=== block 1 ===
Fig. 1: block 1, signal wires by layer
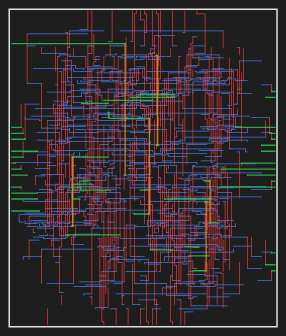

### src/rtl/countdown_timer_pkg.sv
// -----------------------------------------------------------------------------
// countdown_timer_pkg
// Shared definitions for the countdown timer: FSM state encoding, field widths
// (identical to the calendar clock so the two blocks can share buses) and the
// default per-field maximum values.
// -----------------------------------------------------------------------------
package countdown_timer_pkg;

    localparam int SEC_W = 6;
    localparam int MIN_W = 6;
    localparam int HR_W  = 5;
    localparam int DAY_W = 5;

    localparam int SEC_MAX_DEF = 59;
    localparam int MIN_MAX_DEF = 59;
    localparam int HR_MAX_DEF  = 23;
    localparam int DAY_MAX_DEF = 29;   // 30-day month

    typedef enum logic [1:0] {
        ST_IDLE   = 2'd0,
        ST_RUN    = 2'd1,
        ST_PAUSED = 2'd2,
        ST_DONE   = 2'd3
    } state_e;

endpackage

### src/rtl/countdown_timer_borrow_digit.sv
// -----------------------------------------------------------------------------
// countdown_timer_borrow_digit
// One field of the countdown (seconds, minutes, hours or days). Loads a clamped
// value, decrements on request and reloads MAX when decremented from zero (the
// borrow into the next field is formed by the caller from zero_o).
//
// Ports:
//   clk, reset     clock, async active-high reset (value -> 0)
//   load_i         load clamp_o into the field at the next edge
//   load_val_i     raw value to load
//   dec_i          decrement by one at the next edge (borrow when zero)
//   value_o        current field value
//   clamp_o        load_val_i limited to MAX
//   zero_o         field currently holds zero
// -----------------------------------------------------------------------------
module countdown_timer_borrow_digit #(
    parameter int W   = 6,
    parameter int MAX = 59
) (
    input  logic         clk,
    input  logic         reset,
    input  logic         load_i,
    input  logic [W-1:0] load_val_i,
    input  logic         dec_i,
    output logic [W-1:0] value_o,
    output logic [W-1:0] clamp_o,
    output logic         zero_o
);

    localparam logic [W-1:0] MAX_V = W'(MAX);

    logic [W-1:0] value_q;
    logic [W-1:0] value_d;

    assign clamp_o = (load_val_i > MAX_V) ? MAX_V : load_val_i;
    assign zero_o  = (value_q == '0);
    assign value_o = value_q;

    always_comb begin
        value_d = value_q;
        if (load_i) begin
            value_d = clamp_o;
        end else if (dec_i) begin
            value_d = zero_o ? MAX_V : (value_q - 1'b1);
        end
    end

    always_ff @(posedge clk or posedge reset) begin
        if (reset) begin
            value_q <= '0;
        end else begin
            value_q <= value_d;
        end
    end

endmodule

### src/rtl/countdown_timer.sv
// -----------------------------------------------------------------------------
// countdown_timer
// Days:hours:minutes:seconds down-counter driven by the shared one-second tick.
// Stops at zero, pulses expired for one cycle on reaching zero.
//
// Ports:
//   clk, reset                      clock, async active-high reset
//   tick                            one-second strobe (one clk wide)
//   load, load_sec/min/hr/day       load request and duration fields
//   start, pause                    run control
//   seconds/minutes/hours/days      remaining count
//   running                         registered, high while in RUN
//   expired                         one-cycle pulse when count reaches zero
//
// state     | meaning
// ----------+----------------------------------------------
// ST_IDLE   | loaded or reset, waiting for start
// ST_RUN    | counting down on tick
// ST_PAUSED | count held, start resumes
// ST_DONE   | reached zero, holds until a new load
// -----------------------------------------------------------------------------
module countdown_timer
    import countdown_timer_pkg::*;
#(
    parameter int SEC_MAX = SEC_MAX_DEF,
    parameter int MIN_MAX = MIN_MAX_DEF,
    parameter int HR_MAX  = HR_MAX_DEF,
    parameter int DAY_MAX = DAY_MAX_DEF
) (
    input  logic             clk,
    input  logic             reset,
    input  logic             tick,
    input  logic             load,
    input  logic [SEC_W-1:0] load_sec,
    input  logic [MIN_W-1:0] load_min,
    input  logic [HR_W-1:0]  load_hr,
    input  logic [DAY_W-1:0] load_day,
    input  logic             start,
    input  logic             pause,
    output logic [SEC_W-1:0] seconds,
    output logic [MIN_W-1:0] minutes,
    output logic [HR_W-1:0]  hours,
    output logic [DAY_W-1:0] days,
    output logic             running,
    output logic             expired
);

    state_e state_q, state_d;
    logic   running_q, running_d;
    logic   expired_q, expired_d;

    logic load_acc;
    logic step;
    logic last_step;
    logic sec_dec, min_dec, hr_dec, day_dec;
    logic sec_zero, min_zero, hr_zero, day_zero;
    logic count_zero, clamp_zero, eff_zero;

    logic [SEC_W-1:0] sec_clamp;
    logic [MIN_W-1:0] min_clamp;
    logic [HR_W-1:0]  hr_clamp;
    logic [DAY_W-1:0] day_clamp;

    // A load is only honoured outside RUN; it then also defines the count
    // that start has to see as nonzero in the same cycle.
    assign load_acc   = load && (state_q != ST_RUN);
    assign count_zero = sec_zero && min_zero && hr_zero && day_zero;
    assign clamp_zero = (sec_clamp == '0) && (min_clamp == '0) &&
                        (hr_clamp == '0) && (day_clamp == '0);
    assign eff_zero   = load_acc ? clamp_zero : count_zero;

    assign sec_dec = step;
    assign min_dec = sec_dec && sec_zero;
    assign hr_dec  = min_dec && min_zero;
    assign day_dec = hr_dec && hr_zero;

    assign last_step = step && (seconds == SEC_W'(1)) &&
                       min_zero && hr_zero && day_zero;

    countdown_timer_borrow_digit #(.W(SEC_W), .MAX(SEC_MAX)) u_sec (
        .clk(clk), .reset(reset), .load_i(load_acc), .load_val_i(load_sec),
        .dec_i(sec_dec), .value_o(seconds), .clamp_o(sec_clamp), .zero_o(sec_zero)
    );

    countdown_timer_borrow_digit #(.W(MIN_W), .MAX(MIN_MAX)) u_min (
        .clk(clk), .reset(reset), .load_i(load_acc), .load_val_i(load_min),
        .dec_i(min_dec), .value_o(minutes), .clamp_o(min_clamp), .zero_o(min_zero)
    );

    countdown_timer_borrow_digit #(.W(HR_W), .MAX(HR_MAX)) u_hr (
        .clk(clk), .reset(reset), .load_i(load_acc), .load_val_i(load_hr),
        .dec_i(hr_dec), .value_o(hours), .clamp_o(hr_clamp), .zero_o(hr_zero)
    );

    countdown_timer_borrow_digit #(.W(DAY_W), .MAX(DAY_MAX)) u_day (
        .clk(clk), .reset(reset), .load_i(load_acc), .load_val_i(load_day),
        .dec_i(day_dec), .value_o(days), .clamp_o(day_clamp), .zero_o(day_zero)
    );

    always_comb begin
        state_d = state_q;
        step    = 1'b0;
        case (state_q)
            ST_IDLE: begin
                if (start && !eff_zero) begin
                    state_d = ST_RUN;
                end
            end
            ST_RUN: begin
                // pause beats both start and a coincident tick
                if (pause) begin
                    state_d = ST_PAUSED;
                end else if (tick && !count_zero) begin
                    step = 1'b1;
                    if (last_step) begin
                        state_d = ST_DONE;
                    end
                end
            end
            ST_PAUSED: begin
                if (start && !eff_zero) begin
                    state_d = ST_RUN;
                end else if (load) begin
                    state_d = ST_IDLE;
                end
            end
            ST_DONE: begin
                if (load) begin
                    state_d = (start && !eff_zero) ? ST_RUN : ST_IDLE;
                end
            end
            default: state_d = ST_IDLE;
        endcase
    end

    assign running_d = (state_d == ST_RUN);
    assign expired_d = last_step;

    always_ff @(posedge clk or posedge reset) begin
        if (reset) begin
            state_q   <= ST_IDLE;
            running_q <= 1'b0;
            expired_q <= 1'b0;
        end else begin
            state_q   <= state_d;
            running_q <= running_d;
            expired_q <= expired_d;
        end
    end

    assign running = running_q;
    assign expired = expired_q;

endmodule

### config.mk
export PLATFORM = sky130hd
export DESIGN_NAME = countdown_timer
export DESIGN_NICKNAME = d
export VERILOG_FILES = /design/src/rtl/countdown_timer_pkg.sv /design/src/rtl/countdown_timer_borrow_digit.sv /design/src/rtl/countdown_timer.sv
export SDC_FILE = /design/constraint.sdc
export NUM_CORES = 1
export LEC_CHECK = 0
export CAP_MARGIN = 20
export CORE_ASPECT_RATIO = 1.2
export CORE_MARGIN = 2
export CORE_UTILIZATION = 48
export DETAILED_ROUTE_END_ITERATION = 8
export GPL_TIMING_DRIVEN = 0
export MAX_ROUTING_LAYER = met4
export PLACE_DENSITY = 0.8
export SLEW_MARGIN = 15
export SYNTH_ARGS = -nofsm -noshare
export SYNTH_HDL_FRONTEND = slang
export SYNTH_SLANG_ARGS = --single-unit
### constraint.sdc
create_clock -name clk -period 2.6 [get_ports clk]
set_input_delay 0.39 -clock clk [delete_from_list [all_inputs] [get_ports clk]]
set_output_delay 0.39 -clock clk [all_outputs]
set_load 0.01 [all_outputs]
=== block 2 ===
[src/rtl/pc_fetch.sv]
// Instruction fetch unit: issues one instruction-memory request at a time and
// presents each response to decode, dropping responses that a branch redirect made stale.
module pc_fetch #(
  parameter int               WIDTH    = 32,
  parameter logic [WIDTH-1:0] RESET_PC = 32'h0000_0000
) (
  input  logic             clk,
  input  logic             rst_n,
  input  logic             pc_sel,
  input  logic [WIDTH-1:0] branch_target,
  output logic             imem_req,
  output logic [WIDTH-1:0] imem_addr,
  input  logic             imem_gnt,
  input  logic             imem_rvalid,
  input  logic [31:0]      imem_rdata,
  output logic             instr_valid,
  input  logic             instr_ready,
  output logic [31:0]      instr_out,
  output logic [WIDTH-1:0] pc_out
);

  typedef enum logic [1:0] {
    S_FETCH = 2'd0,
    S_WAIT  = 2'd1,
    S_HOLD  = 2'd2
  } state_e;

  localparam logic [WIDTH-1:0] ALIGN_MASK = ~(WIDTH'(3));

  state_e           state_q, state_d;
  logic [WIDTH-1:0] pc_q, pc_d;
  logic             discard_q, discard_d;
  logic             valid_q, valid_d;
  logic [31:0]      instr_q, instr_d;
  logic [WIDTH-1:0] pc_out_q, pc_out_d;
  logic [WIDTH-1:0] target;

  assign target = branch_target & ALIGN_MASK;

  always_ff @(posedge clk) begin
    if (!rst_n) begin
      state_q   <= S_FETCH;
      pc_q      <= RESET_PC & ALIGN_MASK;
      discard_q <= 1'b0;
      valid_q   <= 1'b0;
      instr_q   <= 32'h0;
      pc_out_q  <= '0;
    end else begin
      state_q   <= state_d;
      pc_q      <= pc_d;
      discard_q <= discard_d;
      valid_q   <= valid_d;
      instr_q   <= instr_d;
      pc_out_q  <= pc_out_d;
    end
  end

  // A redirect always wins; a response already granted under the old pc is
  // marked for discard so it can never reach decode.
  always_comb begin
    state_d   = state_q;
    pc_d      = pc_q;
    discard_d = discard_q;
    valid_d   = valid_q;
    instr_d   = instr_q;
    pc_out_d  = pc_out_q;
    unique case (state_q)
      S_FETCH: begin
        if (pc_sel) pc_d = target;
        if (imem_gnt) begin
          state_d   = S_WAIT;
          discard_d = pc_sel;
        end
      end
      S_WAIT: begin
        if (pc_sel) pc_d = target;
        if (imem_rvalid) begin
          discard_d = 1'b0;
          if (pc_sel || discard_q) begin
            state_d = S_FETCH;
          end else begin
            state_d  = S_HOLD;
            valid_d  = 1'b1;
            instr_d  = imem_rdata;
            pc_out_d = pc_q;
          end
        end else if (pc_sel) begin
          discard_d = 1'b1;
        end
      end
      S_HOLD: begin
        if (pc_sel) begin
          pc_d    = target;
          valid_d = 1'b0;
          state_d = S_FETCH;
        end else if (instr_ready) begin
          pc_d    = pc_q + WIDTH'(4);
          valid_d = 1'b0;
          state_d = S_FETCH;
        end
      end
      default: begin
        state_d = S_FETCH;
      end
    endcase
  end

  // Request is gated by rst_n so nothing is issued while reset is held.
  assign imem_req    = rst_n && (state_q == S_FETCH);
  assign imem_addr   = pc_q;
  assign instr_valid = valid_q;
  assign instr_out   = instr_q;
  assign pc_out      = pc_out_q;

endmodule

[config.mk]
export PLATFORM = sky130hd
export DESIGN_NAME = pc_fetch
export DESIGN_NICKNAME = d
export VERILOG_FILES = /design/src/rtl/pc_fetch.sv
export SDC_FILE = /design/constraint.sdc
export NUM_CORES = 1
export LEC_CHECK = 0
export CAP_MARGIN = 10
export CELL_PAD_IN_SITES_DETAIL_PLACEMENT = 1
export CELL_PAD_IN_SITES_GLOBAL_PLACEMENT = 1
export CORE_AREA = 2 2 123 125
export CTS_CLUSTER_DIAMETER = 50
export DETAILED_ROUTE_END_ITERATION = 16
export DIE_AREA = 0 0 125 127
export GPL_ROUTABILITY_DRIVEN = 0
export MAX_ROUTING_LAYER = met4
export PLACE_DENSITY_LB_ADDON = 0.1
export SYNTH_ARGS = -nofsm -noshare
export SYNTH_HDL_FRONTEND = slang
export SYNTH_SLANG_ARGS = --single-unit
[constraint.sdc]
create_clock -name clk -period 2 [get_ports clk]
set_input_delay 0.4 -clock clk [delete_from_list [all_inputs] [get_ports clk]]
set_output_delay 0.4 -clock clk [all_outputs]
set_load 0.01 [all_outputs]
=== block 3 ===
### src/rtl/ptx_inst_encoder_if.sv
// Bundle for ptx_inst_encoder: decoded field inputs, buffered instruction output stream
// and illegal-input status. The master drives fields; the slave is the encoder.
interface ptx_inst_encoder_if #(
    parameter int DEPTH     = 4,
    parameter int REG_WIDTH = 5
);
    logic                           flush;
    logic                           in_valid;
    logic                           in_ready;
    logic [2:0]                     in_fu;
    logic                           in_variant;
    logic                           in_vector;
    logic                           in_use_imm;
    logic [REG_WIDTH-1:0]           in_rd;
    logic [REG_WIDTH-1:0]           in_rs1;
    logic [REG_WIDTH-1:0]           in_rs2;
    logic [15:0]                    in_imm;
    logic                           out_valid;
    logic                           out_ready;
    logic [31:0]                    out_instr;
    logic [$clog2(DEPTH+1)-1:0]     fifo_count;
    logic                           err_pulse;
    logic [15:0]                    err_cnt;

    modport master (
        output flush, in_valid, in_fu, in_variant, in_vector, in_use_imm,
               in_rd, in_rs1, in_rs2, in_imm, out_ready,
        input  in_ready, out_valid, out_instr, fifo_count, err_pulse, err_cnt
    );

    modport slave (
        input  flush, in_valid, in_fu, in_variant, in_vector, in_use_imm,
               in_rd, in_rs1, in_rs2, in_imm, out_ready,
        output in_ready, out_valid, out_instr, fifo_count, err_pulse, err_cnt
    );
endinterface

### src/rtl/ptx_inst_encoder.sv
// Re-encodes decoded PTX micro-op fields into 32-bit words and buffers them in a circular FIFO.
// Define PTX_ENC_ERR_CNT_EN to build the 16-bit saturating illegal-input counter (err_cnt).
module ptx_inst_encoder #(
    parameter int DEPTH     = 4,
    parameter int REG_WIDTH = 5
) (
    input  logic             clk,
    input  logic             rst_n,
    ptx_inst_encoder_if.slave bus
);
    localparam int AW     = $clog2(DEPTH);
    localparam int CW     = $clog2(DEPTH + 1);
    localparam int OPND_W = 32 - 6 - 2 * REG_WIDTH;
    localparam logic [CW-1:0] FULL_CNT = CW'(DEPTH);

    logic [5:0]        w_opcode;
    logic              w_legal;
    logic [OPND_W-1:0] w_operand;
    logic [31:0]       w_word;
    logic              w_in_ready;
    logic              w_out_valid;
    logic              w_accept;
    logic              w_push;
    logic              w_pop;
    logic              w_illegal;

    logic [31:0]       r_mem [DEPTH];
    logic [AW-1:0]     r_wptr;
    logic [AW-1:0]     r_rptr;
    logic [CW-1:0]     r_count;
    logic              r_err_pulse;

    // Opcode map must stay identical to the SM decoder's so words round-trip losslessly.
    always_comb begin
        w_opcode = 6'h00;
        w_legal  = 1'b0;
        case (bus.in_fu)
            3'd0: begin
                if (!bus.in_vector) begin
                    w_legal  = 1'b1;
                    w_opcode = bus.in_use_imm ? 6'h01 : 6'h00;
                end else if (!bus.in_use_imm) begin
                    w_legal  = 1'b1;
                    w_opcode = 6'h08;
                end
            end
            3'd1: begin
                if (!bus.in_use_imm) begin
                    if (!bus.in_vector) begin
                        w_legal  = 1'b1;
                        w_opcode = bus.in_variant ? 6'h03 : 6'h02;
                    end else if (bus.in_variant) begin
                        w_legal  = 1'b1;
                        w_opcode = 6'h09;
                    end
                end
            end
            3'd2: begin
                if (!bus.in_vector) begin
                    w_legal  = 1'b1;
                    w_opcode = bus.in_variant ? 6'h05 : 6'h04;
                end
            end
            3'd3: begin
                if (!bus.in_vector && !bus.in_use_imm) begin
                    w_legal  = 1'b1;
                    w_opcode = 6'h07;
                end
            end
            3'd4: begin
                if (!bus.in_vector) begin
                    w_legal  = 1'b1;
                    w_opcode = 6'h06;
                end
            end
            default: begin
                w_legal  = 1'b0;
                w_opcode = 6'h00;
            end
        endcase
    end

    assign w_operand = bus.in_use_imm ? bus.in_imm : {bus.in_rs2, 11'd0};
    assign w_word    = {w_opcode, bus.in_rd, bus.in_rs1, w_operand};

    // in_ready depends only on registered occupancy, never on out_ready.
    assign w_in_ready  = (r_count != FULL_CNT);
    assign w_out_valid = (r_count != '0);
    assign w_accept    = bus.in_valid && w_in_ready;
    assign w_illegal   = w_accept && !w_legal;
    assign w_push      = w_accept && w_legal && !bus.flush;
    assign w_pop       = w_out_valid && bus.out_ready && !bus.flush;

    always_ff @(posedge clk) begin
        if (w_push) begin
            r_mem[r_wptr] <= w_word;
        end
    end

    // Flush outranks push and pop; pointers wrap naturally since DEPTH is a power of two.
    always_ff @(posedge clk or negedge rst_n) begin
        if (!rst_n) begin
            r_wptr  <= '0;
            r_rptr  <= '0;
            r_count <= '0;
        end else if (bus.flush) begin
            r_wptr  <= '0;
            r_rptr  <= '0;
            r_count <= '0;
        end else begin
            if (w_push) begin
                r_wptr <= r_wptr + AW'(1);
            end
            if (w_pop) begin
                r_rptr <= r_rptr + AW'(1);
            end
            case ({w_push, w_pop})
                2'b10:   r_count <= r_count + CW'(1);
                2'b01:   r_count <= r_count - CW'(1);
                default: r_count <= r_count;
            endcase
        end
    end

    always_ff @(posedge clk or negedge rst_n) begin
        if (!rst_n) begin
            r_err_pulse <= 1'b0;
        end else begin
            r_err_pulse <= w_illegal;
        end
    end

`ifdef PTX_ENC_ERR_CNT_EN
    logic [15:0] r_err_cnt;

    always_ff @(posedge clk or negedge rst_n) begin
        if (!rst_n) begin
            r_err_cnt <= 16'h0000;
        end else if (w_illegal && (r_err_cnt != 16'hFFFF)) begin
            r_err_cnt <= r_err_cnt + 16'd1;
        end
    end

    assign bus.err_cnt = r_err_cnt;
`else
    assign bus.err_cnt = 16'h0000;
`endif

    // Head is forced to zero while empty so stale storage never leaks out.
    assign bus.in_ready   = w_in_ready;
    assign bus.out_valid  = w_out_valid;
    assign bus.out_instr  = w_out_valid ? r_mem[r_rptr] : 32'h0000_0000;
    assign bus.fifo_count = r_count;
    assign bus.err_pulse  = r_err_pulse;
endmodule

### src/flat_wrapper.sv
// flat-port wrapper written by rule: the top's interface ports become plain ports
module ptx_inst_encoder_flat 
#(
    parameter int DEPTH     = 4,
    parameter int REG_WIDTH = 5
)
  (clk, rst_n, bus_flush, bus_in_valid, bus_in_fu, bus_in_variant, bus_in_vector, bus_in_use_imm, bus_in_rd, bus_in_rs1, bus_in_rs2, bus_in_imm, bus_out_ready, bus_in_ready, bus_out_valid, bus_out_instr, bus_fifo_count, bus_err_pulse, bus_err_cnt);
  ptx_inst_encoder_if #(.DEPTH(DEPTH), .REG_WIDTH(REG_WIDTH)) bus_i ();
  input  logic clk;
  input  logic rst_n;
  input wire logic [$bits(bus_i.flush)-1:0] bus_flush;
  input wire logic [$bits(bus_i.in_valid)-1:0] bus_in_valid;
  input wire logic [$bits(bus_i.in_fu)-1:0] bus_in_fu;
  input wire logic [$bits(bus_i.in_variant)-1:0] bus_in_variant;
  input wire logic [$bits(bus_i.in_vector)-1:0] bus_in_vector;
  input wire logic [$bits(bus_i.in_use_imm)-1:0] bus_in_use_imm;
  input wire logic [$bits(bus_i.in_rd)-1:0] bus_in_rd;
  input wire logic [$bits(bus_i.in_rs1)-1:0] bus_in_rs1;
  input wire logic [$bits(bus_i.in_rs2)-1:0] bus_in_rs2;
  input wire logic [$bits(bus_i.in_imm)-1:0] bus_in_imm;
  input wire logic [$bits(bus_i.out_ready)-1:0] bus_out_ready;
  output wire logic [$bits(bus_i.in_ready)-1:0] bus_in_ready;
  output wire logic [$bits(bus_i.out_valid)-1:0] bus_out_valid;
  output wire logic [$bits(bus_i.out_instr)-1:0] bus_out_instr;
  output wire logic [$bits(bus_i.fifo_count)-1:0] bus_fifo_count;
  output wire logic [$bits(bus_i.err_pulse)-1:0] bus_err_pulse;
  output wire logic [$bits(bus_i.err_cnt)-1:0] bus_err_cnt;
  assign bus_i.flush = bus_flush;
  assign bus_i.in_valid = bus_in_valid;
  assign bus_i.in_fu = bus_in_fu;
  assign bus_i.in_variant = bus_in_variant;
  assign bus_i.in_vector = bus_in_vector;
  assign bus_i.in_use_imm = bus_in_use_imm;
  assign bus_i.in_rd = bus_in_rd;
  assign bus_i.in_rs1 = bus_in_rs1;
  assign bus_i.in_rs2 = bus_in_rs2;
  assign bus_i.in_imm = bus_in_imm;
  assign bus_i.out_ready = bus_out_ready;
  assign bus_in_ready = bus_i.in_ready;
  assign bus_out_valid = bus_i.out_valid;
  assign bus_out_instr = bus_i.out_instr;
  assign bus_fifo_count = bus_i.fifo_count;
  assign bus_err_pulse = bus_i.err_pulse;
  assign bus_err_cnt = bus_i.err_cnt;
  ptx_inst_encoder #(.DEPTH(DEPTH), .REG_WIDTH(REG_WIDTH)) u_core (.clk(clk), .rst_n(rst_n), .bus(bus_i));
endmodule
### config.mk
export PLATFORM = sky130hd
export DESIGN_NAME = ptx_inst_encoder_flat
export DESIGN_NICKNAME = d
export VERILOG_FILES = /design/src/rtl/ptx_inst_encoder_if.sv /design/src/rtl/ptx_inst_encoder.sv /design/src/flat_wrapper.sv
export SDC_FILE = /design/constraint.sdc
export NUM_CORES = 1
export LEC_CHECK = 0
export CAP_MARGIN = 20
export CORE_UTILIZATION = 57
export DETAILED_ROUTE_END_ITERATION = 12
export PLACE_DENSITY = 0.85
export RECOVER_POWER = 50
export SLEW_MARGIN = 20
export SYNTH_ARGS = -nofsm -noshare
export SYNTH_HDL_FRONTEND = slang
export SYNTH_SLANG_ARGS = --single-unit
### constraint.sdc
create_clock -name clk -period 5.61 [get_ports clk]
set_input_delay 0.8415 -clock clk [delete_from_list [all_inputs] [get_ports clk]]
set_output_delay 0.8415 -clock clk [all_outputs]
set_load 0.01 [all_outputs]

==> layout pictures side by side <==
Routing congestion.
picture 1
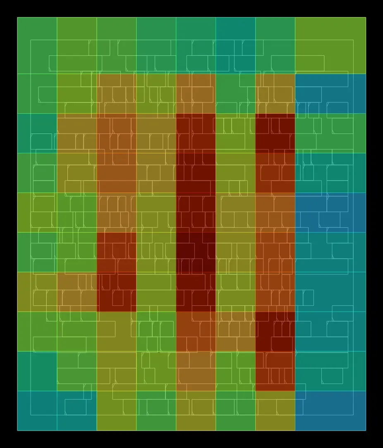
picture 2
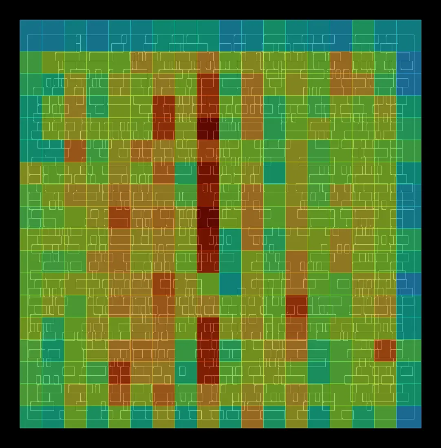
picture 3
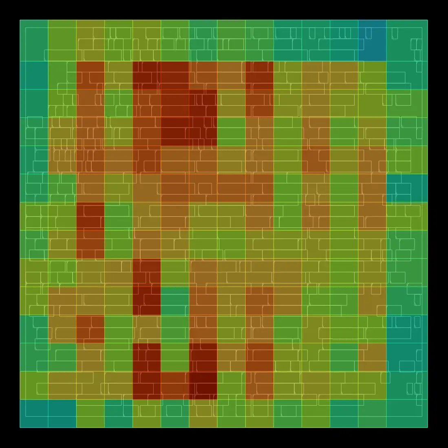
Of these, most wire per cell: picture 3
picture 3: block 3
picture 1: block 1
picture 2: block 2

Fig. 2: block 3, signal wires by layer
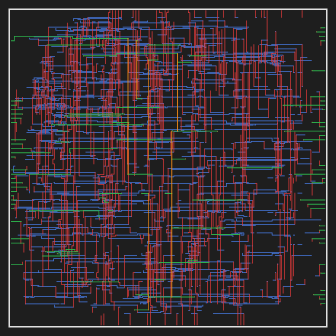
[green] M3 | wire length: 658 um
[orange] M4 | wire length: 206 um
[red] M2 | wire length: 5130 um
[blue] M1 | wire length: 4300 um

==> run summary, block 3 <==
yosys + openroad results -> outcome=completed, Top Layer Used=met4, Largest register FFs=roughly 120, fmax=0.2729 GHz, Die Size=approximately 10000 sq um, #FFs+latches synth=around 130, Synth mux share=~14%, Cells after DPL=just under 500, flip-flops with a built-in enable=120, IO Pins=96, TritonCTS clock tree=yes, sequential fraction of the synthesis area=between 60% and 70%, Clock H-tree levels=4, flop share of the area=a little under three fifths, initial antenna violation count=0, area grow syn2layout=26.21%, critical path buffer and inverter count=1, GRT busiest layer=met2, Commonest Layout Cell=edfxtp_1, DR WL/cell=slightly below 20 um, ant diodes=0, inverter count=4, TNS Setup=0 ps, Min Hold Slack=648.4 ps, cts repair resizes=0, port buffer count=77, Crit Path Category=in -> reg, Top pwr grp=registers, most frequent logic cells in the routed design=edfxtp_1 (120), clkdlybuf4s50_1 (55), and2_1 (31), clock-net power=1.16 mW, Non-CTS buffers=approximately 78, Root Driver=clkbuf_8, Flop area=3807 sq um, met2 routed WL=5130 um, crit path DAT=~3800 ps, WHS Path Cells=2, Net Sw Frac=26.38%, DR DRC count=0, Mean Syn Cell Area=18.11 sq um, drt initial violations=237, Post-synth ARST share=6.250%, Largest stage delay, worst path=840 ps, Leading cell kind=registers, GRT Util Overall=22.75%, Critical Path RT=5750 ps, hold crit path type=reg -> reg, logic share of the area=21.62%, commonest cells in the netlist=edfxtp_1 (120), and2_1 (46), mux4_2 (30), most numerous cell in the Yosys netlist=edfxtp_1, ao+oa area frac=1.469%, Comb pwr share=~28%
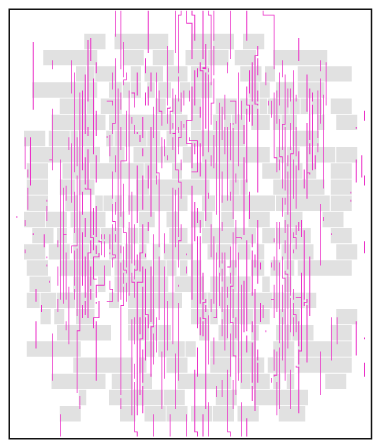
Fig. 3. M2 wires (block 1).
Cells faint in the background.
longest straight run: 40.0 um
share of all routed wire: 49%
main direction: vertical
nets with wire on the layer: 256

Notes on Fig. 1 above:
[green] M3 | wire length: 253 um
[red] M2 | wire length: 2490 um
[orange] M4 | wire length: 113 um
[blue] M1 | wire length: 2200 um

==> run summary, block 1 <==
yosys + openroad results -> nets@finish=300, multi-input gates=162, GRT Util Overall=between 20 and 30%, Synth mux share=under 10%, largest net degree at the start of global routing=27, clock transition at the registers of the reported paths=roughly 90 ps, Min Hold Slack=around 380 ps, Vias=1855, area grow syn2layout=34.92%, outcome=completed, Top area cell types=dfrtp_1 (35%), ha_1 (6.1%), nand2_1 (3.9%), vias per cell=5.927, Post-Synth Adder-Cell Area=6.102%, Commonest Layout Cell=clkdlybuf4s50_1, CTS Sinks=26, Clk pwr share=a little under a tenth, met3 wire length=roughly 250 um, row count=24, Area leader share=35.25%, Final ANT Viol Nets=0, seq_cells=26, tap cells=52, Largest stage delay, worst path=460 ps, Root Driver=clkbuf_8, flop share of the area=26.13%, met3 usage=2.674%, Worst Slack Setup Final=321.2 ps, logic share of the area=45.08%, clock buf count=3, final-layout non-clock buffer area share=22.86%, Die Size=4359 sq um, critical path buffer and inverter count=2, die width=slightly above 60 um, delay-heaviest family, CP=simple AND/OR/NAND/NOR gates, initial antenna violation count=0, floorplan core area=3664 sq um, crit path DAT=2440 ps, Slew @ Worst Pin=~520 ps, Die Span Y=71.93 um, Crit Path Category=reg -> reg, Critical Path RT=2760 ps, clock network area share=1.658%, syn nets=243, cell-internal power=1.423 mW, ant diodes=0, main flop type=dfrtp_1, Flop area=roughly 650 sq um, most numerous cell in the Yosys netlist=dfrtp_1, grt ovf=0, inverter count=11, Flop pwr share=34.5%, final instance area=between 2000 and 2500 sq um, setup slack, reg-to-reg=320 ps, Slew Viols, Final=0, Leading cell kind=logic gates, TritonRoute pass-1 iters=4, IO Pins=~52, RSZ-0062 raised after global routing=false
Fig. 4: block 2, signal wires by layer
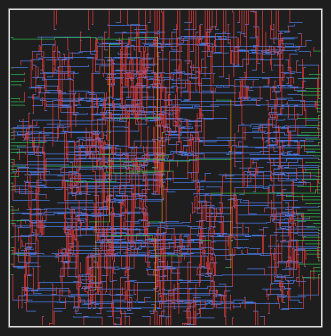
[blue] M1 | wire length: 7430 um
[green] M3 | wire length: 721 um
[orange] M4 | wire length: 283 um
[red] M2 | wire length: 7450 um

Fig. 5: block 2, the metal 3 layer
The bar under the picture is 50 um long. Cells faint in the background.
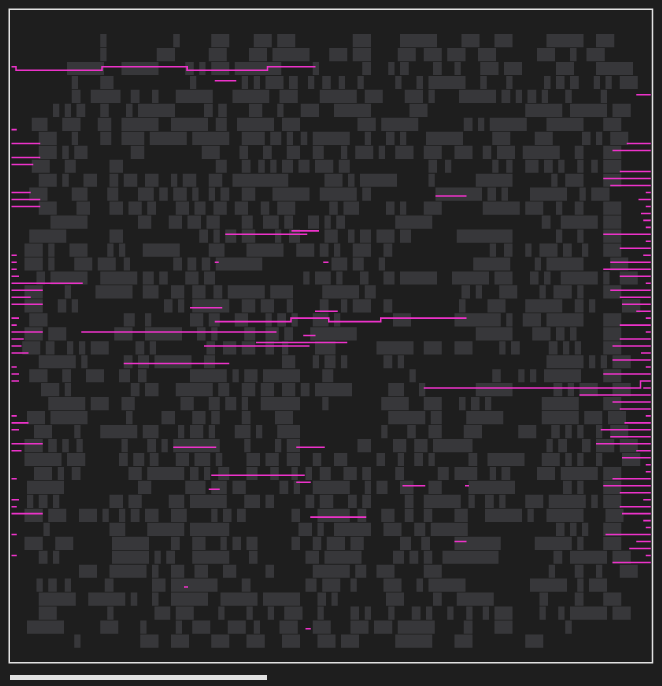
longest straight run: 42.1 um
main direction: horizontal
wire length on this layer: 721 um
share of all routed wire: 4.5%
nets with wire on the layer: 111

==> run summary, block 2 <==
yosys + openroad results -> count of different cell masters after synthesis=59, Synth mux share=1.360%, Largest stage delay, worst path=approximately 530 ps, die width=approximately 130 um, crit path DAT=between 1500 and 2000 ps, clk latency late pin=350 ps, tap cells=between 150 and 200, Vias=just under 5000, VDD IR max=0.4232 mV, Clk pwr share=42.7%, initial antenna violation count=0, CTS Hold Buffers Added=0, Slowest cell on crit path=clkdlybuf4s50_1, Met1 Routed Length=7434 um, MaxCap Viol Count=0, CP Capture Type=output port, port buffer count=~160, largest net degree at the start of global routing=46, sequential power=between 2 and 2.5 mW, Levels on crit path=2, seq_cells=96, Commonest Layout Cell=clkdlybuf4s50_1, Netlist Area Pre-Place=4415 sq um, DP Area=6653 sq um, clock buf count=9, final instance area=7005 sq um, Setup violations, final=0, RR Startpoint=imem_addr[3], Largest register FFs=32, Min Hold Slack=453.1 ps, Combinational Power=about 650 uW, area grow syn2layout=58.66%, met1 Use GR=26.32%, Die Span Y=127 um, cell-internal power=between 3 and 4 mW, R2R depth=7, logic area=between 2000 and 2500 sq um, vias per cell=5.056, delay-heaviest family, CP=buffers and inverters, GRT busiest layer=met2, final core utilization=48.57%, setup slack, reg-to-reg=between 100 and 150 ps, cts repair resizes=1, flop share of the area=27.45%, OpenROAD warning count=28, Max FO, Critical Path=6, Net Sw Frac=24.27%, cell count listed in synth_stat.txt=585, critical path buffer and inverter count=2, outcome=completed, most frequent logic cells in the routed design=clkdlybuf4s50_1 (160), nand2_1 (153), dfxtp_1 (95), met2 Use GR=33.06%, worst hold start=pc_out[5], worst path cell trace=buf_4 -> clkdlybuf4s50_1, met2 routed WL=~7400 um, Pwr Total=4.699 mW, Slew Viols, Final=0, Synth area leader=dfxtp_1, Top pwr grp=registers, hold crit path type=reg -> reg, Mapped Cells=approximately 600, XOR-XNOR Cells, Area Fraction=0%

=== block 4 ===
Fig. 6: block 4, signal wires by layer
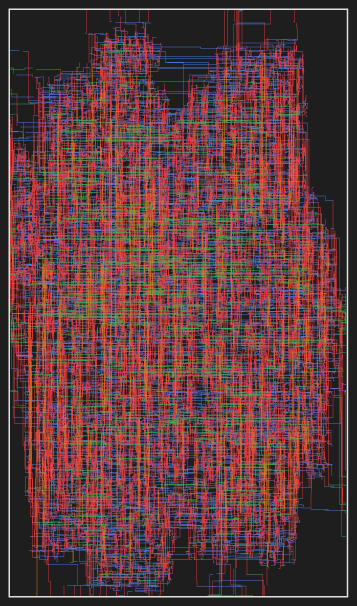

$ cat src/rtl/vc_buffer.sv
// Multi-channel input buffer: num_vc independent show-ahead FIFOs sharing one
// write port and one read port, each steered by a channel index.
module vc_buffer #(
    parameter int buffer_depth          = 8,
    parameter int buffer_width          = 64,
    parameter int num_vc                = 4,
    parameter int almost_full_threshold = 6,
    localparam int vc_bits = (num_vc > 1) ? $clog2(num_vc) : 1,
    localparam int cnt_w   = $clog2(buffer_depth + 1)
) (
    input  logic                      clk,
    input  logic                      rst_n,
    input  logic [buffer_width-1:0]   in,
    input  logic [vc_bits-1:0]        in_vc,
    input  logic                      produce,
    input  logic [vc_bits-1:0]        out_vc,
    input  logic                      consume,
    output logic [buffer_width-1:0]   out,
    output logic [num_vc-1:0]         full,
    output logic [num_vc-1:0]         empty,
    output logic [num_vc-1:0]         almost_full,
    output logic [num_vc*cnt_w-1:0]   usedw,
    output logic                      overflow,
    output logic                      underflow
);

    localparam int ptr_w = $clog2(buffer_depth);

    logic [buffer_width-1:0] mem_q [num_vc][buffer_depth];
    logic [ptr_w-1:0]        head_q [num_vc];
    logic [ptr_w-1:0]        head_d [num_vc];
    logic [ptr_w-1:0]        tail_q [num_vc];
    logic [ptr_w-1:0]        tail_d [num_vc];
    logic [cnt_w-1:0]        cnt_q  [num_vc];
    logic [cnt_w-1:0]        cnt_d  [num_vc];
    logic [num_vc-1:0]       wr_en;
    logic [num_vc-1:0]       rd_en;
    logic                    overflow_q, overflow_d;
    logic                    underflow_q, underflow_d;

    function automatic logic [ptr_w-1:0] next_ptr(input logic [ptr_w-1:0] p);
        return (p == ptr_w'(buffer_depth - 1)) ? '0 : p + 1'b1;
    endfunction

    // Looping over real channels only makes an out-of-range index match nothing,
    // so range checking falls out of the decode for free.
    always_comb begin
        wr_en = '0;
        rd_en = '0;
        for (int v = 0; v < num_vc; v++) begin
            rd_en[v] = consume && (out_vc == vc_bits'(v)) && (cnt_q[v] != '0);
            // A full channel still accepts a write when the same cycle pops it.
            wr_en[v] = produce && (in_vc == vc_bits'(v)) &&
                       ((cnt_q[v] != cnt_w'(buffer_depth)) || rd_en[v]);
        end
    end

    always_comb begin
        for (int v = 0; v < num_vc; v++) begin
            head_d[v] = rd_en[v] ? next_ptr(head_q[v]) : head_q[v];
            tail_d[v] = wr_en[v] ? next_ptr(tail_q[v]) : tail_q[v];
            case ({wr_en[v], rd_en[v]})
                2'b10:   cnt_d[v] = cnt_q[v] + 1'b1;
                2'b01:   cnt_d[v] = cnt_q[v] - 1'b1;
                default: cnt_d[v] = cnt_q[v];
            endcase
        end
        overflow_d  = overflow_q  || (produce && (wr_en == '0));
        underflow_d = underflow_q || (consume && (rd_en == '0));
    end

    always_ff @(posedge clk or negedge rst_n) begin
        if (!rst_n) begin
            for (int v = 0; v < num_vc; v++) begin
                head_q[v] <= '0;
                tail_q[v] <= '0;
                cnt_q[v]  <= '0;
            end
            overflow_q  <= 1'b0;
            underflow_q <= 1'b0;
        end else begin
            for (int v = 0; v < num_vc; v++) begin
                head_q[v] <= head_d[v];
                tail_q[v] <= tail_d[v];
                cnt_q[v]  <= cnt_d[v];
            end
            overflow_q  <= overflow_d;
            underflow_q <= underflow_d;
        end
    end

    always_ff @(posedge clk) begin
        for (int v = 0; v < num_vc; v++) begin
            if (wr_en[v]) begin
                mem_q[v][tail_q[v]] <= in;
            end
        end
    end

    always_comb begin
        out         = '0;
        full        = '0;
        empty       = '0;
        almost_full = '0;
        usedw       = '0;
        for (int v = 0; v < num_vc; v++) begin
            if ((out_vc == vc_bits'(v)) && (cnt_q[v] != '0)) begin
                out = mem_q[v][head_q[v]];
            end
            full[v]                 = (cnt_q[v] == cnt_w'(buffer_depth));
            empty[v]                = (cnt_q[v] == '0);
            almost_full[v]          = (cnt_q[v] >= cnt_w'(almost_full_threshold));
            usedw[v*cnt_w +: cnt_w] = cnt_q[v];
        end
    end

    assign overflow  = overflow_q;
    assign underflow = underflow_q;

endmodule
$ cat config.mk
export PLATFORM = sky130hd
export DESIGN_NAME = vc_buffer
export DESIGN_NICKNAME = d
export VERILOG_FILES = /design/src/rtl/vc_buffer.sv
export SDC_FILE = /design/constraint.sdc
export NUM_CORES = 2
export LEC_CHECK = 0
export ABC_AREA = 1
export CORE_ASPECT_RATIO = 1.75
export CORE_MARGIN = 2
export CORE_UTILIZATION = 50
export CTS_CLUSTER_DIAMETER = 60
export DETAILED_ROUTE_END_ITERATION = 10
export HOLD_SLACK_MARGIN = 0.08
export PLACE_DENSITY = 0.68
export SLEW_MARGIN = 0
export SYNTH_ARGS = -nofsm -noshare
export SYNTH_HDL_FRONTEND = slang
export SYNTH_SLANG_ARGS = --single-unit
$ cat constraint.sdc
create_clock -name clk -period 10.4 [get_ports clk]
set_input_delay 1.04 -clock clk [delete_from_list [all_inputs] [get_ports clk]]
set_output_delay 1.04 -clock clk [all_outputs]
set_load 0.005 [all_outputs]
=== block 5 ===
===== config.mk =====
export PLATFORM = sky130hd
export DESIGN_NAME = conv_layer_sched_flat
export DESIGN_NICKNAME = d
export VERILOG_FILES = /design/src/rtl/conv_layer_sched_if.sv /design/src/rtl/conv_layer_sched.sv /design/src/flat_wrapper.sv
export SDC_FILE = /design/constraint.sdc
export NUM_CORES = 1
export LEC_CHECK = 0
export CORE_MARGIN = 3
export CORE_UTILIZATION = 54
export CTS_BUF_LIST = sky130_fd_sc_hd__clkbuf_2
export DETAILED_ROUTE_END_ITERATION = 8
export PLACE_DENSITY = 0.8
export SYNTH_ARGS = -nofsm -noshare
export SYNTH_HDL_FRONTEND = slang
export SYNTH_SLANG_ARGS = --single-unit

===== constraint.sdc =====
create_clock -name clk -period 2.2 [get_ports clk]
set_clock_uncertainty 0.05 [all_clocks]
set_input_delay 0.44 -clock clk [delete_from_list [all_inputs] [get_ports clk]]
set_output_delay 0.44 -clock clk [all_outputs]
set_load 0.01 [all_outputs]

===== src/rtl/conv_layer_sched_if.sv =====
// Control and handshake bundle between the conv layer scheduler, the conv engine,
// the partial-sum accumulator and the downstream pooling/storage stage.
interface conv_layer_sched_if #(
    parameter int CH_W  = 2,
    parameter int FLT_W = 2
);
    logic             start;
    logic             abort;
    logic             busy;
    logic             eng_rst;
    logic             eng_en;
    logic             eng_done;
    logic [CH_W-1:0]  ch_sel;
    logic [FLT_W-1:0] flt_sel;
    logic             acc_wr;
    logic             acc_first;
    logic             out_valid;
    logic             out_ready;
    logic [FLT_W-1:0] out_filter;
    logic             layer_done;
    logic             timeout_err;

    modport master (
        input  start, abort, eng_done, out_ready,
        output busy, eng_rst, eng_en, ch_sel, flt_sel, acc_wr, acc_first,
               out_valid, out_filter, layer_done, timeout_err
    );

    modport slave (
        output start, abort, eng_done, out_ready,
        input  busy, eng_rst, eng_en, ch_sel, flt_sel, acc_wr, acc_first,
               out_valid, out_filter, layer_done, timeout_err
    );
endinterface


===== src/rtl/conv_layer_sched.sv =====
// Layer scheduler: walks every (filter, input channel) job through one shared conv
// engine, drives the partial-sum accumulator and hands finished filters downstream.
module conv_layer_sched #(
    parameter int NUM_IN_CH   = 3,
    parameter int NUM_FILTERS = 4,
    parameter int MAX_WAIT    = 1024,
    parameter int CH_W        = (NUM_IN_CH > 1) ? $clog2(NUM_IN_CH) : 1,
    parameter int FLT_W       = (NUM_FILTERS > 1) ? $clog2(NUM_FILTERS) : 1
) (
    input logic                clk,
    input logic                reset,
    conv_layer_sched_if.master bus
);
    localparam int               WD_W     = (MAX_WAIT > 1) ? $clog2(MAX_WAIT) : 1;
    localparam logic [CH_W-1:0]  CH_LAST  = CH_W'(NUM_IN_CH - 1);
    localparam logic [FLT_W-1:0] FLT_LAST = FLT_W'(NUM_FILTERS - 1);
    localparam logic [WD_W-1:0]  WD_LAST  = WD_W'(MAX_WAIT - 1);

    typedef enum logic [2:0] {
        IDLE  = 3'd0,
        CLEAR = 3'd1,
        RUN   = 3'd2,
        ACC   = 3'd3,
        OUT   = 3'd4,
        DONE  = 3'd5,
        ERR   = 3'd6
    } state_t;

    state_t           state_q, state_d;
    logic [CH_W-1:0]  ch_q, ch_d;
    logic [FLT_W-1:0] flt_q, flt_d;
    logic [WD_W-1:0]  wd_q, wd_d;
    logic             abort_rst_q, abort_rst_d;

    always_ff @(posedge clk or posedge reset) begin
        if (reset) begin
            state_q     <= IDLE;
            ch_q        <= '0;
            flt_q       <= '0;
            wd_q        <= '0;
            abort_rst_q <= 1'b0;
        end else begin
            state_q     <= state_d;
            ch_q        <= ch_d;
            flt_q       <= flt_d;
            wd_q        <= wd_d;
            abort_rst_q <= abort_rst_d;
        end
    end

    always_comb begin
        state_d     = state_q;
        ch_d        = ch_q;
        flt_d       = flt_q;
        wd_d        = wd_q;
        abort_rst_d = 1'b0;
        // Abort wins over every other transition; it also restarts the engine on the way out.
        if (bus.abort && (state_q != IDLE)) begin
            state_d     = IDLE;
            abort_rst_d = 1'b1;
        end else begin
            case (state_q)
                IDLE: begin
                    if (bus.start) begin
                        state_d = CLEAR;
                        ch_d    = '0;
                        flt_d   = '0;
                    end
                end
                CLEAR: begin
                    wd_d    = '0;
                    state_d = RUN;
                end
                RUN: begin
                    if (bus.eng_done) begin
                        state_d = ACC;
                    end else if (wd_q == WD_LAST) begin
                        state_d = ERR;
                    end else begin
                        wd_d = wd_q + 1'b1;
                    end
                end
                ACC: begin
                    if (ch_q == CH_LAST) begin
                        state_d = OUT;
                    end else begin
                        ch_d    = ch_q + 1'b1;
                        state_d = CLEAR;
                    end
                end
                OUT: begin
                    if (bus.out_ready) begin
                        if (flt_q == FLT_LAST) begin
                            state_d = DONE;
                        end else begin
                            flt_d   = flt_q + 1'b1;
                            ch_d    = '0;
                            state_d = CLEAR;
                        end
                    end
                end
                DONE:    state_d = IDLE;
                ERR:     state_d = ERR;
                default: state_d = IDLE;
            endcase
        end
    end

    // Every output is a pure decode of registered state, so no input reaches an output.
    assign bus.busy        = (state_q != IDLE);
    assign bus.eng_rst     = (state_q == CLEAR) || abort_rst_q;
    assign bus.eng_en      = (state_q == RUN);
    assign bus.ch_sel      = ch_q;
    assign bus.flt_sel     = flt_q;
    assign bus.acc_wr      = (state_q == ACC);
    assign bus.acc_first   = (state_q == ACC) && (ch_q == '0);
    assign bus.out_valid   = (state_q == OUT);
    assign bus.out_filter  = flt_q;
    assign bus.layer_done  = (state_q == DONE);
    assign bus.timeout_err = (state_q == ERR);

endmodule


===== src/flat_wrapper.sv =====
// flat-port wrapper written by rule: the top's interface ports become plain ports
module conv_layer_sched_flat 
#(
    parameter int NUM_IN_CH   = 3,
    parameter int NUM_FILTERS = 4,
    parameter int MAX_WAIT    = 1024,
    parameter int CH_W        = (NUM_IN_CH > 1) ? $clog2(NUM_IN_CH) : 1,
    parameter int FLT_W       = (NUM_FILTERS > 1) ? $clog2(NUM_FILTERS) : 1
)
  (clk, reset, bus_start, bus_abort, bus_eng_done, bus_out_ready, bus_busy, bus_eng_rst, bus_eng_en, bus_ch_sel, bus_flt_sel, bus_acc_wr, bus_acc_first, bus_out_valid, bus_out_filter, bus_layer_done, bus_timeout_err);
  conv_layer_sched_if #(.CH_W(CH_W), .FLT_W(FLT_W)) bus_i ();
  input logic clk;
  input logic reset;
  input wire logic [$bits(bus_i.start)-1:0] bus_start;
  input wire logic [$bits(bus_i.abort)-1:0] bus_abort;
  input wire logic [$bits(bus_i.eng_done)-1:0] bus_eng_done;
  input wire logic [$bits(bus_i.out_ready)-1:0] bus_out_ready;
  output wire logic [$bits(bus_i.busy)-1:0] bus_busy;
  output wire logic [$bits(bus_i.eng_rst)-1:0] bus_eng_rst;
  output wire logic [$bits(bus_i.eng_en)-1:0] bus_eng_en;
  output wire logic [$bits(bus_i.ch_sel)-1:0] bus_ch_sel;
  output wire logic [$bits(bus_i.flt_sel)-1:0] bus_flt_sel;
  output wire logic [$bits(bus_i.acc_wr)-1:0] bus_acc_wr;
  output wire logic [$bits(bus_i.acc_first)-1:0] bus_acc_first;
  output wire logic [$bits(bus_i.out_valid)-1:0] bus_out_valid;
  output wire logic [$bits(bus_i.out_filter)-1:0] bus_out_filter;
  output wire logic [$bits(bus_i.layer_done)-1:0] bus_layer_done;
  output wire logic [$bits(bus_i.timeout_err)-1:0] bus_timeout_err;
  assign bus_i.start = bus_start;
  assign bus_i.abort = bus_abort;
  assign bus_i.eng_done = bus_eng_done;
  assign bus_i.out_ready = bus_out_ready;
  assign bus_busy = bus_i.busy;
  assign bus_eng_rst = bus_i.eng_rst;
  assign bus_eng_en = bus_i.eng_en;
  assign bus_ch_sel = bus_i.ch_sel;
  assign bus_flt_sel = bus_i.flt_sel;
  assign bus_acc_wr = bus_i.acc_wr;
  assign bus_acc_first = bus_i.acc_first;
  assign bus_out_valid = bus_i.out_valid;
  assign bus_out_filter = bus_i.out_filter;
  assign bus_layer_done = bus_i.layer_done;
  assign bus_timeout_err = bus_i.timeout_err;
  conv_layer_sched #(.NUM_IN_CH(NUM_IN_CH), .NUM_FILTERS(NUM_FILTERS), .MAX_WAIT(MAX_WAIT), .CH_W(CH_W), .FLT_W(FLT_W)) u_core (.clk(clk), .reset(reset), .bus(bus_i));
endmodule

=== block 6 ===
## config.mk

```make
export PLATFORM = sky130hd
export DESIGN_NAME = serial_addsub_flat
export DESIGN_NICKNAME = d
export VERILOG_FILES = /design/src/rtl/addsub_pkg.sv /design/src/rtl/serial_addsub_if.sv /design/src/rtl/addsub_digit.sv /design/src/rtl/serial_addsub.sv /design/src/flat_wrapper.sv
export SDC_FILE = /design/constraint.sdc
export NUM_CORES = 1
export LEC_CHECK = 0
export CAP_MARGIN = 25
export CORE_MARGIN = 5
export CORE_UTILIZATION = 55
export DETAILED_ROUTE_END_ITERATION = 8
export PLACE_DENSITY_LB_ADDON = 0.12
export RECOVER_POWER = 50
export SYNTH_ARGS = -nofsm -noshare
export SYNTH_HDL_FRONTEND = slang
export SYNTH_SLANG_ARGS = --single-unit
export TNS_END_PERCENT = 1
```

## constraint.sdc

```tcl
create_clock -name clk -period 3.6 [get_ports clk]
set_input_delay 0.72 -clock clk [delete_from_list [all_inputs] [get_ports clk]]
set_output_delay 0.72 -clock clk [all_outputs]
set_load 0.1 [all_outputs]
```

## src/rtl/addsub_pkg.sv

```systemverilog
// Shared types for the digit-serial adder/subtractor.
package addsub_pkg;

  typedef enum logic [1:0] {
    MODE_ADD  = 2'b00,
    MODE_SUB  = 2'b01,
    MODE_ABS  = 2'b10,
    MODE_SUBB = 2'b11
  } mode_t;

  typedef enum logic [1:0] {
    S_IDLE,
    S_RUN,
    S_RUN2,
    S_DONE
  } state_t;

endpackage

```

## src/rtl/serial_addsub_if.sv

```systemverilog
// Operand/result handshake bundle for serial_addsub.
// slave = arithmetic block side, master = producer/consumer side.
interface serial_addsub_if #(parameter int N = 8);
  import addsub_pkg::*;

  logic         in_valid;
  logic         in_ready;
  logic [N-1:0] a;
  logic [N-1:0] b;
  mode_t        mode;
  logic         cin;
  logic         out_valid;
  logic         out_ready;
  logic [N-1:0] result;
  logic         cout;
  logic         ovf;
  logic         zero;
  logic         neg;

  modport slave (
    input  in_valid, a, b, mode, cin, out_ready,
    output in_ready, out_valid, result, cout, ovf, zero, neg
  );

  modport master (
    output in_valid, a, b, mode, cin, out_ready,
    input  in_ready, out_valid, result, cout, ovf, zero, neg
  );
endinterface

```

## src/rtl/addsub_digit.sv

```systemverilog
// K-bit ripple-carry slice built from 1-bit full adders.
// c_msb is the carry into the top bit, needed for signed overflow.
module addsub_digit #(
  parameter int K = 2
) (
  input  logic [K-1:0] a,
  input  logic [K-1:0] b,
  input  logic         cin,
  output logic [K-1:0] s,
  output logic         cout,
  output logic         c_msb
);

  // Ripple the carry through K full adders.
  always_comb begin
    logic [K:0] c;
    c     = '0;
    s     = '0;
    c[0]  = cin;
    for (int unsigned i = 0; i < K; i++) begin
      s[i]   = a[i] ^ b[i] ^ c[i];
      c[i+1] = (a[i] & b[i]) | (c[i] & (a[i] ^ b[i]));
    end
    cout  = c[K];
    c_msb = c[K-1];
  end

endmodule

```

## src/rtl/serial_addsub.sv

```systemverilog
// Digit-serial ADD / SUB / SUBB / |a-b|, K bits per clock over N bits.
// Optional macro ADDSUB_SAT_EN: clamp signed overflow in ADD/SUB/SUBB.
module serial_addsub #(
  parameter int N = 8,
  parameter int K = 2
) (
  input  logic             clk,
  input  logic             rst,
  serial_addsub_if.slave   bus
);
  import addsub_pkg::*;

  localparam int D  = N / K;
  localparam int CW = (D > 1) ? $clog2(D) : 1;

  state_t        state_q, state_d;
  mode_t         mode_q, mode_d;
  logic [N-1:0]  opa_q, opa_d;
  logic [N-1:0]  opb_q, opb_d;
  logic [N-1:0]  a_q, a_d;
  logic [N-1:0]  b_q, b_d;
  logic [N-1:0]  res_q, res_d;
  logic [CW-1:0] cnt_q, cnt_d;
  logic          cin_q, cin_d;
  logic          carry_q, carry_d;
  logic [N-1:0]  result_q, result_d;
  logic          cout_q, cout_d;
  logic          ovf_q, ovf_d;
  logic          zero_q, zero_d;
  logic          neg_q, neg_d;
  logic          ovalid_q, ovalid_d;

  logic [K-1:0]  dig_s;
  logic          dig_cin, dig_cout, dig_cmsb;
  logic [N-1:0]  res_next;
  logic [N-1:0]  arith_res;
  logic          arith_ovf;
  logic          last;

  addsub_digit #(.K(K)) u_digit (
    .a     (opa_q[K-1:0]),
    .b     (opb_q[K-1:0]),
    .cin   (dig_cin),
    .s     (dig_s),
    .cout  (dig_cout),
    .c_msb (dig_cmsb)
  );

  // Slice carry-in, shifted result and overflow/clamp of the final digit.
  always_comb begin
    dig_cin = carry_q;
    if (cnt_q == '0) begin
      if (state_q == S_RUN && (mode_q == MODE_ADD || mode_q == MODE_SUBB))
        dig_cin = cin_q;
      else
        dig_cin = 1'b1;
    end
    res_next  = (res_q >> K) | (N'(dig_s) << (N - K));
    arith_ovf = dig_cmsb ^ dig_cout;
`ifdef ADDSUB_SAT_EN
    // Wrapped MSB is the opposite of the true sign, so it selects the limit.
    arith_res = arith_ovf ? {~res_next[N-1], {(N-1){res_next[N-1]}}} : res_next;
`else
    arith_res = res_next;
`endif
    last = (cnt_q == CW'(D - 1));
  end

  // Next-state and datapath control.
  always_comb begin
    state_d  = state_q;
    mode_d   = mode_q;
    opa_d    = opa_q;
    opb_d    = opb_q;
    a_d      = a_q;
    b_d      = b_q;
    res_d    = res_q;
    cnt_d    = cnt_q;
    cin_d    = cin_q;
    carry_d  = carry_q;
    result_d = result_q;
    cout_d   = cout_q;
    ovf_d    = ovf_q;
    zero_d   = zero_q;
    neg_d    = neg_q;
    ovalid_d = ovalid_q;

    case (state_q)
      S_IDLE: begin
        if (bus.in_valid) begin
          mode_d  = bus.mode;
          cin_d   = bus.cin;
          a_d     = bus.a;
          b_d     = bus.b;
          opa_d   = bus.a;
          opb_d   = (bus.mode == MODE_ADD) ? bus.b : ~bus.b;
          res_d   = '0;
          cnt_d   = '0;
          carry_d = 1'b0;
          state_d = S_RUN;
        end
      end

      S_RUN, S_RUN2: begin
        opa_d   = opa_q >> K;
        opb_d   = opb_q >> K;
        res_d   = res_next;
        carry_d = dig_cout;
        cnt_d   = cnt_q + CW'(1);
        if (last) begin
          if (state_q == S_RUN && mode_q == MODE_ABS && !dig_cout) begin
            // a < b: recompute as b - a straight away, no idle cycle.
            opa_d   = b_q;
            opb_d   = ~a_q;
            res_d   = '0;
            cnt_d   = '0;
            state_d = S_RUN2;
          end else begin
            state_d  = S_DONE;
            ovalid_d = 1'b1;
            if (state_q == S_RUN2) begin
              result_d = res_next;
              cout_d   = 1'b0;
              ovf_d    = 1'b0;
              neg_d    = 1'b1;
              zero_d   = (res_next == '0);
            end else if (mode_q == MODE_ABS) begin
              result_d = res_next;
              cout_d   = 1'b1;
              ovf_d    = 1'b0;
              neg_d    = 1'b0;
              zero_d   = (res_next == '0);
            end else begin
              result_d = arith_res;
              cout_d   = dig_cout;
              ovf_d    = arith_ovf;
              neg_d    = arith_res[N-1];
              zero_d   = (arith_res == '0);
            end
          end
        end
      end

      S_DONE: begin
        if (bus.out_ready) begin
          ovalid_d = 1'b0;
          state_d  = S_IDLE;
        end
      end

      default: state_d = S_IDLE;
    endcase
  end

  // State and datapath registers with synchronous reset.
  always_ff @(posedge clk) begin
    if (rst) begin
      state_q  <= S_IDLE;
      mode_q   <= MODE_ADD;
      opa_q    <= '0;
      opb_q    <= '0;
      a_q      <= '0;
      b_q      <= '0;
      res_q    <= '0;
      cnt_q    <= '0;
      cin_q    <= 1'b0;
      carry_q  <= 1'b0;
      result_q <= '0;
      cout_q   <= 1'b0;
      ovf_q    <= 1'b0;
      zero_q   <= 1'b0;
      neg_q    <= 1'b0;
      ovalid_q <= 1'b0;
    end else begin
      state_q  <= state_d;
      mode_q   <= mode_d;
      opa_q    <= opa_d;
      opb_q    <= opb_d;
      a_q      <= a_d;
      b_q      <= b_d;
      res_q    <= res_d;
      cnt_q    <= cnt_d;
      cin_q    <= cin_d;
      carry_q  <= carry_d;
      result_q <= result_d;
      cout_q   <= cout_d;
      ovf_q    <= ovf_d;
      zero_q   <= zero_d;
      neg_q    <= neg_d;
      ovalid_q <= ovalid_d;
    end
  end

  assign bus.in_ready  = (state_q == S_IDLE) && !rst;
  assign bus.out_valid = ovalid_q;
  assign bus.result    = result_q;
  assign bus.cout      = cout_q;
  assign bus.ovf       = ovf_q;
  assign bus.zero      = zero_q;
  assign bus.neg       = neg_q;

endmodule

```

## src/flat_wrapper.sv

```systemverilog
// flat-port wrapper written by rule: the top's interface ports become plain ports
module serial_addsub_flat import addsub_pkg::*;
#(
  parameter int N = 8,
  parameter int K = 2
)
  (clk, rst, bus_in_valid, bus_a, bus_b, bus_mode, bus_cin, bus_out_ready, bus_in_ready, bus_out_valid, bus_result, bus_cout, bus_ovf, bus_zero, bus_neg);
  serial_addsub_if #(.N(N)) bus_i ();
  input  logic clk;
  input  logic rst;
  input wire logic [$bits(bus_i.in_valid)-1:0] bus_in_valid;
  input wire logic [$bits(bus_i.a)-1:0] bus_a;
  input wire logic [$bits(bus_i.b)-1:0] bus_b;
  input wire logic [$bits(bus_i.mode)-1:0] bus_mode;
  input wire logic [$bits(bus_i.cin)-1:0] bus_cin;
  input wire logic [$bits(bus_i.out_ready)-1:0] bus_out_ready;
  output wire logic [$bits(bus_i.in_ready)-1:0] bus_in_ready;
  output wire logic [$bits(bus_i.out_valid)-1:0] bus_out_valid;
  output wire logic [$bits(bus_i.result)-1:0] bus_result;
  output wire logic [$bits(bus_i.cout)-1:0] bus_cout;
  output wire logic [$bits(bus_i.ovf)-1:0] bus_ovf;
  output wire logic [$bits(bus_i.zero)-1:0] bus_zero;
  output wire logic [$bits(bus_i.neg)-1:0] bus_neg;
  assign bus_i.in_valid = bus_in_valid;
  assign bus_i.a = bus_a;
  assign bus_i.b = bus_b;
  assign bus_i.mode = bus_mode;
  assign bus_i.cin = bus_cin;
  assign bus_i.out_ready = bus_out_ready;
  assign bus_in_ready = bus_i.in_ready;
  assign bus_out_valid = bus_i.out_valid;
  assign bus_result = bus_i.result;
  assign bus_cout = bus_i.cout;
  assign bus_ovf = bus_i.ovf;
  assign bus_zero = bus_i.zero;
  assign bus_neg = bus_i.neg;
  serial_addsub #(.N(N), .K(K)) u_core (.clk(clk), .rst(rst), .bus(bus_i));
endmodule
```

=== block 7 ===
**src/rtl/i2c_pad_bank.sv**
```systemverilog
// Open-drain pad front-end for NCH I2C master channels: synchronising glitch filter,
// START/STOP bus-busy tracking and a per-channel stuck-bus recovery engine.

module i2c_pad_filt #(
   parameter int FILT_LEN = 3
) (
   input  logic clk,
   input  logic rst_n,
   input  logic raw,
   output logic filt
);
   localparam int CW = (FILT_LEN > 1) ? $clog2(FILT_LEN) : 1;
   localparam logic [CW-1:0] CMAX = CW'(FILT_LEN - 1);

   logic [1:0]    sync;
   logic [CW-1:0] cnt;

   // filt follows sync[1] only after FILT_LEN consecutive differing samples
   always_ff @(posedge clk) begin
      if (!rst_n) begin
         sync <= 2'b11;
         cnt  <= '0;
         filt <= 1'b1;
      end else begin
         sync <= {sync[0], raw};
         if (sync[1] == filt) begin
            cnt <= '0;
         end else if (cnt == CMAX) begin
            filt <= sync[1];
            cnt  <= '0;
         end else begin
            cnt <= cnt + 1'b1;
         end
      end
   end
endmodule

module i2c_pad_ch #(
   parameter int FILT_LEN = 3,
   parameter int HALF_PER = 250,
   parameter int PULSES   = 9
) (
   input  logic clk,
   input  logic rst_n,
   input  logic m_scl_o,
   input  logic m_scl_oen,
   input  logic m_sda_o,
   input  logic m_sda_oen,
   output logic m_scl_i,
   output logic m_sda_i,
   input  logic pad_scl_in,
   input  logic pad_sda_in,
   output logic pad_scl_oeb,
   output logic pad_sda_oeb,
   input  logic recover,
   output logic busy,
   output logic recovering,
   output logic rec_done,
   output logic rec_fail
);
   localparam int HW = $clog2(HALF_PER);
   localparam int PW = $clog2(PULSES + 1);
   localparam logic [HW-1:0] HP_LD = HW'(HALF_PER - 1);
   localparam logic [PW-1:0] PMAX  = PW'(PULSES);

   typedef enum logic [2:0] {IDLE, LOW, HIGH, S_LO, S_SU, S_HI, DONE} st_t;

   st_t           st;
   logic [HW-1:0] hp;
   logic [PW-1:0] pcnt;
   logic          rel_scl, rel_sda;
   logic          scl_f, sda_f, sda_q;
   logic          hp_end;

   i2c_pad_filt #(.FILT_LEN(FILT_LEN)) u_scl (.clk(clk), .rst_n(rst_n), .raw(pad_scl_in), .filt(scl_f));
   i2c_pad_filt #(.FILT_LEN(FILT_LEN)) u_sda (.clk(clk), .rst_n(rst_n), .raw(pad_sda_in), .filt(sda_f));

   assign m_scl_i     = scl_f;
   assign m_sda_i     = sda_f;
   assign hp_end      = (hp == '0);
   assign pad_scl_oeb = (st == IDLE) ? ~(m_scl_oen & ~m_scl_o) : rel_scl;
   assign pad_sda_oeb = (st == IDLE) ? ~(m_sda_oen & ~m_sda_o) : rel_sda;

   always_ff @(posedge clk) begin
      if (!rst_n) begin
         sda_q <= 1'b1;
         busy  <= 1'b0;
      end else begin
         sda_q <= sda_f;
         if (scl_f && sda_q && !sda_f)
            busy <= 1'b1;
         else if (scl_f && !sda_q && sda_f)
            busy <= 1'b0;
      end
   end

   // hp reloads on every state entry; in HIGH it only runs while SCL is seen high (stretching)
   always_ff @(posedge clk) begin
      if (!rst_n) begin
         st         <= IDLE;
         hp         <= HP_LD;
         pcnt       <= '0;
         rel_scl    <= 1'b1;
         rel_sda    <= 1'b1;
         recovering <= 1'b0;
         rec_done   <= 1'b0;
         rec_fail   <= 1'b0;
      end else begin
         rec_done <= 1'b0;
         case (st)
            IDLE: if (recover) begin
               st         <= LOW;
               hp         <= HP_LD;
               pcnt       <= '0;
               rec_fail   <= 1'b0;
               recovering <= 1'b1;
               rel_scl    <= 1'b0;
               rel_sda    <= 1'b1;
            end
            LOW: if (hp_end) begin
               st      <= HIGH;
               hp      <= HP_LD;
               pcnt    <= pcnt + 1'b1;
               rel_scl <= 1'b1;
            end else hp <= hp - 1'b1;
            HIGH: if (scl_f) begin
               if (hp_end) begin
                  hp <= HP_LD;
                  if (sda_f) begin
                     st      <= S_LO;
                     rel_scl <= 1'b0;
                     rel_sda <= 1'b0;
                  end else if (pcnt == PMAX) begin
                     st         <= DONE;
                     rec_fail   <= 1'b1;
                     rec_done   <= 1'b1;
                     recovering <= 1'b0;
                  end else begin
                     st      <= LOW;
                     rel_scl <= 1'b0;
                  end
               end else hp <= hp - 1'b1;
            end
            S_LO: if (hp_end) begin
               st      <= S_SU;
               hp      <= HP_LD;
               rel_scl <= 1'b1;
            end else hp <= hp - 1'b1;
            S_SU: if (hp_end) begin
               st      <= S_HI;
               hp      <= HP_LD;
               rel_sda <= 1'b1;
            end else hp <= hp - 1'b1;
            S_HI: if (hp_end) begin
               st         <= DONE;
               hp         <= HP_LD;
               rec_done   <= 1'b1;
               recovering <= 1'b0;
            end else hp <= hp - 1'b1;
            DONE: st <= IDLE;
            default: st <= IDLE;
         endcase
      end
   end
endmodule

module i2c_pad_bank #(
   parameter int NCH      = 2,
   parameter int FILT_LEN = 3,
   parameter int HALF_PER = 250,
   parameter int PULSES   = 9
) (
   input  logic           wb_clk_i,
   input  logic           wb_rst_n,
   input  logic [NCH-1:0] m_scl_o,
   input  logic [NCH-1:0] m_scl_oen,
   input  logic [NCH-1:0] m_sda_o,
   input  logic [NCH-1:0] m_sda_oen,
   output logic [NCH-1:0] m_scl_i,
   output logic [NCH-1:0] m_sda_i,
   input  logic [NCH-1:0] pad_scl_in,
   input  logic [NCH-1:0] pad_sda_in,
   output logic [NCH-1:0] pad_scl_out,
   output logic [NCH-1:0] pad_sda_out,
   output logic [NCH-1:0] pad_scl_oeb,
   output logic [NCH-1:0] pad_sda_oeb,
   input  logic [NCH-1:0] recover_i,
   output logic [NCH-1:0] busy_o,
   output logic [NCH-1:0] recovering_o,
   output logic [NCH-1:0] rec_done_o,
   output logic [NCH-1:0] rec_fail_o,
   output logic           irq_o
);
   assign pad_scl_out = '0;
   assign pad_sda_out = '0;
   assign irq_o       = |rec_done_o;

   for (genvar g = 0; g < NCH; g++) begin : g_ch
      i2c_pad_ch #(.FILT_LEN(FILT_LEN), .HALF_PER(HALF_PER), .PULSES(PULSES)) u_ch (
         .clk(wb_clk_i), .rst_n(wb_rst_n),
         .m_scl_o(m_scl_o[g]), .m_scl_oen(m_scl_oen[g]),
         .m_sda_o(m_sda_o[g]), .m_sda_oen(m_sda_oen[g]),
         .m_scl_i(m_scl_i[g]), .m_sda_i(m_sda_i[g]),
         .pad_scl_in(pad_scl_in[g]), .pad_sda_in(pad_sda_in[g]),
         .pad_scl_oeb(pad_scl_oeb[g]), .pad_sda_oeb(pad_sda_oeb[g]),
         .recover(recover_i[g]), .busy(busy_o[g]), .recovering(recovering_o[g]),
         .rec_done(rec_done_o[g]), .rec_fail(rec_fail_o[g])
      );
   end
endmodule
```
**config.mk**
```make
export PLATFORM = sky130hd
export DESIGN_NAME = i2c_pad_bank
export DESIGN_NICKNAME = d
export VERILOG_FILES = /design/src/rtl/i2c_pad_bank.sv
export SDC_FILE = /design/constraint.sdc
export NUM_CORES = 1
export LEC_CHECK = 0
export CELL_PAD_IN_SITES_DETAIL_PLACEMENT = 1
export CELL_PAD_IN_SITES_GLOBAL_PLACEMENT = 1
export CORE_UTILIZATION = 42
export DETAILED_ROUTE_END_ITERATION = 12
export MAX_ROUTING_LAYER = met4
export PLACE_DENSITY_LB_ADDON = 0.1
export SYNTH_ARGS = -nofsm -noshare
export SYNTH_HDL_FRONTEND = slang
export SYNTH_SLANG_ARGS = --single-unit
```
**constraint.sdc**
```tcl
create_clock -name wb_clk_i -period 2.2 [get_ports wb_clk_i]
set_input_delay 0.44 -clock wb_clk_i [delete_from_list [all_inputs] [get_ports wb_clk_i]]
set_output_delay 0.44 -clock wb_clk_i [all_outputs]
set_load 0.01 [all_outputs]
```
Fig. 7: block 4, clock network drawn from the DEF
The bar under the picture is 100 um long.
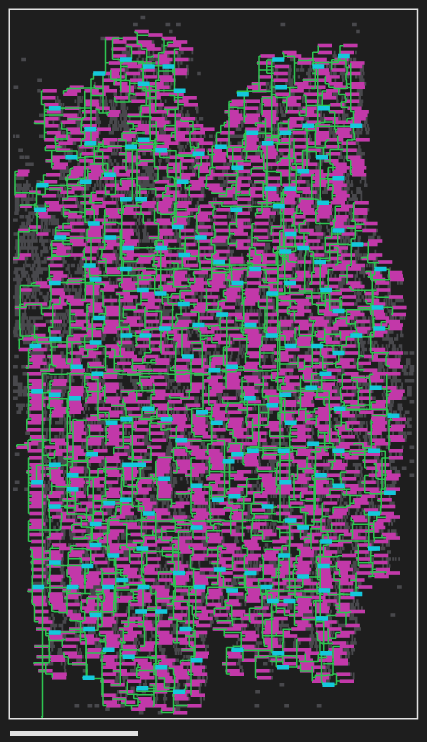
[cyan] clock-net drivers | count: 188
[green] clock wires | length: 22.3 mm
[magenta] flip-flops | count: 2090
flops lie: spread over the die

Fig. 8: block 4, M2 wires
Cells faint in the background.
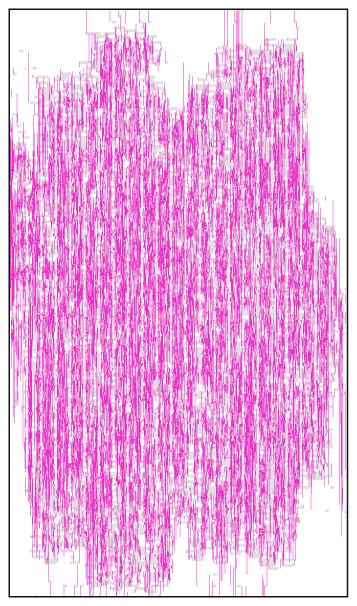
share of all routed wire: 51%
longest straight run: 165 um
nets with wire on the layer: 5551
main direction: vertical
wire length on this layer: 130 mm

Notes on Fig. 6 above:
[purple] M5 | wire length: 41.4 um
[orange] M4 | wire length: 15200 um
[green] M3 | wire length: 21.9 mm
[red] M2 | wire length: 130 mm
[blue] M1 | wire length: 88.6 mm

==> run summary, block 4 <==
yosys + openroad results -> outcome=completed, CP Capture Type=output port, IO Pins=166, Vias=approximately 58000, Combinational Power=8.11 mW, Netlist Area Pre-Place=85550 sq um, Place WS=4591 ps, Pwr Total=24.97 mW, Flop pwr share=around two fifths, delay-heaviest family, CP=buffers and inverters, final core utilization=55.92%, port buffer count=165, met2 routed WL=approximately 130000 um, clock buf count=238, Top pwr grp=registers, Non-CTS buffers=281, multi-input gates=between 4000 and 5000, Post-Synth Adder-Cell Area=0.4271%, logic share of the area=20.87%, Leading cell kind=registers, Mean Syn Cell Area=roughly 11 sq um, hold crit path type=in -> async, R2R depth=8, Critical Path Most Common Cell=nand2_1, post-DP HPWL=141300 um, Setup Buffers After CTS=0, Levels on crit path=11, Sw Pwr=9.336 mW, cts repair resizes=0, fp util=50.35%, met3 wire length=21880 um, Slowest cell on crit path=dfrtp_4, clock network area share=6.074%, Top Layer Used=met5, largest net degree at the start of global routing=155, grt ovf=0, area grow syn2layout=11.06%, Pwr Density=262.8 nW/um^2, flop share of the area=between 60 and 70%, XOR-XNOR Cells, Area Fraction=0.1229%, clock-net power=6.73 mW, Die Span Y=551.2 um, Critical Path RT=9360 ps, Final ANT Viol Nets=0, CTS Sinks=2090, number of global-route vias before repair=56910, GRT Util Overall=29.24%, Clk pwr share=27.0%, #FFs+latches synth=around 2100, Flop area=62600 sq um, Cells after DPL=~9600, Top area cell types=edfxtp_1 (72%), nand2_1 (11%), nand3_1 (7.2%), yosys warns=0, comb area leader=simple AND/OR/NAND/NOR gates, Max FO, Critical Path=80, Commonest Layout Cell=nand2_1, Synth Area in Simple Gates=about a fifth, Largest stage delay, worst path=810 ps, Post-Layout Cell Count=9893, syn nets=7573, CTS Hold Buffers Added=0, inverter count=369, clock transition at the registers of the reported paths=about 70 ps, DP Area=89210 sq um, most frequent logic cells in the routed design=nand2_1 (2587), edfxtp_1 (2048), nand3_1 (1227), final-layout non-clock buffer area share=about 2.7%
Fig. 9: block 5, clock network drawn from the DEF
The bar under the picture is 20 um long.
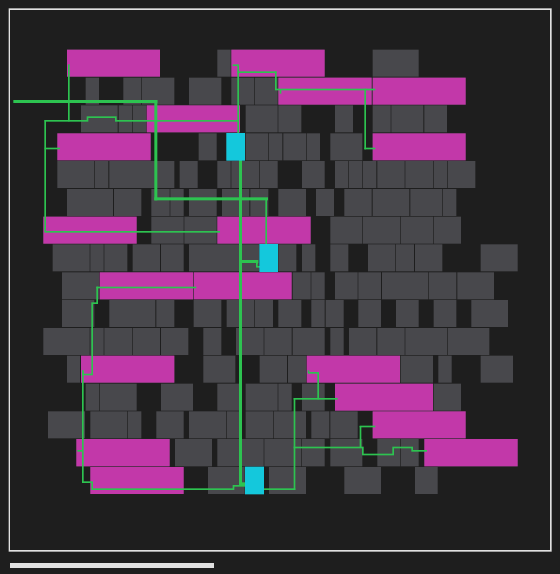
[cyan] clock-net drivers | count: 3
[magenta] flip-flops | count: 18
[green] clock wires | length: 250 um
routed clock nets: 4

Fig. 10: block 5, M2 wires
Cells faint in the background.
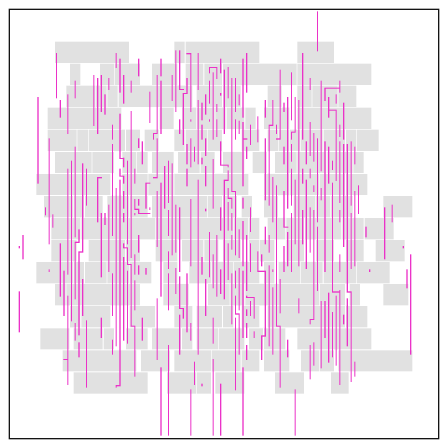
longest straight run: 25.3 um
wire length on this layer: 1420 um
nets with wire on the layer: 152
share of all routed wire: 47%
main direction: vertical

==> run summary, block 5 <==
yosys + openroad results -> outcome=completed, syn nets=143, Top Registers=u_core.wd_q x10, u_core.state_q x3, Synth mux share=2.537%, CTS Hold Buffers Added=0, #FFs+latches synth=18, final-layout non-clock buffer area share=between 20% and 30%, Commonest Layout Cell=buf_4, logic area=670.6 sq um, Pwr Total=between 1 and 1.5 mW, Mapped Cells=133, Synth Area in Simple Gates=28.44%, Min Hold Slack=roughly 470 ps, post-DP HPWL=approximately 2000 um, fp util=58.54%, Largest stage delay, worst path=480 ps, clk latency late pin=310 ps, Largest register FFs=10, Root Driver=clkbuf_2, number of global-route vias before repair=between 1000 and 1500, initial antenna violation count=0, clock buf count=3, OpenROAD warning count=28, Mean Syn Cell Area=8.900 sq um, Slew @ Worst Pin=717.4 ps, cell count listed in synth_stat.txt=133, Pwr Density=805.1 nW/um^2, Worst Slack Setup Final=59.12 ps, grt ovf=0, flip-flops with a built-in enable=0, hold crit path type=in -> async, flop share of the area=roughly 30%, XOR-XNOR Cells, Area Fraction=0%, Inserted Clock Buffers=3, Critical Path End=bus_eng_rst, Post-synth ARST share=100.0%, drt total wl=3004 um, clock transition at the registers of the reported paths=170 ps, count of different cell masters after synthesis=41, crit path DAT=1650 ps, CTS Sinks=18, number of fill cells in the layout=157, Top pwr grp=combinational logic, Die Size=2789 sq um, Biggest register=u_core.wd_q, met2 Use GR=40.29%, Max Buffers Root-to-Sink=2, Synth area leader=dfrtp_1, sequential power=approximately 420 uW, Post-Synth Adder-Cell Area=4.228%, TNS Setup=0 ps, cell-internal power=735.9 uW, area grow syn2layout=28.01%, met1 Use GR=32.74%, clock network area share=0.9909%, Met1 Routed Length=1375 um, final core utilization=74.94%, Combinational Power=656 uW, Sw Pwr=between 400 and 500 uW, Critical Path RT=1710 ps, YS chip area=1184 sq um, seq_cells=18, die width=52.82 um, met3 wire length=170 um, DP Area=1421 sq um, fmax=0.4671 GHz, row count=16
Fig. 11: block 7, signal wires by layer
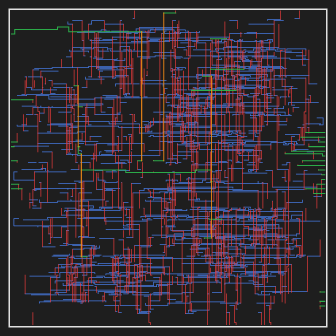
[blue] M1 | wire length: 4070 um
[green] M3 | wire length: 219 um
[orange] M4 | wire length: 175 um
[red] M2 | wire length: 3620 um

==> run summary, block 7 <==
yosys + openroad results -> WHS Path Cells=1, met3 usage=3.400%, flip-flops with a built-in enable=0, Area leader share=37.95%, area grow syn2layout=17.42%, Root Driver=clkbuf_8, CP Capture Type=output port, floorplan core area=7767 sq um, initial antenna violation count=0, ao+oa area frac=16.64%, row count=32, CTS Sinks=64, drt initial violations=127, multi-input gates=288, delay-heaviest family, CP=buffers and inverters, vias per cell=about 5.3, Sw Pwr=between 1 and 1.5 mW, Leading cell kind=logic gates, grt ovf=0, RR Startpoint=g_ch[0].u_ch.st[1], GRT busiest layer=met2, #FFs+latches synth=64, Top area cell types=dfxtp_1 (38%), nand2_1 (4.8%), buf_4 (4.7%), Min Hold Slack=around 400 ps, Mapped Cells=409, Met1 Routed Length=4065 um, cell-internal power=2.301 mW, outcome=completed, crit path DAT=1580 ps, ant diodes=0, commonest cells in the netlist=dfxtp_1 (64), nand2_1 (43), nor2_1 (42), Cells after DPL=526, inverter count=22, Pwr Total=3.352 mW, RSZ-0062 raised after global routing=false, clock-net power=1.19 mW, clock buf count=12, Inserted Clock Buffers=9, fp util=43.46%, Largest register FFs=16, most frequent logic cells in the routed design=dfxtp_1 (64), nand2_1 (43), nor2_1 (42), met1 Use GR=28.62%, DR DRC count=0, met3 wire length=218 um, IO Pins=37, Combinational Power=866 uW, critical path launch point type=register, most numerous cell in the Yosys netlist=dfxtp_1, worst-case clock skew=12.61 ps, R2R depth=6, Top Registers=g_ch.u_ch.hp x16, g_ch.u_ch.pcnt x8, g_ch.u_ch.st x6, first-pass GRT wire length=14010 um, critical path buffer and inverter count=2
Fig. 12: block 6, routing congestion
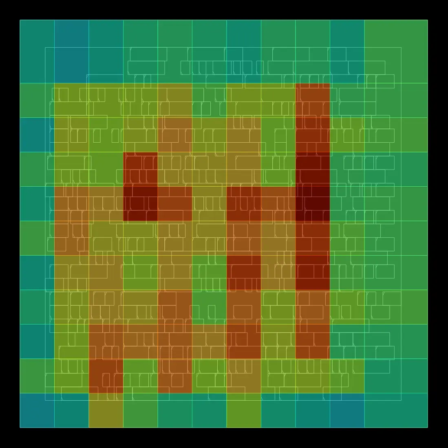
met1 Use GR: 30.02%
met2 Use GR: 39.09%
DR WL/cell: 15.89 um
met3 usage: 5.044%
GRT busiest layer: met2

==> run summary, block 6 <==
yosys + openroad results -> critical path launch point type=register, fp util=56.00%, hold crit path type=reg -> reg, logic share of the area=43.06%, outcome=completed, Levels on crit path=12, sequential power=approximately 900 uW, cell count listed in synth_stat.txt=353, syn nets=roughly 390, Critical Path End=u_core.opa_q[3], Crit Path Category=reg -> reg, Slowest cell on crit path=fa_1, Critical Path RT=roughly 3900 ps, seq_cells=~59, Combinational Power=1.01 mW, vias per cell=5.754

=== block 8 ===
Fig. 13: block 8, M2 wires
Cells faint in the background.
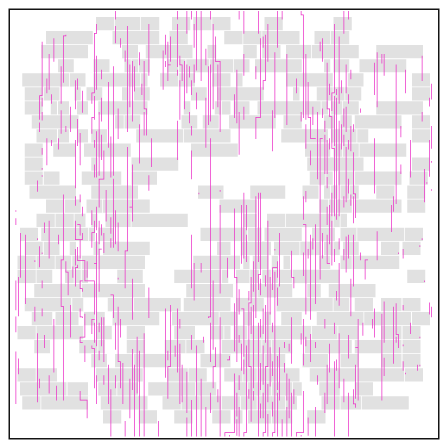

### src/rtl/bip_control_unit_if.sv
// rtl/bip_control_unit_if.sv - BIP control unit program-memory / datapath bundle
interface bip_control_unit_if #(
    parameter int AB = 11,
    parameter int DB = 16
);
    logic          start;
    logic [DB-1:0] instr;
    logic [AB-1:0] pm_addr;
    logic [AB-1:0] operand;
    logic [1:0]    sel_a;
    logic          sel_b;
    logic          alu_op;
    logic          wr_acc;
    logic          wr_ram;
    logic          rd_ram;
    logic          halted;
    logic [DB-1:0] clk_count;
    logic [DB-1:0] instr_count;

    modport master (
        input  start, instr,
        output pm_addr, operand, sel_a, sel_b, alu_op,
        output wr_acc, wr_ram, rd_ram, halted, clk_count, instr_count
    );

    modport slave (
        output start, instr,
        input  pm_addr, operand, sel_a, sel_b, alu_op,
        input  wr_acc, wr_ram, rd_ram, halted, clk_count, instr_count
    );
endinterface

### src/rtl/bip_control_unit.sv
// rtl/bip_control_unit.sv - BIP accumulator processor fetch/decode/exec sequencer
module bip_control_unit #(
    parameter int AB  = 11,
    parameter int DB  = 16,
    parameter int OPB = 5
) (
    input  logic               clk,
    input  logic               reset,
    bip_control_unit_if.master bus
);
    typedef enum logic [2:0] {
        S_IDLE,
        S_FETCH,
        S_DECODE,
        S_EXEC,
        S_HALT
    } state_t;

    localparam logic [OPB-1:0] OP_HLT  = OPB'(0);
    localparam logic [OPB-1:0] OP_STO  = OPB'(1);
    localparam logic [OPB-1:0] OP_LD   = OPB'(2);
    localparam logic [OPB-1:0] OP_LDI  = OPB'(3);
    localparam logic [OPB-1:0] OP_ADD  = OPB'(4);
    localparam logic [OPB-1:0] OP_ADDI = OPB'(5);
    localparam logic [OPB-1:0] OP_SUB  = OPB'(6);
    localparam logic [OPB-1:0] OP_SUBI = OPB'(7);

    localparam logic [AB-1:0] PC_ONE  = AB'(1);
    localparam logic [DB-1:0] CNT_ONE = DB'(1);

    state_t         state;
    state_t         state_next;
    logic [AB-1:0]  pc;
    logic [DB-1:0]  ir;
    logic [DB-1:0]  clk_count;
    logic [DB-1:0]  instr_count;
    logic [OPB-1:0] opcode;
    logic           active;

    logic [1:0]     sel_a;
    logic           sel_b;
    logic           alu_op;
    logic           wr_acc;
    logic           wr_ram;
    logic           rd_ram;

    assign opcode = ir[DB-1:AB];
    assign active = (state == S_FETCH) || (state == S_DECODE) || (state == S_EXEC);

    always_ff @(posedge clk or posedge reset) begin
        if (reset) begin
            state <= S_IDLE;
        end else begin
            state <= state_next;
        end
    end

    // Strobes come only from state and IR, so reset (which clears state
    // asynchronously) drops them without waiting for a clock edge.
    always_comb begin
        state_next = state;
        sel_a      = 2'd0;
        sel_b      = 1'b0;
        alu_op     = 1'b0;
        wr_acc     = 1'b0;
        wr_ram     = 1'b0;
        rd_ram     = 1'b0;
        case (state)
            S_IDLE: begin
                if (bus.start) begin
                    state_next = S_FETCH;
                end
            end
            S_FETCH: begin
                state_next = S_DECODE;
            end
            S_DECODE: begin
                state_next = S_EXEC;
            end
            S_EXEC: begin
                state_next = (opcode == OP_HLT) ? S_HALT : S_FETCH;
                case (opcode)
                    OP_STO: begin
                        wr_ram = 1'b1;
                    end
                    OP_LD: begin
                        rd_ram = 1'b1;
                        sel_a  = 2'd0;
                        wr_acc = 1'b1;
                    end
                    OP_LDI: begin
                        sel_a  = 2'd1;
                        wr_acc = 1'b1;
                    end
                    OP_ADD, OP_SUB: begin
                        rd_ram = 1'b1;
                        sel_b  = 1'b0;
                        sel_a  = 2'd2;
                        alu_op = (opcode == OP_SUB);
                        wr_acc = 1'b1;
                    end
                    OP_ADDI, OP_SUBI: begin
                        sel_b  = 1'b1;
                        sel_a  = 2'd2;
                        alu_op = (opcode == OP_SUBI);
                        wr_acc = 1'b1;
                    end
                    default: begin
                    end
                endcase
            end
            S_HALT: begin
                state_next = S_HALT;
            end
            default: begin
                state_next = S_IDLE;
            end
        endcase
    end

    always_ff @(posedge clk or posedge reset) begin
        if (reset) begin
            pc          <= '0;
            ir          <= '0;
            clk_count   <= '0;
            instr_count <= '0;
        end else begin
            if (state == S_DECODE) begin
                ir <= bus.instr;
                pc <= pc + PC_ONE;
            end
            if (active) begin
                clk_count <= clk_count + CNT_ONE;
            end
            if (state == S_EXEC) begin
                instr_count <= instr_count + CNT_ONE;
            end
        end
    end

    assign bus.pm_addr     = pc;
    assign bus.operand     = ir[AB-1:0];
    assign bus.sel_a       = sel_a;
    assign bus.sel_b       = sel_b;
    assign bus.alu_op      = alu_op;
    assign bus.wr_acc      = wr_acc;
    assign bus.wr_ram      = wr_ram;
    assign bus.rd_ram      = rd_ram;
    assign bus.halted      = (state == S_HALT);
    assign bus.clk_count   = clk_count;
    assign bus.instr_count = instr_count;
endmodule

### src/flat_wrapper.sv
// flat-port wrapper written by rule: the top's interface ports become plain ports
module bip_control_unit_flat 
#(
    parameter int AB  = 11,
    parameter int DB  = 16,
    parameter int OPB = 5
)
  (clk, reset, bus_start, bus_instr, bus_pm_addr, bus_operand, bus_sel_a, bus_sel_b, bus_alu_op, bus_wr_acc, bus_wr_ram, bus_rd_ram, bus_halted, bus_clk_count, bus_instr_count);
  bip_control_unit_if #(.AB(AB), .DB(DB)) bus_i ();
  input  logic clk;
  input  logic reset;
  input wire logic [$bits(bus_i.start)-1:0] bus_start;
  input wire logic [$bits(bus_i.instr)-1:0] bus_instr;
  output wire logic [$bits(bus_i.pm_addr)-1:0] bus_pm_addr;
  output wire logic [$bits(bus_i.operand)-1:0] bus_operand;
  output wire logic [$bits(bus_i.sel_a)-1:0] bus_sel_a;
  output wire logic [$bits(bus_i.sel_b)-1:0] bus_sel_b;
  output wire logic [$bits(bus_i.alu_op)-1:0] bus_alu_op;
  output wire logic [$bits(bus_i.wr_acc)-1:0] bus_wr_acc;
  output wire logic [$bits(bus_i.wr_ram)-1:0] bus_wr_ram;
  output wire logic [$bits(bus_i.rd_ram)-1:0] bus_rd_ram;
  output wire logic [$bits(bus_i.halted)-1:0] bus_halted;
  output wire logic [$bits(bus_i.clk_count)-1:0] bus_clk_count;
  output wire logic [$bits(bus_i.instr_count)-1:0] bus_instr_count;
  assign bus_i.start = bus_start;
  assign bus_i.instr = bus_instr;
  assign bus_pm_addr = bus_i.pm_addr;
  assign bus_operand = bus_i.operand;
  assign bus_sel_a = bus_i.sel_a;
  assign bus_sel_b = bus_i.sel_b;
  assign bus_alu_op = bus_i.alu_op;
  assign bus_wr_acc = bus_i.wr_acc;
  assign bus_wr_ram = bus_i.wr_ram;
  assign bus_rd_ram = bus_i.rd_ram;
  assign bus_halted = bus_i.halted;
  assign bus_clk_count = bus_i.clk_count;
  assign bus_instr_count = bus_i.instr_count;
  bip_control_unit #(.AB(AB), .DB(DB), .OPB(OPB)) u_core (.clk(clk), .reset(reset), .bus(bus_i));
endmodule
### config.mk
export PLATFORM = sky130hd
export DESIGN_NAME = bip_control_unit_flat
export DESIGN_NICKNAME = d
export VERILOG_FILES = /design/src/rtl/bip_control_unit_if.sv /design/src/rtl/bip_control_unit.sv /design/src/flat_wrapper.sv
export SDC_FILE = /design/constraint.sdc
export NUM_CORES = 1
export LEC_CHECK = 0
export ABC_AREA = 0
export CAP_MARGIN = 40
export CORE_UTILIZATION = 43
export CTS_CLUSTER_SIZE = 10
export DETAILED_ROUTE_END_ITERATION = 6
export PLACE_DENSITY = 0.76
export SKIP_LAST_GASP = 1
export SYNTH_ARGS = -nofsm -noshare
export SYNTH_HDL_FRONTEND = slang
export SYNTH_SLANG_ARGS = --single-unit
### constraint.sdc
create_clock -name clk -period 1.8 [get_ports clk]
set_input_delay 0.36 -clock clk [delete_from_list [all_inputs] [get_ports clk]]
set_output_delay 0.36 -clock clk [all_outputs]
set_load 0.01 [all_outputs]
=== block 9 ===
==> src/rtl/hazard_unit_mdu_if.sv <==
// hazard_unit_mdu_if: pipeline-control inputs and stall/forward/counter outputs of the hazard unit
interface hazard_unit_mdu_if #(parameter int RA_W = 5, parameter int CNT_W = 16);
  logic BranchD, MemToRegE, RegWriteE, MemToRegM, RegWriteM, RegWriteW, MduStartE, MduUseD;
  logic [RA_W-1:0] RsD, RtD, RsE, RtE, WriteRegE, WriteRegM, WriteRegW;
  logic StallF, StallD, FlushE, ForwardAD, ForwardBD, MduBusy;
  logic [1:0] ForwardAE, ForwardBE;
  logic [CNT_W-1:0] CntLoad, CntBranch, CntMdu;
  modport master (
    output BranchD, MemToRegE, RegWriteE, MemToRegM, RegWriteM, RegWriteW, MduStartE, MduUseD,
    output RsD, RtD, RsE, RtE, WriteRegE, WriteRegM, WriteRegW,
    input  StallF, StallD, FlushE, ForwardAD, ForwardBD, MduBusy, ForwardAE, ForwardBE,
    input  CntLoad, CntBranch, CntMdu
  );
  modport slave (
    input  BranchD, MemToRegE, RegWriteE, MemToRegM, RegWriteM, RegWriteW, MduStartE, MduUseD,
    input  RsD, RtD, RsE, RtE, WriteRegE, WriteRegM, WriteRegW,
    output StallF, StallD, FlushE, ForwardAD, ForwardBD, MduBusy, ForwardAE, ForwardBE,
    output CntLoad, CntBranch, CntMdu
  );
endinterface

==> src/rtl/hazard_unit_mdu.sv <==
// hazard_unit_mdu: forwarding, load-use/branch/MDU stall detection with saturating per-cause stall counters
module hazard_unit_mdu #(
  parameter int RA_W        = 5,
  parameter int MDU_LATENCY = 4,
  parameter int CNT_W       = 16
) (
  input logic clk,
  input logic reset,
  hazard_unit_mdu_if.slave hz
);
  localparam int RW = $clog2(MDU_LATENCY) + 1;
  localparam bit MULTI = MDU_LATENCY >= 2;
  logic [RW-1:0] remain;
  logic [CNT_W-1:0] cntLoad, cntBranch, cntMdu;
  logic lwStall, brStall, mduStall, stall;
  function automatic logic hit(input logic [RA_W-1:0] a, input logic [RA_W-1:0] b);
    return a != '0 && a == b;
  endfunction
  assign hz.ForwardAE = hz.RegWriteM && hit(hz.RsE, hz.WriteRegM) ? 2'b10 :
                        hz.RegWriteW && hit(hz.RsE, hz.WriteRegW) ? 2'b01 : 2'b00;
  assign hz.ForwardBE = hz.RegWriteM && hit(hz.RtE, hz.WriteRegM) ? 2'b10 :
                        hz.RegWriteW && hit(hz.RtE, hz.WriteRegW) ? 2'b01 : 2'b00;
  assign hz.ForwardAD = hz.RegWriteM && hit(hz.RsD, hz.WriteRegM);
  assign hz.ForwardBD = hz.RegWriteM && hit(hz.RtD, hz.WriteRegM);
  assign lwStall = hz.MemToRegE && hz.RegWriteE &&
                   (hit(hz.RsD, hz.WriteRegE) || hit(hz.RtD, hz.WriteRegE));
  assign brStall = hz.BranchD &&
                   ((hz.RegWriteE && (hit(hz.WriteRegE, hz.RsD) || hit(hz.WriteRegE, hz.RtD))) ||
                    (hz.MemToRegM && (hit(hz.WriteRegM, hz.RsD) || hit(hz.WriteRegM, hz.RtD))));
  // the start cycle itself stalls a dependent, before the counter has been loaded
  assign hz.MduBusy = remain != '0;
  assign mduStall = hz.MduUseD && (hz.MduBusy || (hz.MduStartE && MULTI));
  assign stall = lwStall || brStall || mduStall;
  assign hz.StallF = stall;
  assign hz.StallD = stall;
  assign hz.FlushE = stall;
  assign hz.CntLoad = cntLoad;
  assign hz.CntBranch = cntBranch;
  assign hz.CntMdu = cntMdu;
  always_ff @(posedge clk) begin
    if (reset) begin
      remain <= '0;
      cntLoad <= '0;
      cntBranch <= '0;
      cntMdu <= '0;
    end else begin
      remain <= hz.MduStartE && MULTI ? RW'(MDU_LATENCY - 2) :
                remain != '0 ? remain - RW'(1) : remain;
      if (lwStall && !(&cntLoad)) cntLoad <= cntLoad + CNT_W'(1);
      if (brStall && !lwStall && !(&cntBranch)) cntBranch <= cntBranch + CNT_W'(1);
      if (mduStall && !lwStall && !brStall && !(&cntMdu)) cntMdu <= cntMdu + CNT_W'(1);
    end
  end
endmodule

==> src/flat_wrapper.sv <==
// flat-port wrapper written by rule: the top's interface ports become plain ports
module hazard_unit_mdu_flat 
#(
  parameter int RA_W        = 5,
  parameter int MDU_LATENCY = 4,
  parameter int CNT_W       = 16
)
  (clk, reset, hz_BranchD, hz_MemToRegE, hz_RegWriteE, hz_MemToRegM, hz_RegWriteM, hz_RegWriteW, hz_MduStartE, hz_MduUseD, hz_RsD, hz_RtD, hz_RsE, hz_RtE, hz_WriteRegE, hz_WriteRegM, hz_WriteRegW, hz_StallF, hz_StallD, hz_FlushE, hz_ForwardAD, hz_ForwardBD, hz_MduBusy, hz_ForwardAE, hz_ForwardBE, hz_CntLoad, hz_CntBranch, hz_CntMdu);
  hazard_unit_mdu_if #(.RA_W(RA_W), .CNT_W(CNT_W)) hz_i ();
  input logic clk;
  input logic reset;
  input wire logic [$bits(hz_i.BranchD)-1:0] hz_BranchD;
  input wire logic [$bits(hz_i.MemToRegE)-1:0] hz_MemToRegE;
  input wire logic [$bits(hz_i.RegWriteE)-1:0] hz_RegWriteE;
  input wire logic [$bits(hz_i.MemToRegM)-1:0] hz_MemToRegM;
  input wire logic [$bits(hz_i.RegWriteM)-1:0] hz_RegWriteM;
  input wire logic [$bits(hz_i.RegWriteW)-1:0] hz_RegWriteW;
  input wire logic [$bits(hz_i.MduStartE)-1:0] hz_MduStartE;
  input wire logic [$bits(hz_i.MduUseD)-1:0] hz_MduUseD;
  input wire logic [$bits(hz_i.RsD)-1:0] hz_RsD;
  input wire logic [$bits(hz_i.RtD)-1:0] hz_RtD;
  input wire logic [$bits(hz_i.RsE)-1:0] hz_RsE;
  input wire logic [$bits(hz_i.RtE)-1:0] hz_RtE;
  input wire logic [$bits(hz_i.WriteRegE)-1:0] hz_WriteRegE;
  input wire logic [$bits(hz_i.WriteRegM)-1:0] hz_WriteRegM;
  input wire logic [$bits(hz_i.WriteRegW)-1:0] hz_WriteRegW;
  output wire logic [$bits(hz_i.StallF)-1:0] hz_StallF;
  output wire logic [$bits(hz_i.StallD)-1:0] hz_StallD;
  output wire logic [$bits(hz_i.FlushE)-1:0] hz_FlushE;
  output wire logic [$bits(hz_i.ForwardAD)-1:0] hz_ForwardAD;
  output wire logic [$bits(hz_i.ForwardBD)-1:0] hz_ForwardBD;
  output wire logic [$bits(hz_i.MduBusy)-1:0] hz_MduBusy;
  output wire logic [$bits(hz_i.ForwardAE)-1:0] hz_ForwardAE;
  output wire logic [$bits(hz_i.ForwardBE)-1:0] hz_ForwardBE;
  output wire logic [$bits(hz_i.CntLoad)-1:0] hz_CntLoad;
  output wire logic [$bits(hz_i.CntBranch)-1:0] hz_CntBranch;
  output wire logic [$bits(hz_i.CntMdu)-1:0] hz_CntMdu;
  assign hz_i.BranchD = hz_BranchD;
  assign hz_i.MemToRegE = hz_MemToRegE;
  assign hz_i.RegWriteE = hz_RegWriteE;
  assign hz_i.MemToRegM = hz_MemToRegM;
  assign hz_i.RegWriteM = hz_RegWriteM;
  assign hz_i.RegWriteW = hz_RegWriteW;
  assign hz_i.MduStartE = hz_MduStartE;
  assign hz_i.MduUseD = hz_MduUseD;
  assign hz_i.RsD = hz_RsD;
  assign hz_i.RtD = hz_RtD;
  assign hz_i.RsE = hz_RsE;
  assign hz_i.RtE = hz_RtE;
  assign hz_i.WriteRegE = hz_WriteRegE;
  assign hz_i.WriteRegM = hz_WriteRegM;
  assign hz_i.WriteRegW = hz_WriteRegW;
  assign hz_StallF = hz_i.StallF;
  assign hz_StallD = hz_i.StallD;
  assign hz_FlushE = hz_i.FlushE;
  assign hz_ForwardAD = hz_i.ForwardAD;
  assign hz_ForwardBD = hz_i.ForwardBD;
  assign hz_MduBusy = hz_i.MduBusy;
  assign hz_ForwardAE = hz_i.ForwardAE;
  assign hz_ForwardBE = hz_i.ForwardBE;
  assign hz_CntLoad = hz_i.CntLoad;
  assign hz_CntBranch = hz_i.CntBranch;
  assign hz_CntMdu = hz_i.CntMdu;
  hazard_unit_mdu #(.RA_W(RA_W), .MDU_LATENCY(MDU_LATENCY), .CNT_W(CNT_W)) u_core (.clk(clk), .reset(reset), .hz(hz_i));
endmodule
==> config.mk <==
export PLATFORM = sky130hd
export DESIGN_NAME = hazard_unit_mdu_flat
export DESIGN_NICKNAME = d
export VERILOG_FILES = /design/src/rtl/hazard_unit_mdu_if.sv /design/src/rtl/hazard_unit_mdu.sv /design/src/flat_wrapper.sv
export SDC_FILE = /design/constraint.sdc
export NUM_CORES = 1
export LEC_CHECK = 0
export ABC_AREA = 1
export CORE_MARGIN = 1.5
export CORE_UTILIZATION = 45
export CTS_BUF_LIST = sky130_fd_sc_hd__clkbuf_8
export CTS_CLUSTER_DIAMETER = 60
export DETAILED_ROUTE_END_ITERATION = 6
export PLACE_DENSITY = 0.76
export SETUP_SLACK_MARGIN = 0.05
export SLEW_MARGIN = 20
export SYNTH_ARGS = -nofsm -noshare
export SYNTH_HDL_FRONTEND = slang
export SYNTH_SLANG_ARGS = --single-unit
==> constraint.sdc <==
create_clock -name clk -period 5.8 [get_ports clk]
set_clock_uncertainty 0.2 [all_clocks]
set_input_delay 1.16 -clock clk [delete_from_list [all_inputs] [get_ports clk]]
set_output_delay 1.16 -clock clk [all_outputs]
set_load 0.01 [all_outputs]
=== block 10 ===
$ cat config.mk
export PLATFORM = sky130hd
export DESIGN_NAME = ex_stage
export DESIGN_NICKNAME = d
export VERILOG_FILES = /design/src/rtl/ex_stage_pkg.sv /design/src/rtl/ex_stage_forward_unit.sv /design/src/rtl/ex_stage.sv
export SDC_FILE = /design/constraint.sdc
export NUM_CORES = 1
export LEC_CHECK = 0
export ABC_CLOCK_PERIOD_IN_PS = 7900
export CAP_MARGIN = 20
export CORE_MARGIN = 1.5
export CORE_UTILIZATION = 51
export DETAILED_ROUTE_END_ITERATION = 10
export PLACE_DENSITY = 0.83
export SLEW_MARGIN = 20
export SYNTH_ARGS = -nofsm -noshare
export SYNTH_HDL_FRONTEND = slang
export SYNTH_SLANG_ARGS = --single-unit
$ cat constraint.sdc
create_clock -name clk -period 7.9 [get_ports clk]
set_clock_uncertainty 0.05 [all_clocks]
set_input_delay 1.58 -clock clk [delete_from_list [all_inputs] [get_ports clk]]
set_output_delay 1.58 -clock clk [all_outputs]
set_load 0.02 [all_outputs]
$ cat src/rtl/ex_stage_pkg.sv
// Shared encodings for the execute stage: ALUOp/funct codes, ID/EX control
// bit positions, forwarding selects and multiplier FSM states.
package ex_stage_pkg;

    typedef enum logic [1:0] {
        ALUOP_ADD   = 2'b00,
        ALUOP_SUB   = 2'b01,
        ALUOP_FUNCT = 2'b10,
        ALUOP_SLTI  = 2'b11
    } alu_op_e;

    localparam logic [5:0] FUNCT_ADD = 6'h20;
    localparam logic [5:0] FUNCT_SUB = 6'h22;
    localparam logic [5:0] FUNCT_AND = 6'h24;
    localparam logic [5:0] FUNCT_OR  = 6'h25;
    localparam logic [5:0] FUNCT_SLT = 6'h2A;
    localparam logic [5:0] FUNCT_MUL = 6'h18;

    localparam int EX_REGDST   = 3;
    localparam int EX_ALUOP_HI = 2;
    localparam int EX_ALUOP_LO = 1;
    localparam int EX_ALUSRC   = 0;
    localparam int WB_REGWRITE = 1;
    localparam int WB_MEMTOREG = 0;

    localparam logic [1:0] FWD_REG    = 2'b00;
    localparam logic [1:0] FWD_MEM_WB = 2'b01;
    localparam logic [1:0] FWD_EX_MEM = 2'b10;

    typedef enum logic [1:0] {
        MUL_IDLE = 2'b00,
        MUL_RUN  = 2'b01,
        MUL_DONE = 2'b10
    } mul_state_e;

endpackage

$ cat src/rtl/ex_stage_forward_unit.sv
// Combinational RAW forwarding select for the rs and rt operands of EX.
// EX/MEM has priority over MEM/WB; register 0 is never forwarded.
module ex_forward_unit
    import ex_stage_pkg::*;
(
    input  logic [4:0] rs,
    input  logic [4:0] rt,
    input  logic       ex_mem_regwrite,
    input  logic [4:0] ex_mem_rd,
    input  logic       mem_wb_regwrite,
    input  logic [4:0] mem_wb_rd,
    output logic [1:0] fwd_a,
    output logic [1:0] fwd_b
);

    logic ex_mem_ok;
    logic mem_wb_ok;

    always_comb begin
        ex_mem_ok = ex_mem_regwrite && (ex_mem_rd != 5'd0);
        mem_wb_ok = mem_wb_regwrite && (mem_wb_rd != 5'd0);

        fwd_a = FWD_REG;
        if (ex_mem_ok && (ex_mem_rd == rs))      fwd_a = FWD_EX_MEM;
        else if (mem_wb_ok && (mem_wb_rd == rs)) fwd_a = FWD_MEM_WB;

        fwd_b = FWD_REG;
        if (ex_mem_ok && (ex_mem_rd == rt))      fwd_b = FWD_EX_MEM;
        else if (mem_wb_ok && (mem_wb_rd == rt)) fwd_b = FWD_MEM_WB;
    end

endmodule

$ cat src/rtl/ex_stage.sv
// Execute stage: forwarding, ALU and the EX/MEM pipeline register.
// Define EX_MUL_EN to include the iterative shift-add multiplier and its stall FSM.
module ex_stage
    import ex_stage_pkg::*;
#(
    parameter int WIDTH     = 32,
    parameter int MUL_STEPS = 32
) (
    input  logic             clk,
    input  logic             rst,
    input  logic [3:0]       Ex,
    input  logic             MemR,
    input  logic             MemW,
    input  logic [1:0]       Wb,
    input  logic [4:0]       RegRs,
    input  logic [4:0]       RegRt,
    input  logic [4:0]       RegRd,
    input  logic [WIDTH-1:0] Exsign_extend,
    input  logic [WIDTH-1:0] data1,
    input  logic [WIDTH-1:0] data2,
    input  logic             mem_wb_regwrite,
    input  logic [4:0]       mem_wb_rd,
    input  logic [WIDTH-1:0] mem_wb_data,
    output logic             ex_stall,
    output logic [WIDTH-1:0] ex_mem_alu,
    output logic [WIDTH-1:0] ex_mem_wdata,
    output logic [4:0]       ex_mem_rd,
    output logic             ex_mem_memr,
    output logic             ex_mem_memw,
    output logic [1:0]       ex_mem_wb
);

    logic [1:0]       fwd_a_sel, fwd_b_sel;
    logic [WIDTH-1:0] op_a, fwd_rt, op_b, alu_res;
    logic [4:0]       dest_rd;
    alu_op_e          alu_op;
    logic [5:0]       funct;

    logic             mul_stall, mul_done;
    logic [WIDTH-1:0] mul_prod;
    logic [4:0]       mul_rd;
    logic [1:0]       mul_wb;

    logic [WIDTH-1:0] alu_d, alu_q, wdata_d, wdata_q;
    logic [4:0]       rd_d, rd_q;
    logic             memr_d, memr_q, memw_d, memw_q;
    logic [1:0]       wb_d, wb_q;

    ex_forward_unit u_fwd (
        .rs              (RegRs),
        .rt              (RegRt),
        .ex_mem_regwrite (wb_q[WB_REGWRITE]),
        .ex_mem_rd       (rd_q),
        .mem_wb_regwrite (mem_wb_regwrite),
        .mem_wb_rd       (mem_wb_rd),
        .fwd_a           (fwd_a_sel),
        .fwd_b           (fwd_b_sel)
    );

    // NOTE: every always_comb output gets a default first so no latch is inferred.
    always_comb begin
        case (fwd_a_sel)
            FWD_EX_MEM: op_a = alu_q;
            FWD_MEM_WB: op_a = mem_wb_data;
            default:    op_a = data1;
        endcase
        case (fwd_b_sel)
            FWD_EX_MEM: fwd_rt = alu_q;
            FWD_MEM_WB: fwd_rt = mem_wb_data;
            default:    fwd_rt = data2;
        endcase
        op_b    = Ex[EX_ALUSRC] ? Exsign_extend : fwd_rt;
        alu_op  = alu_op_e'(Ex[EX_ALUOP_HI:EX_ALUOP_LO]);
        funct   = Exsign_extend[5:0];
        dest_rd = Ex[EX_REGDST] ? RegRd : RegRt;
    end

    // Funct 0x18 lands in the default arm here; the multiplier supplies its result.
    always_comb begin
        alu_res = '0;
        case (alu_op)
            ALUOP_ADD:  alu_res = op_a + op_b;
            ALUOP_SUB:  alu_res = op_a - op_b;
            ALUOP_SLTI: alu_res = WIDTH'($signed(op_a) < $signed(Exsign_extend));
            default: begin
                case (funct)
                    FUNCT_ADD: alu_res = op_a + op_b;
                    FUNCT_SUB: alu_res = op_a - op_b;
                    FUNCT_AND: alu_res = op_a & op_b;
                    FUNCT_OR:  alu_res = op_a | op_b;
                    FUNCT_SLT: alu_res = WIDTH'($signed(op_a) < $signed(op_b));
                    default:   alu_res = '0;
                endcase
            end
        endcase
    end

`ifdef EX_MUL_EN
    localparam int CNT_W = $clog2(MUL_STEPS);

    mul_state_e       state_q, state_d;
    logic [CNT_W-1:0] count_q, count_d;
    logic [WIDTH-1:0] mcand_q, mcand_d, mplier_q, mplier_d, prod_q, prod_d;
    logic [4:0]       mrd_q, mrd_d;
    logic [1:0]       mwb_q, mwb_d;
    logic             is_mul;

    always_comb begin
        is_mul    = (alu_op == ALUOP_FUNCT) && (funct == FUNCT_MUL);
        state_d   = state_q;
        count_d   = count_q;
        mcand_d   = mcand_q;
        mplier_d  = mplier_q;
        prod_d    = prod_q;
        mrd_d     = mrd_q;
        mwb_d     = mwb_q;
        mul_stall = 1'b0;
        mul_done  = 1'b0;
        case (state_q)
            MUL_IDLE: begin
                if (is_mul) begin
                    mcand_d   = op_a;
                    mplier_d  = fwd_rt;
                    prod_d    = '0;
                    mrd_d     = dest_rd;
                    mwb_d     = Wb;
                    count_d   = '0;
                    mul_stall = 1'b1;
                    state_d   = MUL_RUN;
                end
            end
            MUL_RUN: begin
                mul_stall = 1'b1;
                if (mplier_q[0]) prod_d = prod_q + mcand_q;
                mcand_d  = mcand_q << 1;
                mplier_d = mplier_q >> 1;
                count_d  = count_q + 1'b1;
                if (count_q == CNT_W'(MUL_STEPS - 1)) state_d = MUL_DONE;
            end
            MUL_DONE: begin
                mul_done = 1'b1;
                state_d  = MUL_IDLE;
            end
            default: state_d = MUL_IDLE;
        endcase
    end

    always_ff @(posedge clk) begin
        if (rst) begin
            state_q <= MUL_IDLE;
            count_q <= '0;
        end else begin
            state_q <= state_d;
            count_q <= count_d;
        end
    end

    // NOTE: multiplier datapath needs no reset; the FSM gates every use of it.
    always_ff @(posedge clk) begin
        mcand_q  <= mcand_d;
        mplier_q <= mplier_d;
        prod_q   <= prod_d;
        mrd_q    <= mrd_d;
        mwb_q    <= mwb_d;
    end

    assign mul_prod = prod_q;
    assign mul_rd   = mrd_q;
    assign mul_wb   = mwb_q;
`else
    assign mul_stall = 1'b0;
    assign mul_done  = 1'b0;
    assign mul_prod  = '0;
    assign mul_rd    = '0;
    assign mul_wb    = '0;
`endif

    always_comb begin
        alu_d   = alu_res;
        wdata_d = fwd_rt;
        rd_d    = dest_rd;
        memr_d  = MemR;
        memw_d  = MemW;
        wb_d    = Wb;
        if (mul_done) begin
            alu_d  = mul_prod;
            rd_d   = mul_rd;
            memr_d = 1'b0;
            memw_d = 1'b0;
            wb_d   = mul_wb;
        end else if (mul_stall) begin
            alu_d   = '0;
            wdata_d = '0;
            rd_d    = '0;
            memr_d  = 1'b0;
            memw_d  = 1'b0;
            wb_d    = '0;
        end
    end

    // NOTE: sequential state uses non-blocking assignments only.
    always_ff @(posedge clk) begin
        if (rst) begin
            alu_q   <= '0;
            wdata_q <= '0;
            rd_q    <= '0;
            memr_q  <= 1'b0;
            memw_q  <= 1'b0;
            wb_q    <= '0;
        end else begin
            alu_q   <= alu_d;
            wdata_q <= wdata_d;
            rd_q    <= rd_d;
            memr_q  <= memr_d;
            memw_q  <= memw_d;
            wb_q    <= wb_d;
        end
    end

    assign ex_stall     = mul_stall && !rst;
    assign ex_mem_alu   = alu_q;
    assign ex_mem_wdata = wdata_q;
    assign ex_mem_rd    = rd_q;
    assign ex_mem_memr  = memr_q;
    assign ex_mem_memw  = memw_q;
    assign ex_mem_wb    = wb_q;

endmodule

Fig. 14: block 8, clock network drawn from the DEF
The bar under the picture is 20 um long.
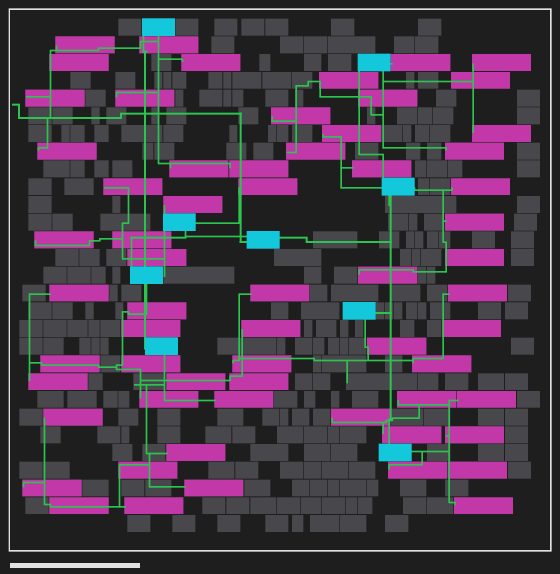
[cyan] clock-net drivers | count: 9
[green] clock wires | length: 825 um
[magenta] flip-flops | count: 62
routed clock nets: 10
flops lie: spread over the die

About Fig. 13:
longest straight run: 34.5 um
share of all routed wire: 50%
wire length on this layer: 2790 um
main direction: vertical

==> run summary, block 8 <==
yosys + openroad results -> outcome=finished, violations left, violated checks=design-rule violations, negative setup slack, met2 Use GR=27.87%, Mapped Cells=232, setup slack, reg-to-reg=100 ps, Post-Layout Cell Count=406, clk latency late pin=340 ps, GRT busiest layer=met2, die width=82.88 um, Worst Slack Setup Final=-153.0 ps, fp util=44.55%, logic share of the area=~29%, number of fill cells in the layout=504, Synth area leader=dfrtp_1, Clk pwr share=25.0%, Slowest cell on crit path=dfrtp_1, syn nets=254, DR DRC count=2, yosys warns=0, cell-internal power=4.224 mW, Setup violations, final=6, flip-flops with a built-in enable=0, Mean Syn Cell Area=12.12 sq um, Pwr Total=6.080 mW, hold crit path type=in -> async, Flop pwr share=between 30% and 40%, VDD IR max=approximately 0.89 mV
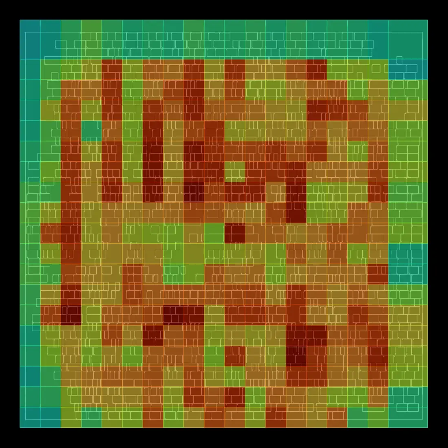
Fig. 15. Routing congestion (block 10).
GRT Util Overall: 33.51%
DR WL/cell: 19.34 um
final core utilization: 68.69%
GRT busiest layer: met2

==> run summary, block 10 <==
yosys + openroad results -> flop share of the area=12.17%, gp weighted congestion=0.9836, met3 wire length=2502 um, met3 usage=5.482%, met2 routed WL=15410 um, Mapped Cells=1248, Netlist Area Pre-Place=9214 sq um, Setup violations, final=0, TritonCTS clock tree=yes, row count=about 48, Top pwr grp=combinational logic, largest net degree at the start of global routing=74, Non-CTS buffers=250, clock-net power=486 uW, nets@finish=1723, R2R depth=17, Synth Area in Simple Gates=between 15 and 20%, critical path buffer and inverter count=2, logic area=roughly 7000 sq um, Max Buffers Root-to-Sink=2, CTS Sinks=73, Clock H-tree levels=3, hold crit path type=reg -> reg, Final Cycle Share=90.84%, seq_cells=73, count of different cell masters after synthesis=68, port buffer count=approximately 230, Cells after DPL=1645, Leading cell kind=logic gates, RSZ-0062 raised after global routing=false, slew margin rel.=roughly 39%, Crit. Startpoint=mem_wb_rd[3], clock transition at the registers of the reported paths=around 70 ps, drt total wl=32120 um, commonest cells in the netlist=ha_1 (131), a21oi_1 (127), inv_1 (125), outcome=completed, Flop area=1461 sq um
Fig. 16: block 9, M2 wires
Cells faint in the background.
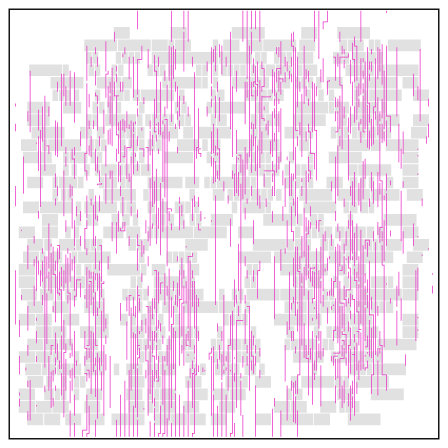
nets with wire on the layer: 604
wire length on this layer: 4750 um

==> run summary, block 9 <==
yosys + openroad results -> drt total wl=about 10000 um, Die Span Y=93.40 um, reg-to-reg endpoint=u_core.hz.CntLoad[8], Post-Synth Adder-Cell Area=approximately 1.0%, port buffer count=102, gp weighted congestion=0.9790, Synth area leader=dfxtp_1, most frequent logic cells in the routed design=nand2_1 (161), clkdlybuf4s50_1 (102), nor2_1 (96), Flop pwr share=47.3%, Hold EP=u_core.remain[0], hold crit path type=reg -> reg, Slowest cell on crit path=clkdlybuf4s50_1, IO Pins=slightly above 100, critical path buffer and inverter count=3, Flop area=1021 sq um, nets@finish=about 750, YS chip area=around 3700 sq um, outcome=completed, grt ovf=0, CTS Sinks=51, met1 Use GR=28.42%, commonest cells in the netlist=nand2_1 (161), nor2_1 (96), inv_1 (89), ant diodes=0, Largest stage delay, worst path=roughly 560 ps, Post-Layout Cell Count=803, die width=93.40 um, number of fill cells in the layout=763, Die Size=8723 sq um, Leading cell kind=logic gates, setup slack, reg-to-reg=3550 ps, flip-flops with a built-in enable=0, final-layout non-clock buffer area share=21.33%, OpenROAD warning count=26, Max FO, Critical Path=11, Pwr Total=755.4 uW, fp util=47.10%, syn nets=roughly 660

## Gallery

The metal 3 layer.
Plate I
The bar under the picture is 50 um long. Cells faint in the background.
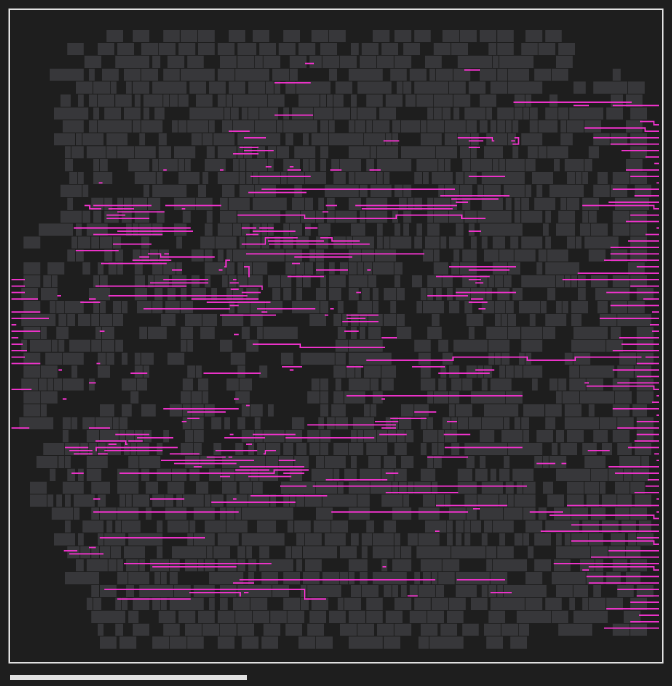
Plate II
The bar under the picture is 20 um long. Cells faint in the background.
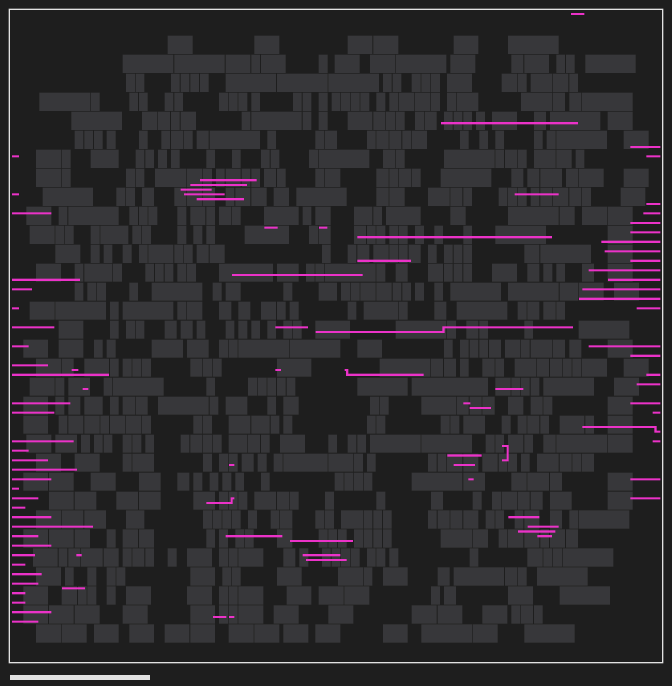
Plate III
The bar under the picture is 20 um long. Cells faint in the background.
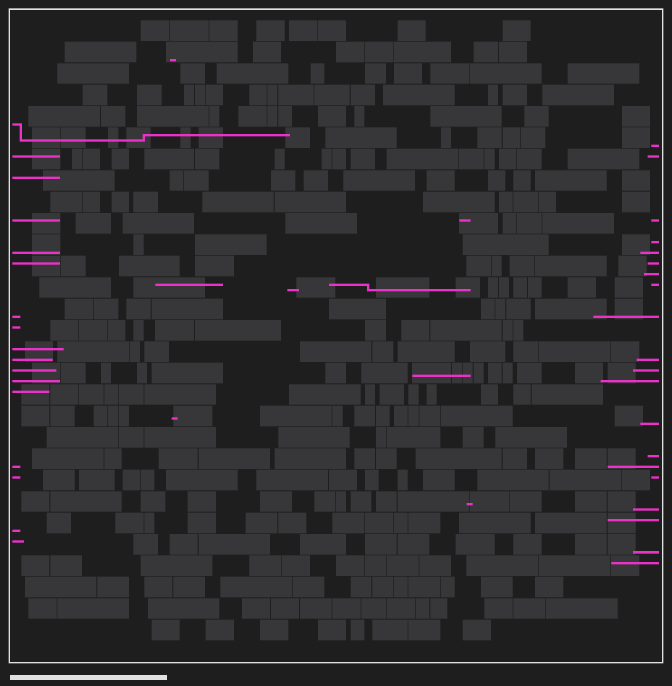
| from | picture |
|---|---|
| block 10 | Plate I |
| block 9 | Plate II |
| block 8 | Plate III |
Of these, largest die: Plate I
Of these, smallest die: Plate III

Key to Plate II:
main direction: horizontal
longest straight run: 27.6 um
wire length on this layer: 507 um
share of all routed wire: 5.2%
nets with wire on the layer: 84



==> layout pictures side by side <==
Signal wires by layer.
panel A
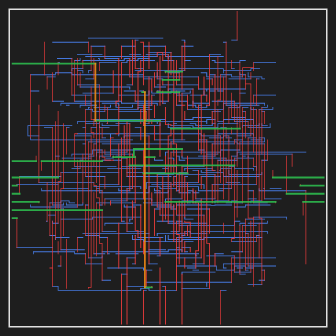
panel B
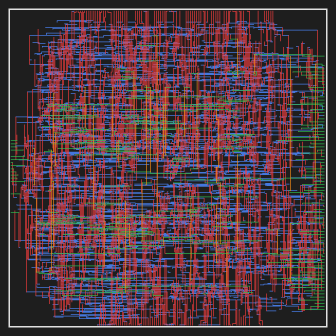
panel C
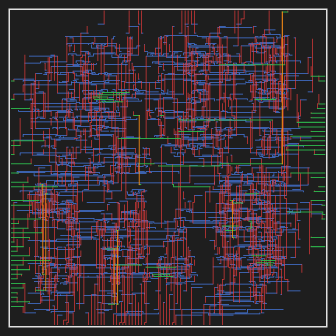
panel D
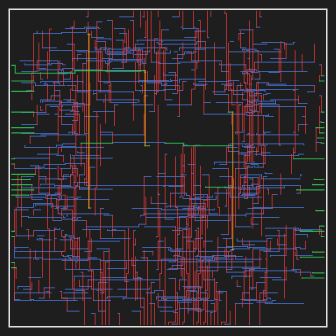
panel E
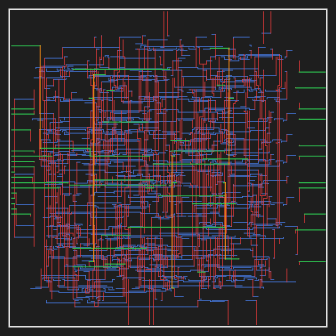
block 5: panel A
block 10: panel B
block 6: panel E
block 9: panel C
block 8: panel D

Key to panel C:
[blue] M1 | wire length: 4350 um
[orange] M4 | wire length: 169 um
[red] M2 | wire length: 4750 um
[green] M3 | wire length: 507 um


==> screenshots <==
M2 wires.
Cells faint in the background.
(a)
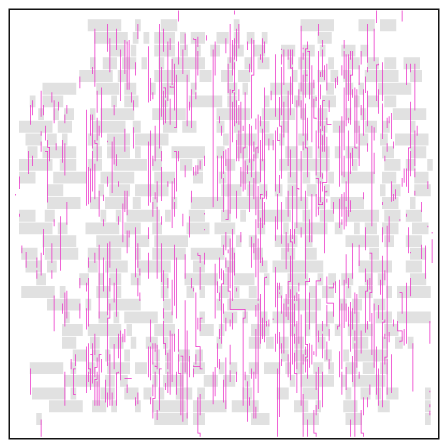
(b)
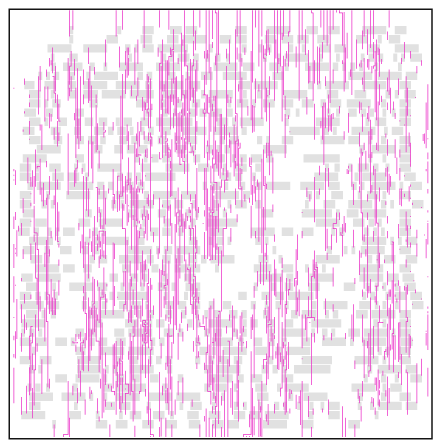
(c)
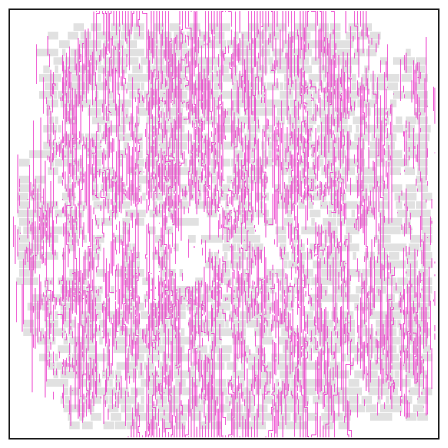
(d)
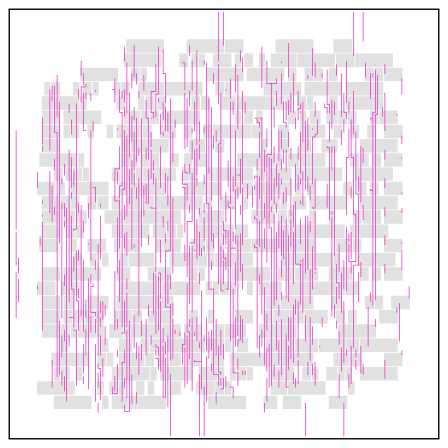
(e)
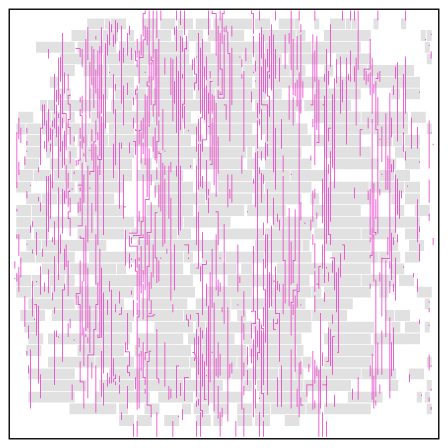
| from | picture |
|---|---|
| block 2 | (b) |
| block 7 | (a) |
| block 6 | (d) |
| block 3 | (e) |
| block 10 | (c) |

Key to (e):
nets with wire on the layer: 385
share of all routed wire: 50%

Power figures rest on the tool's default switching activity, not on a simulated workload.
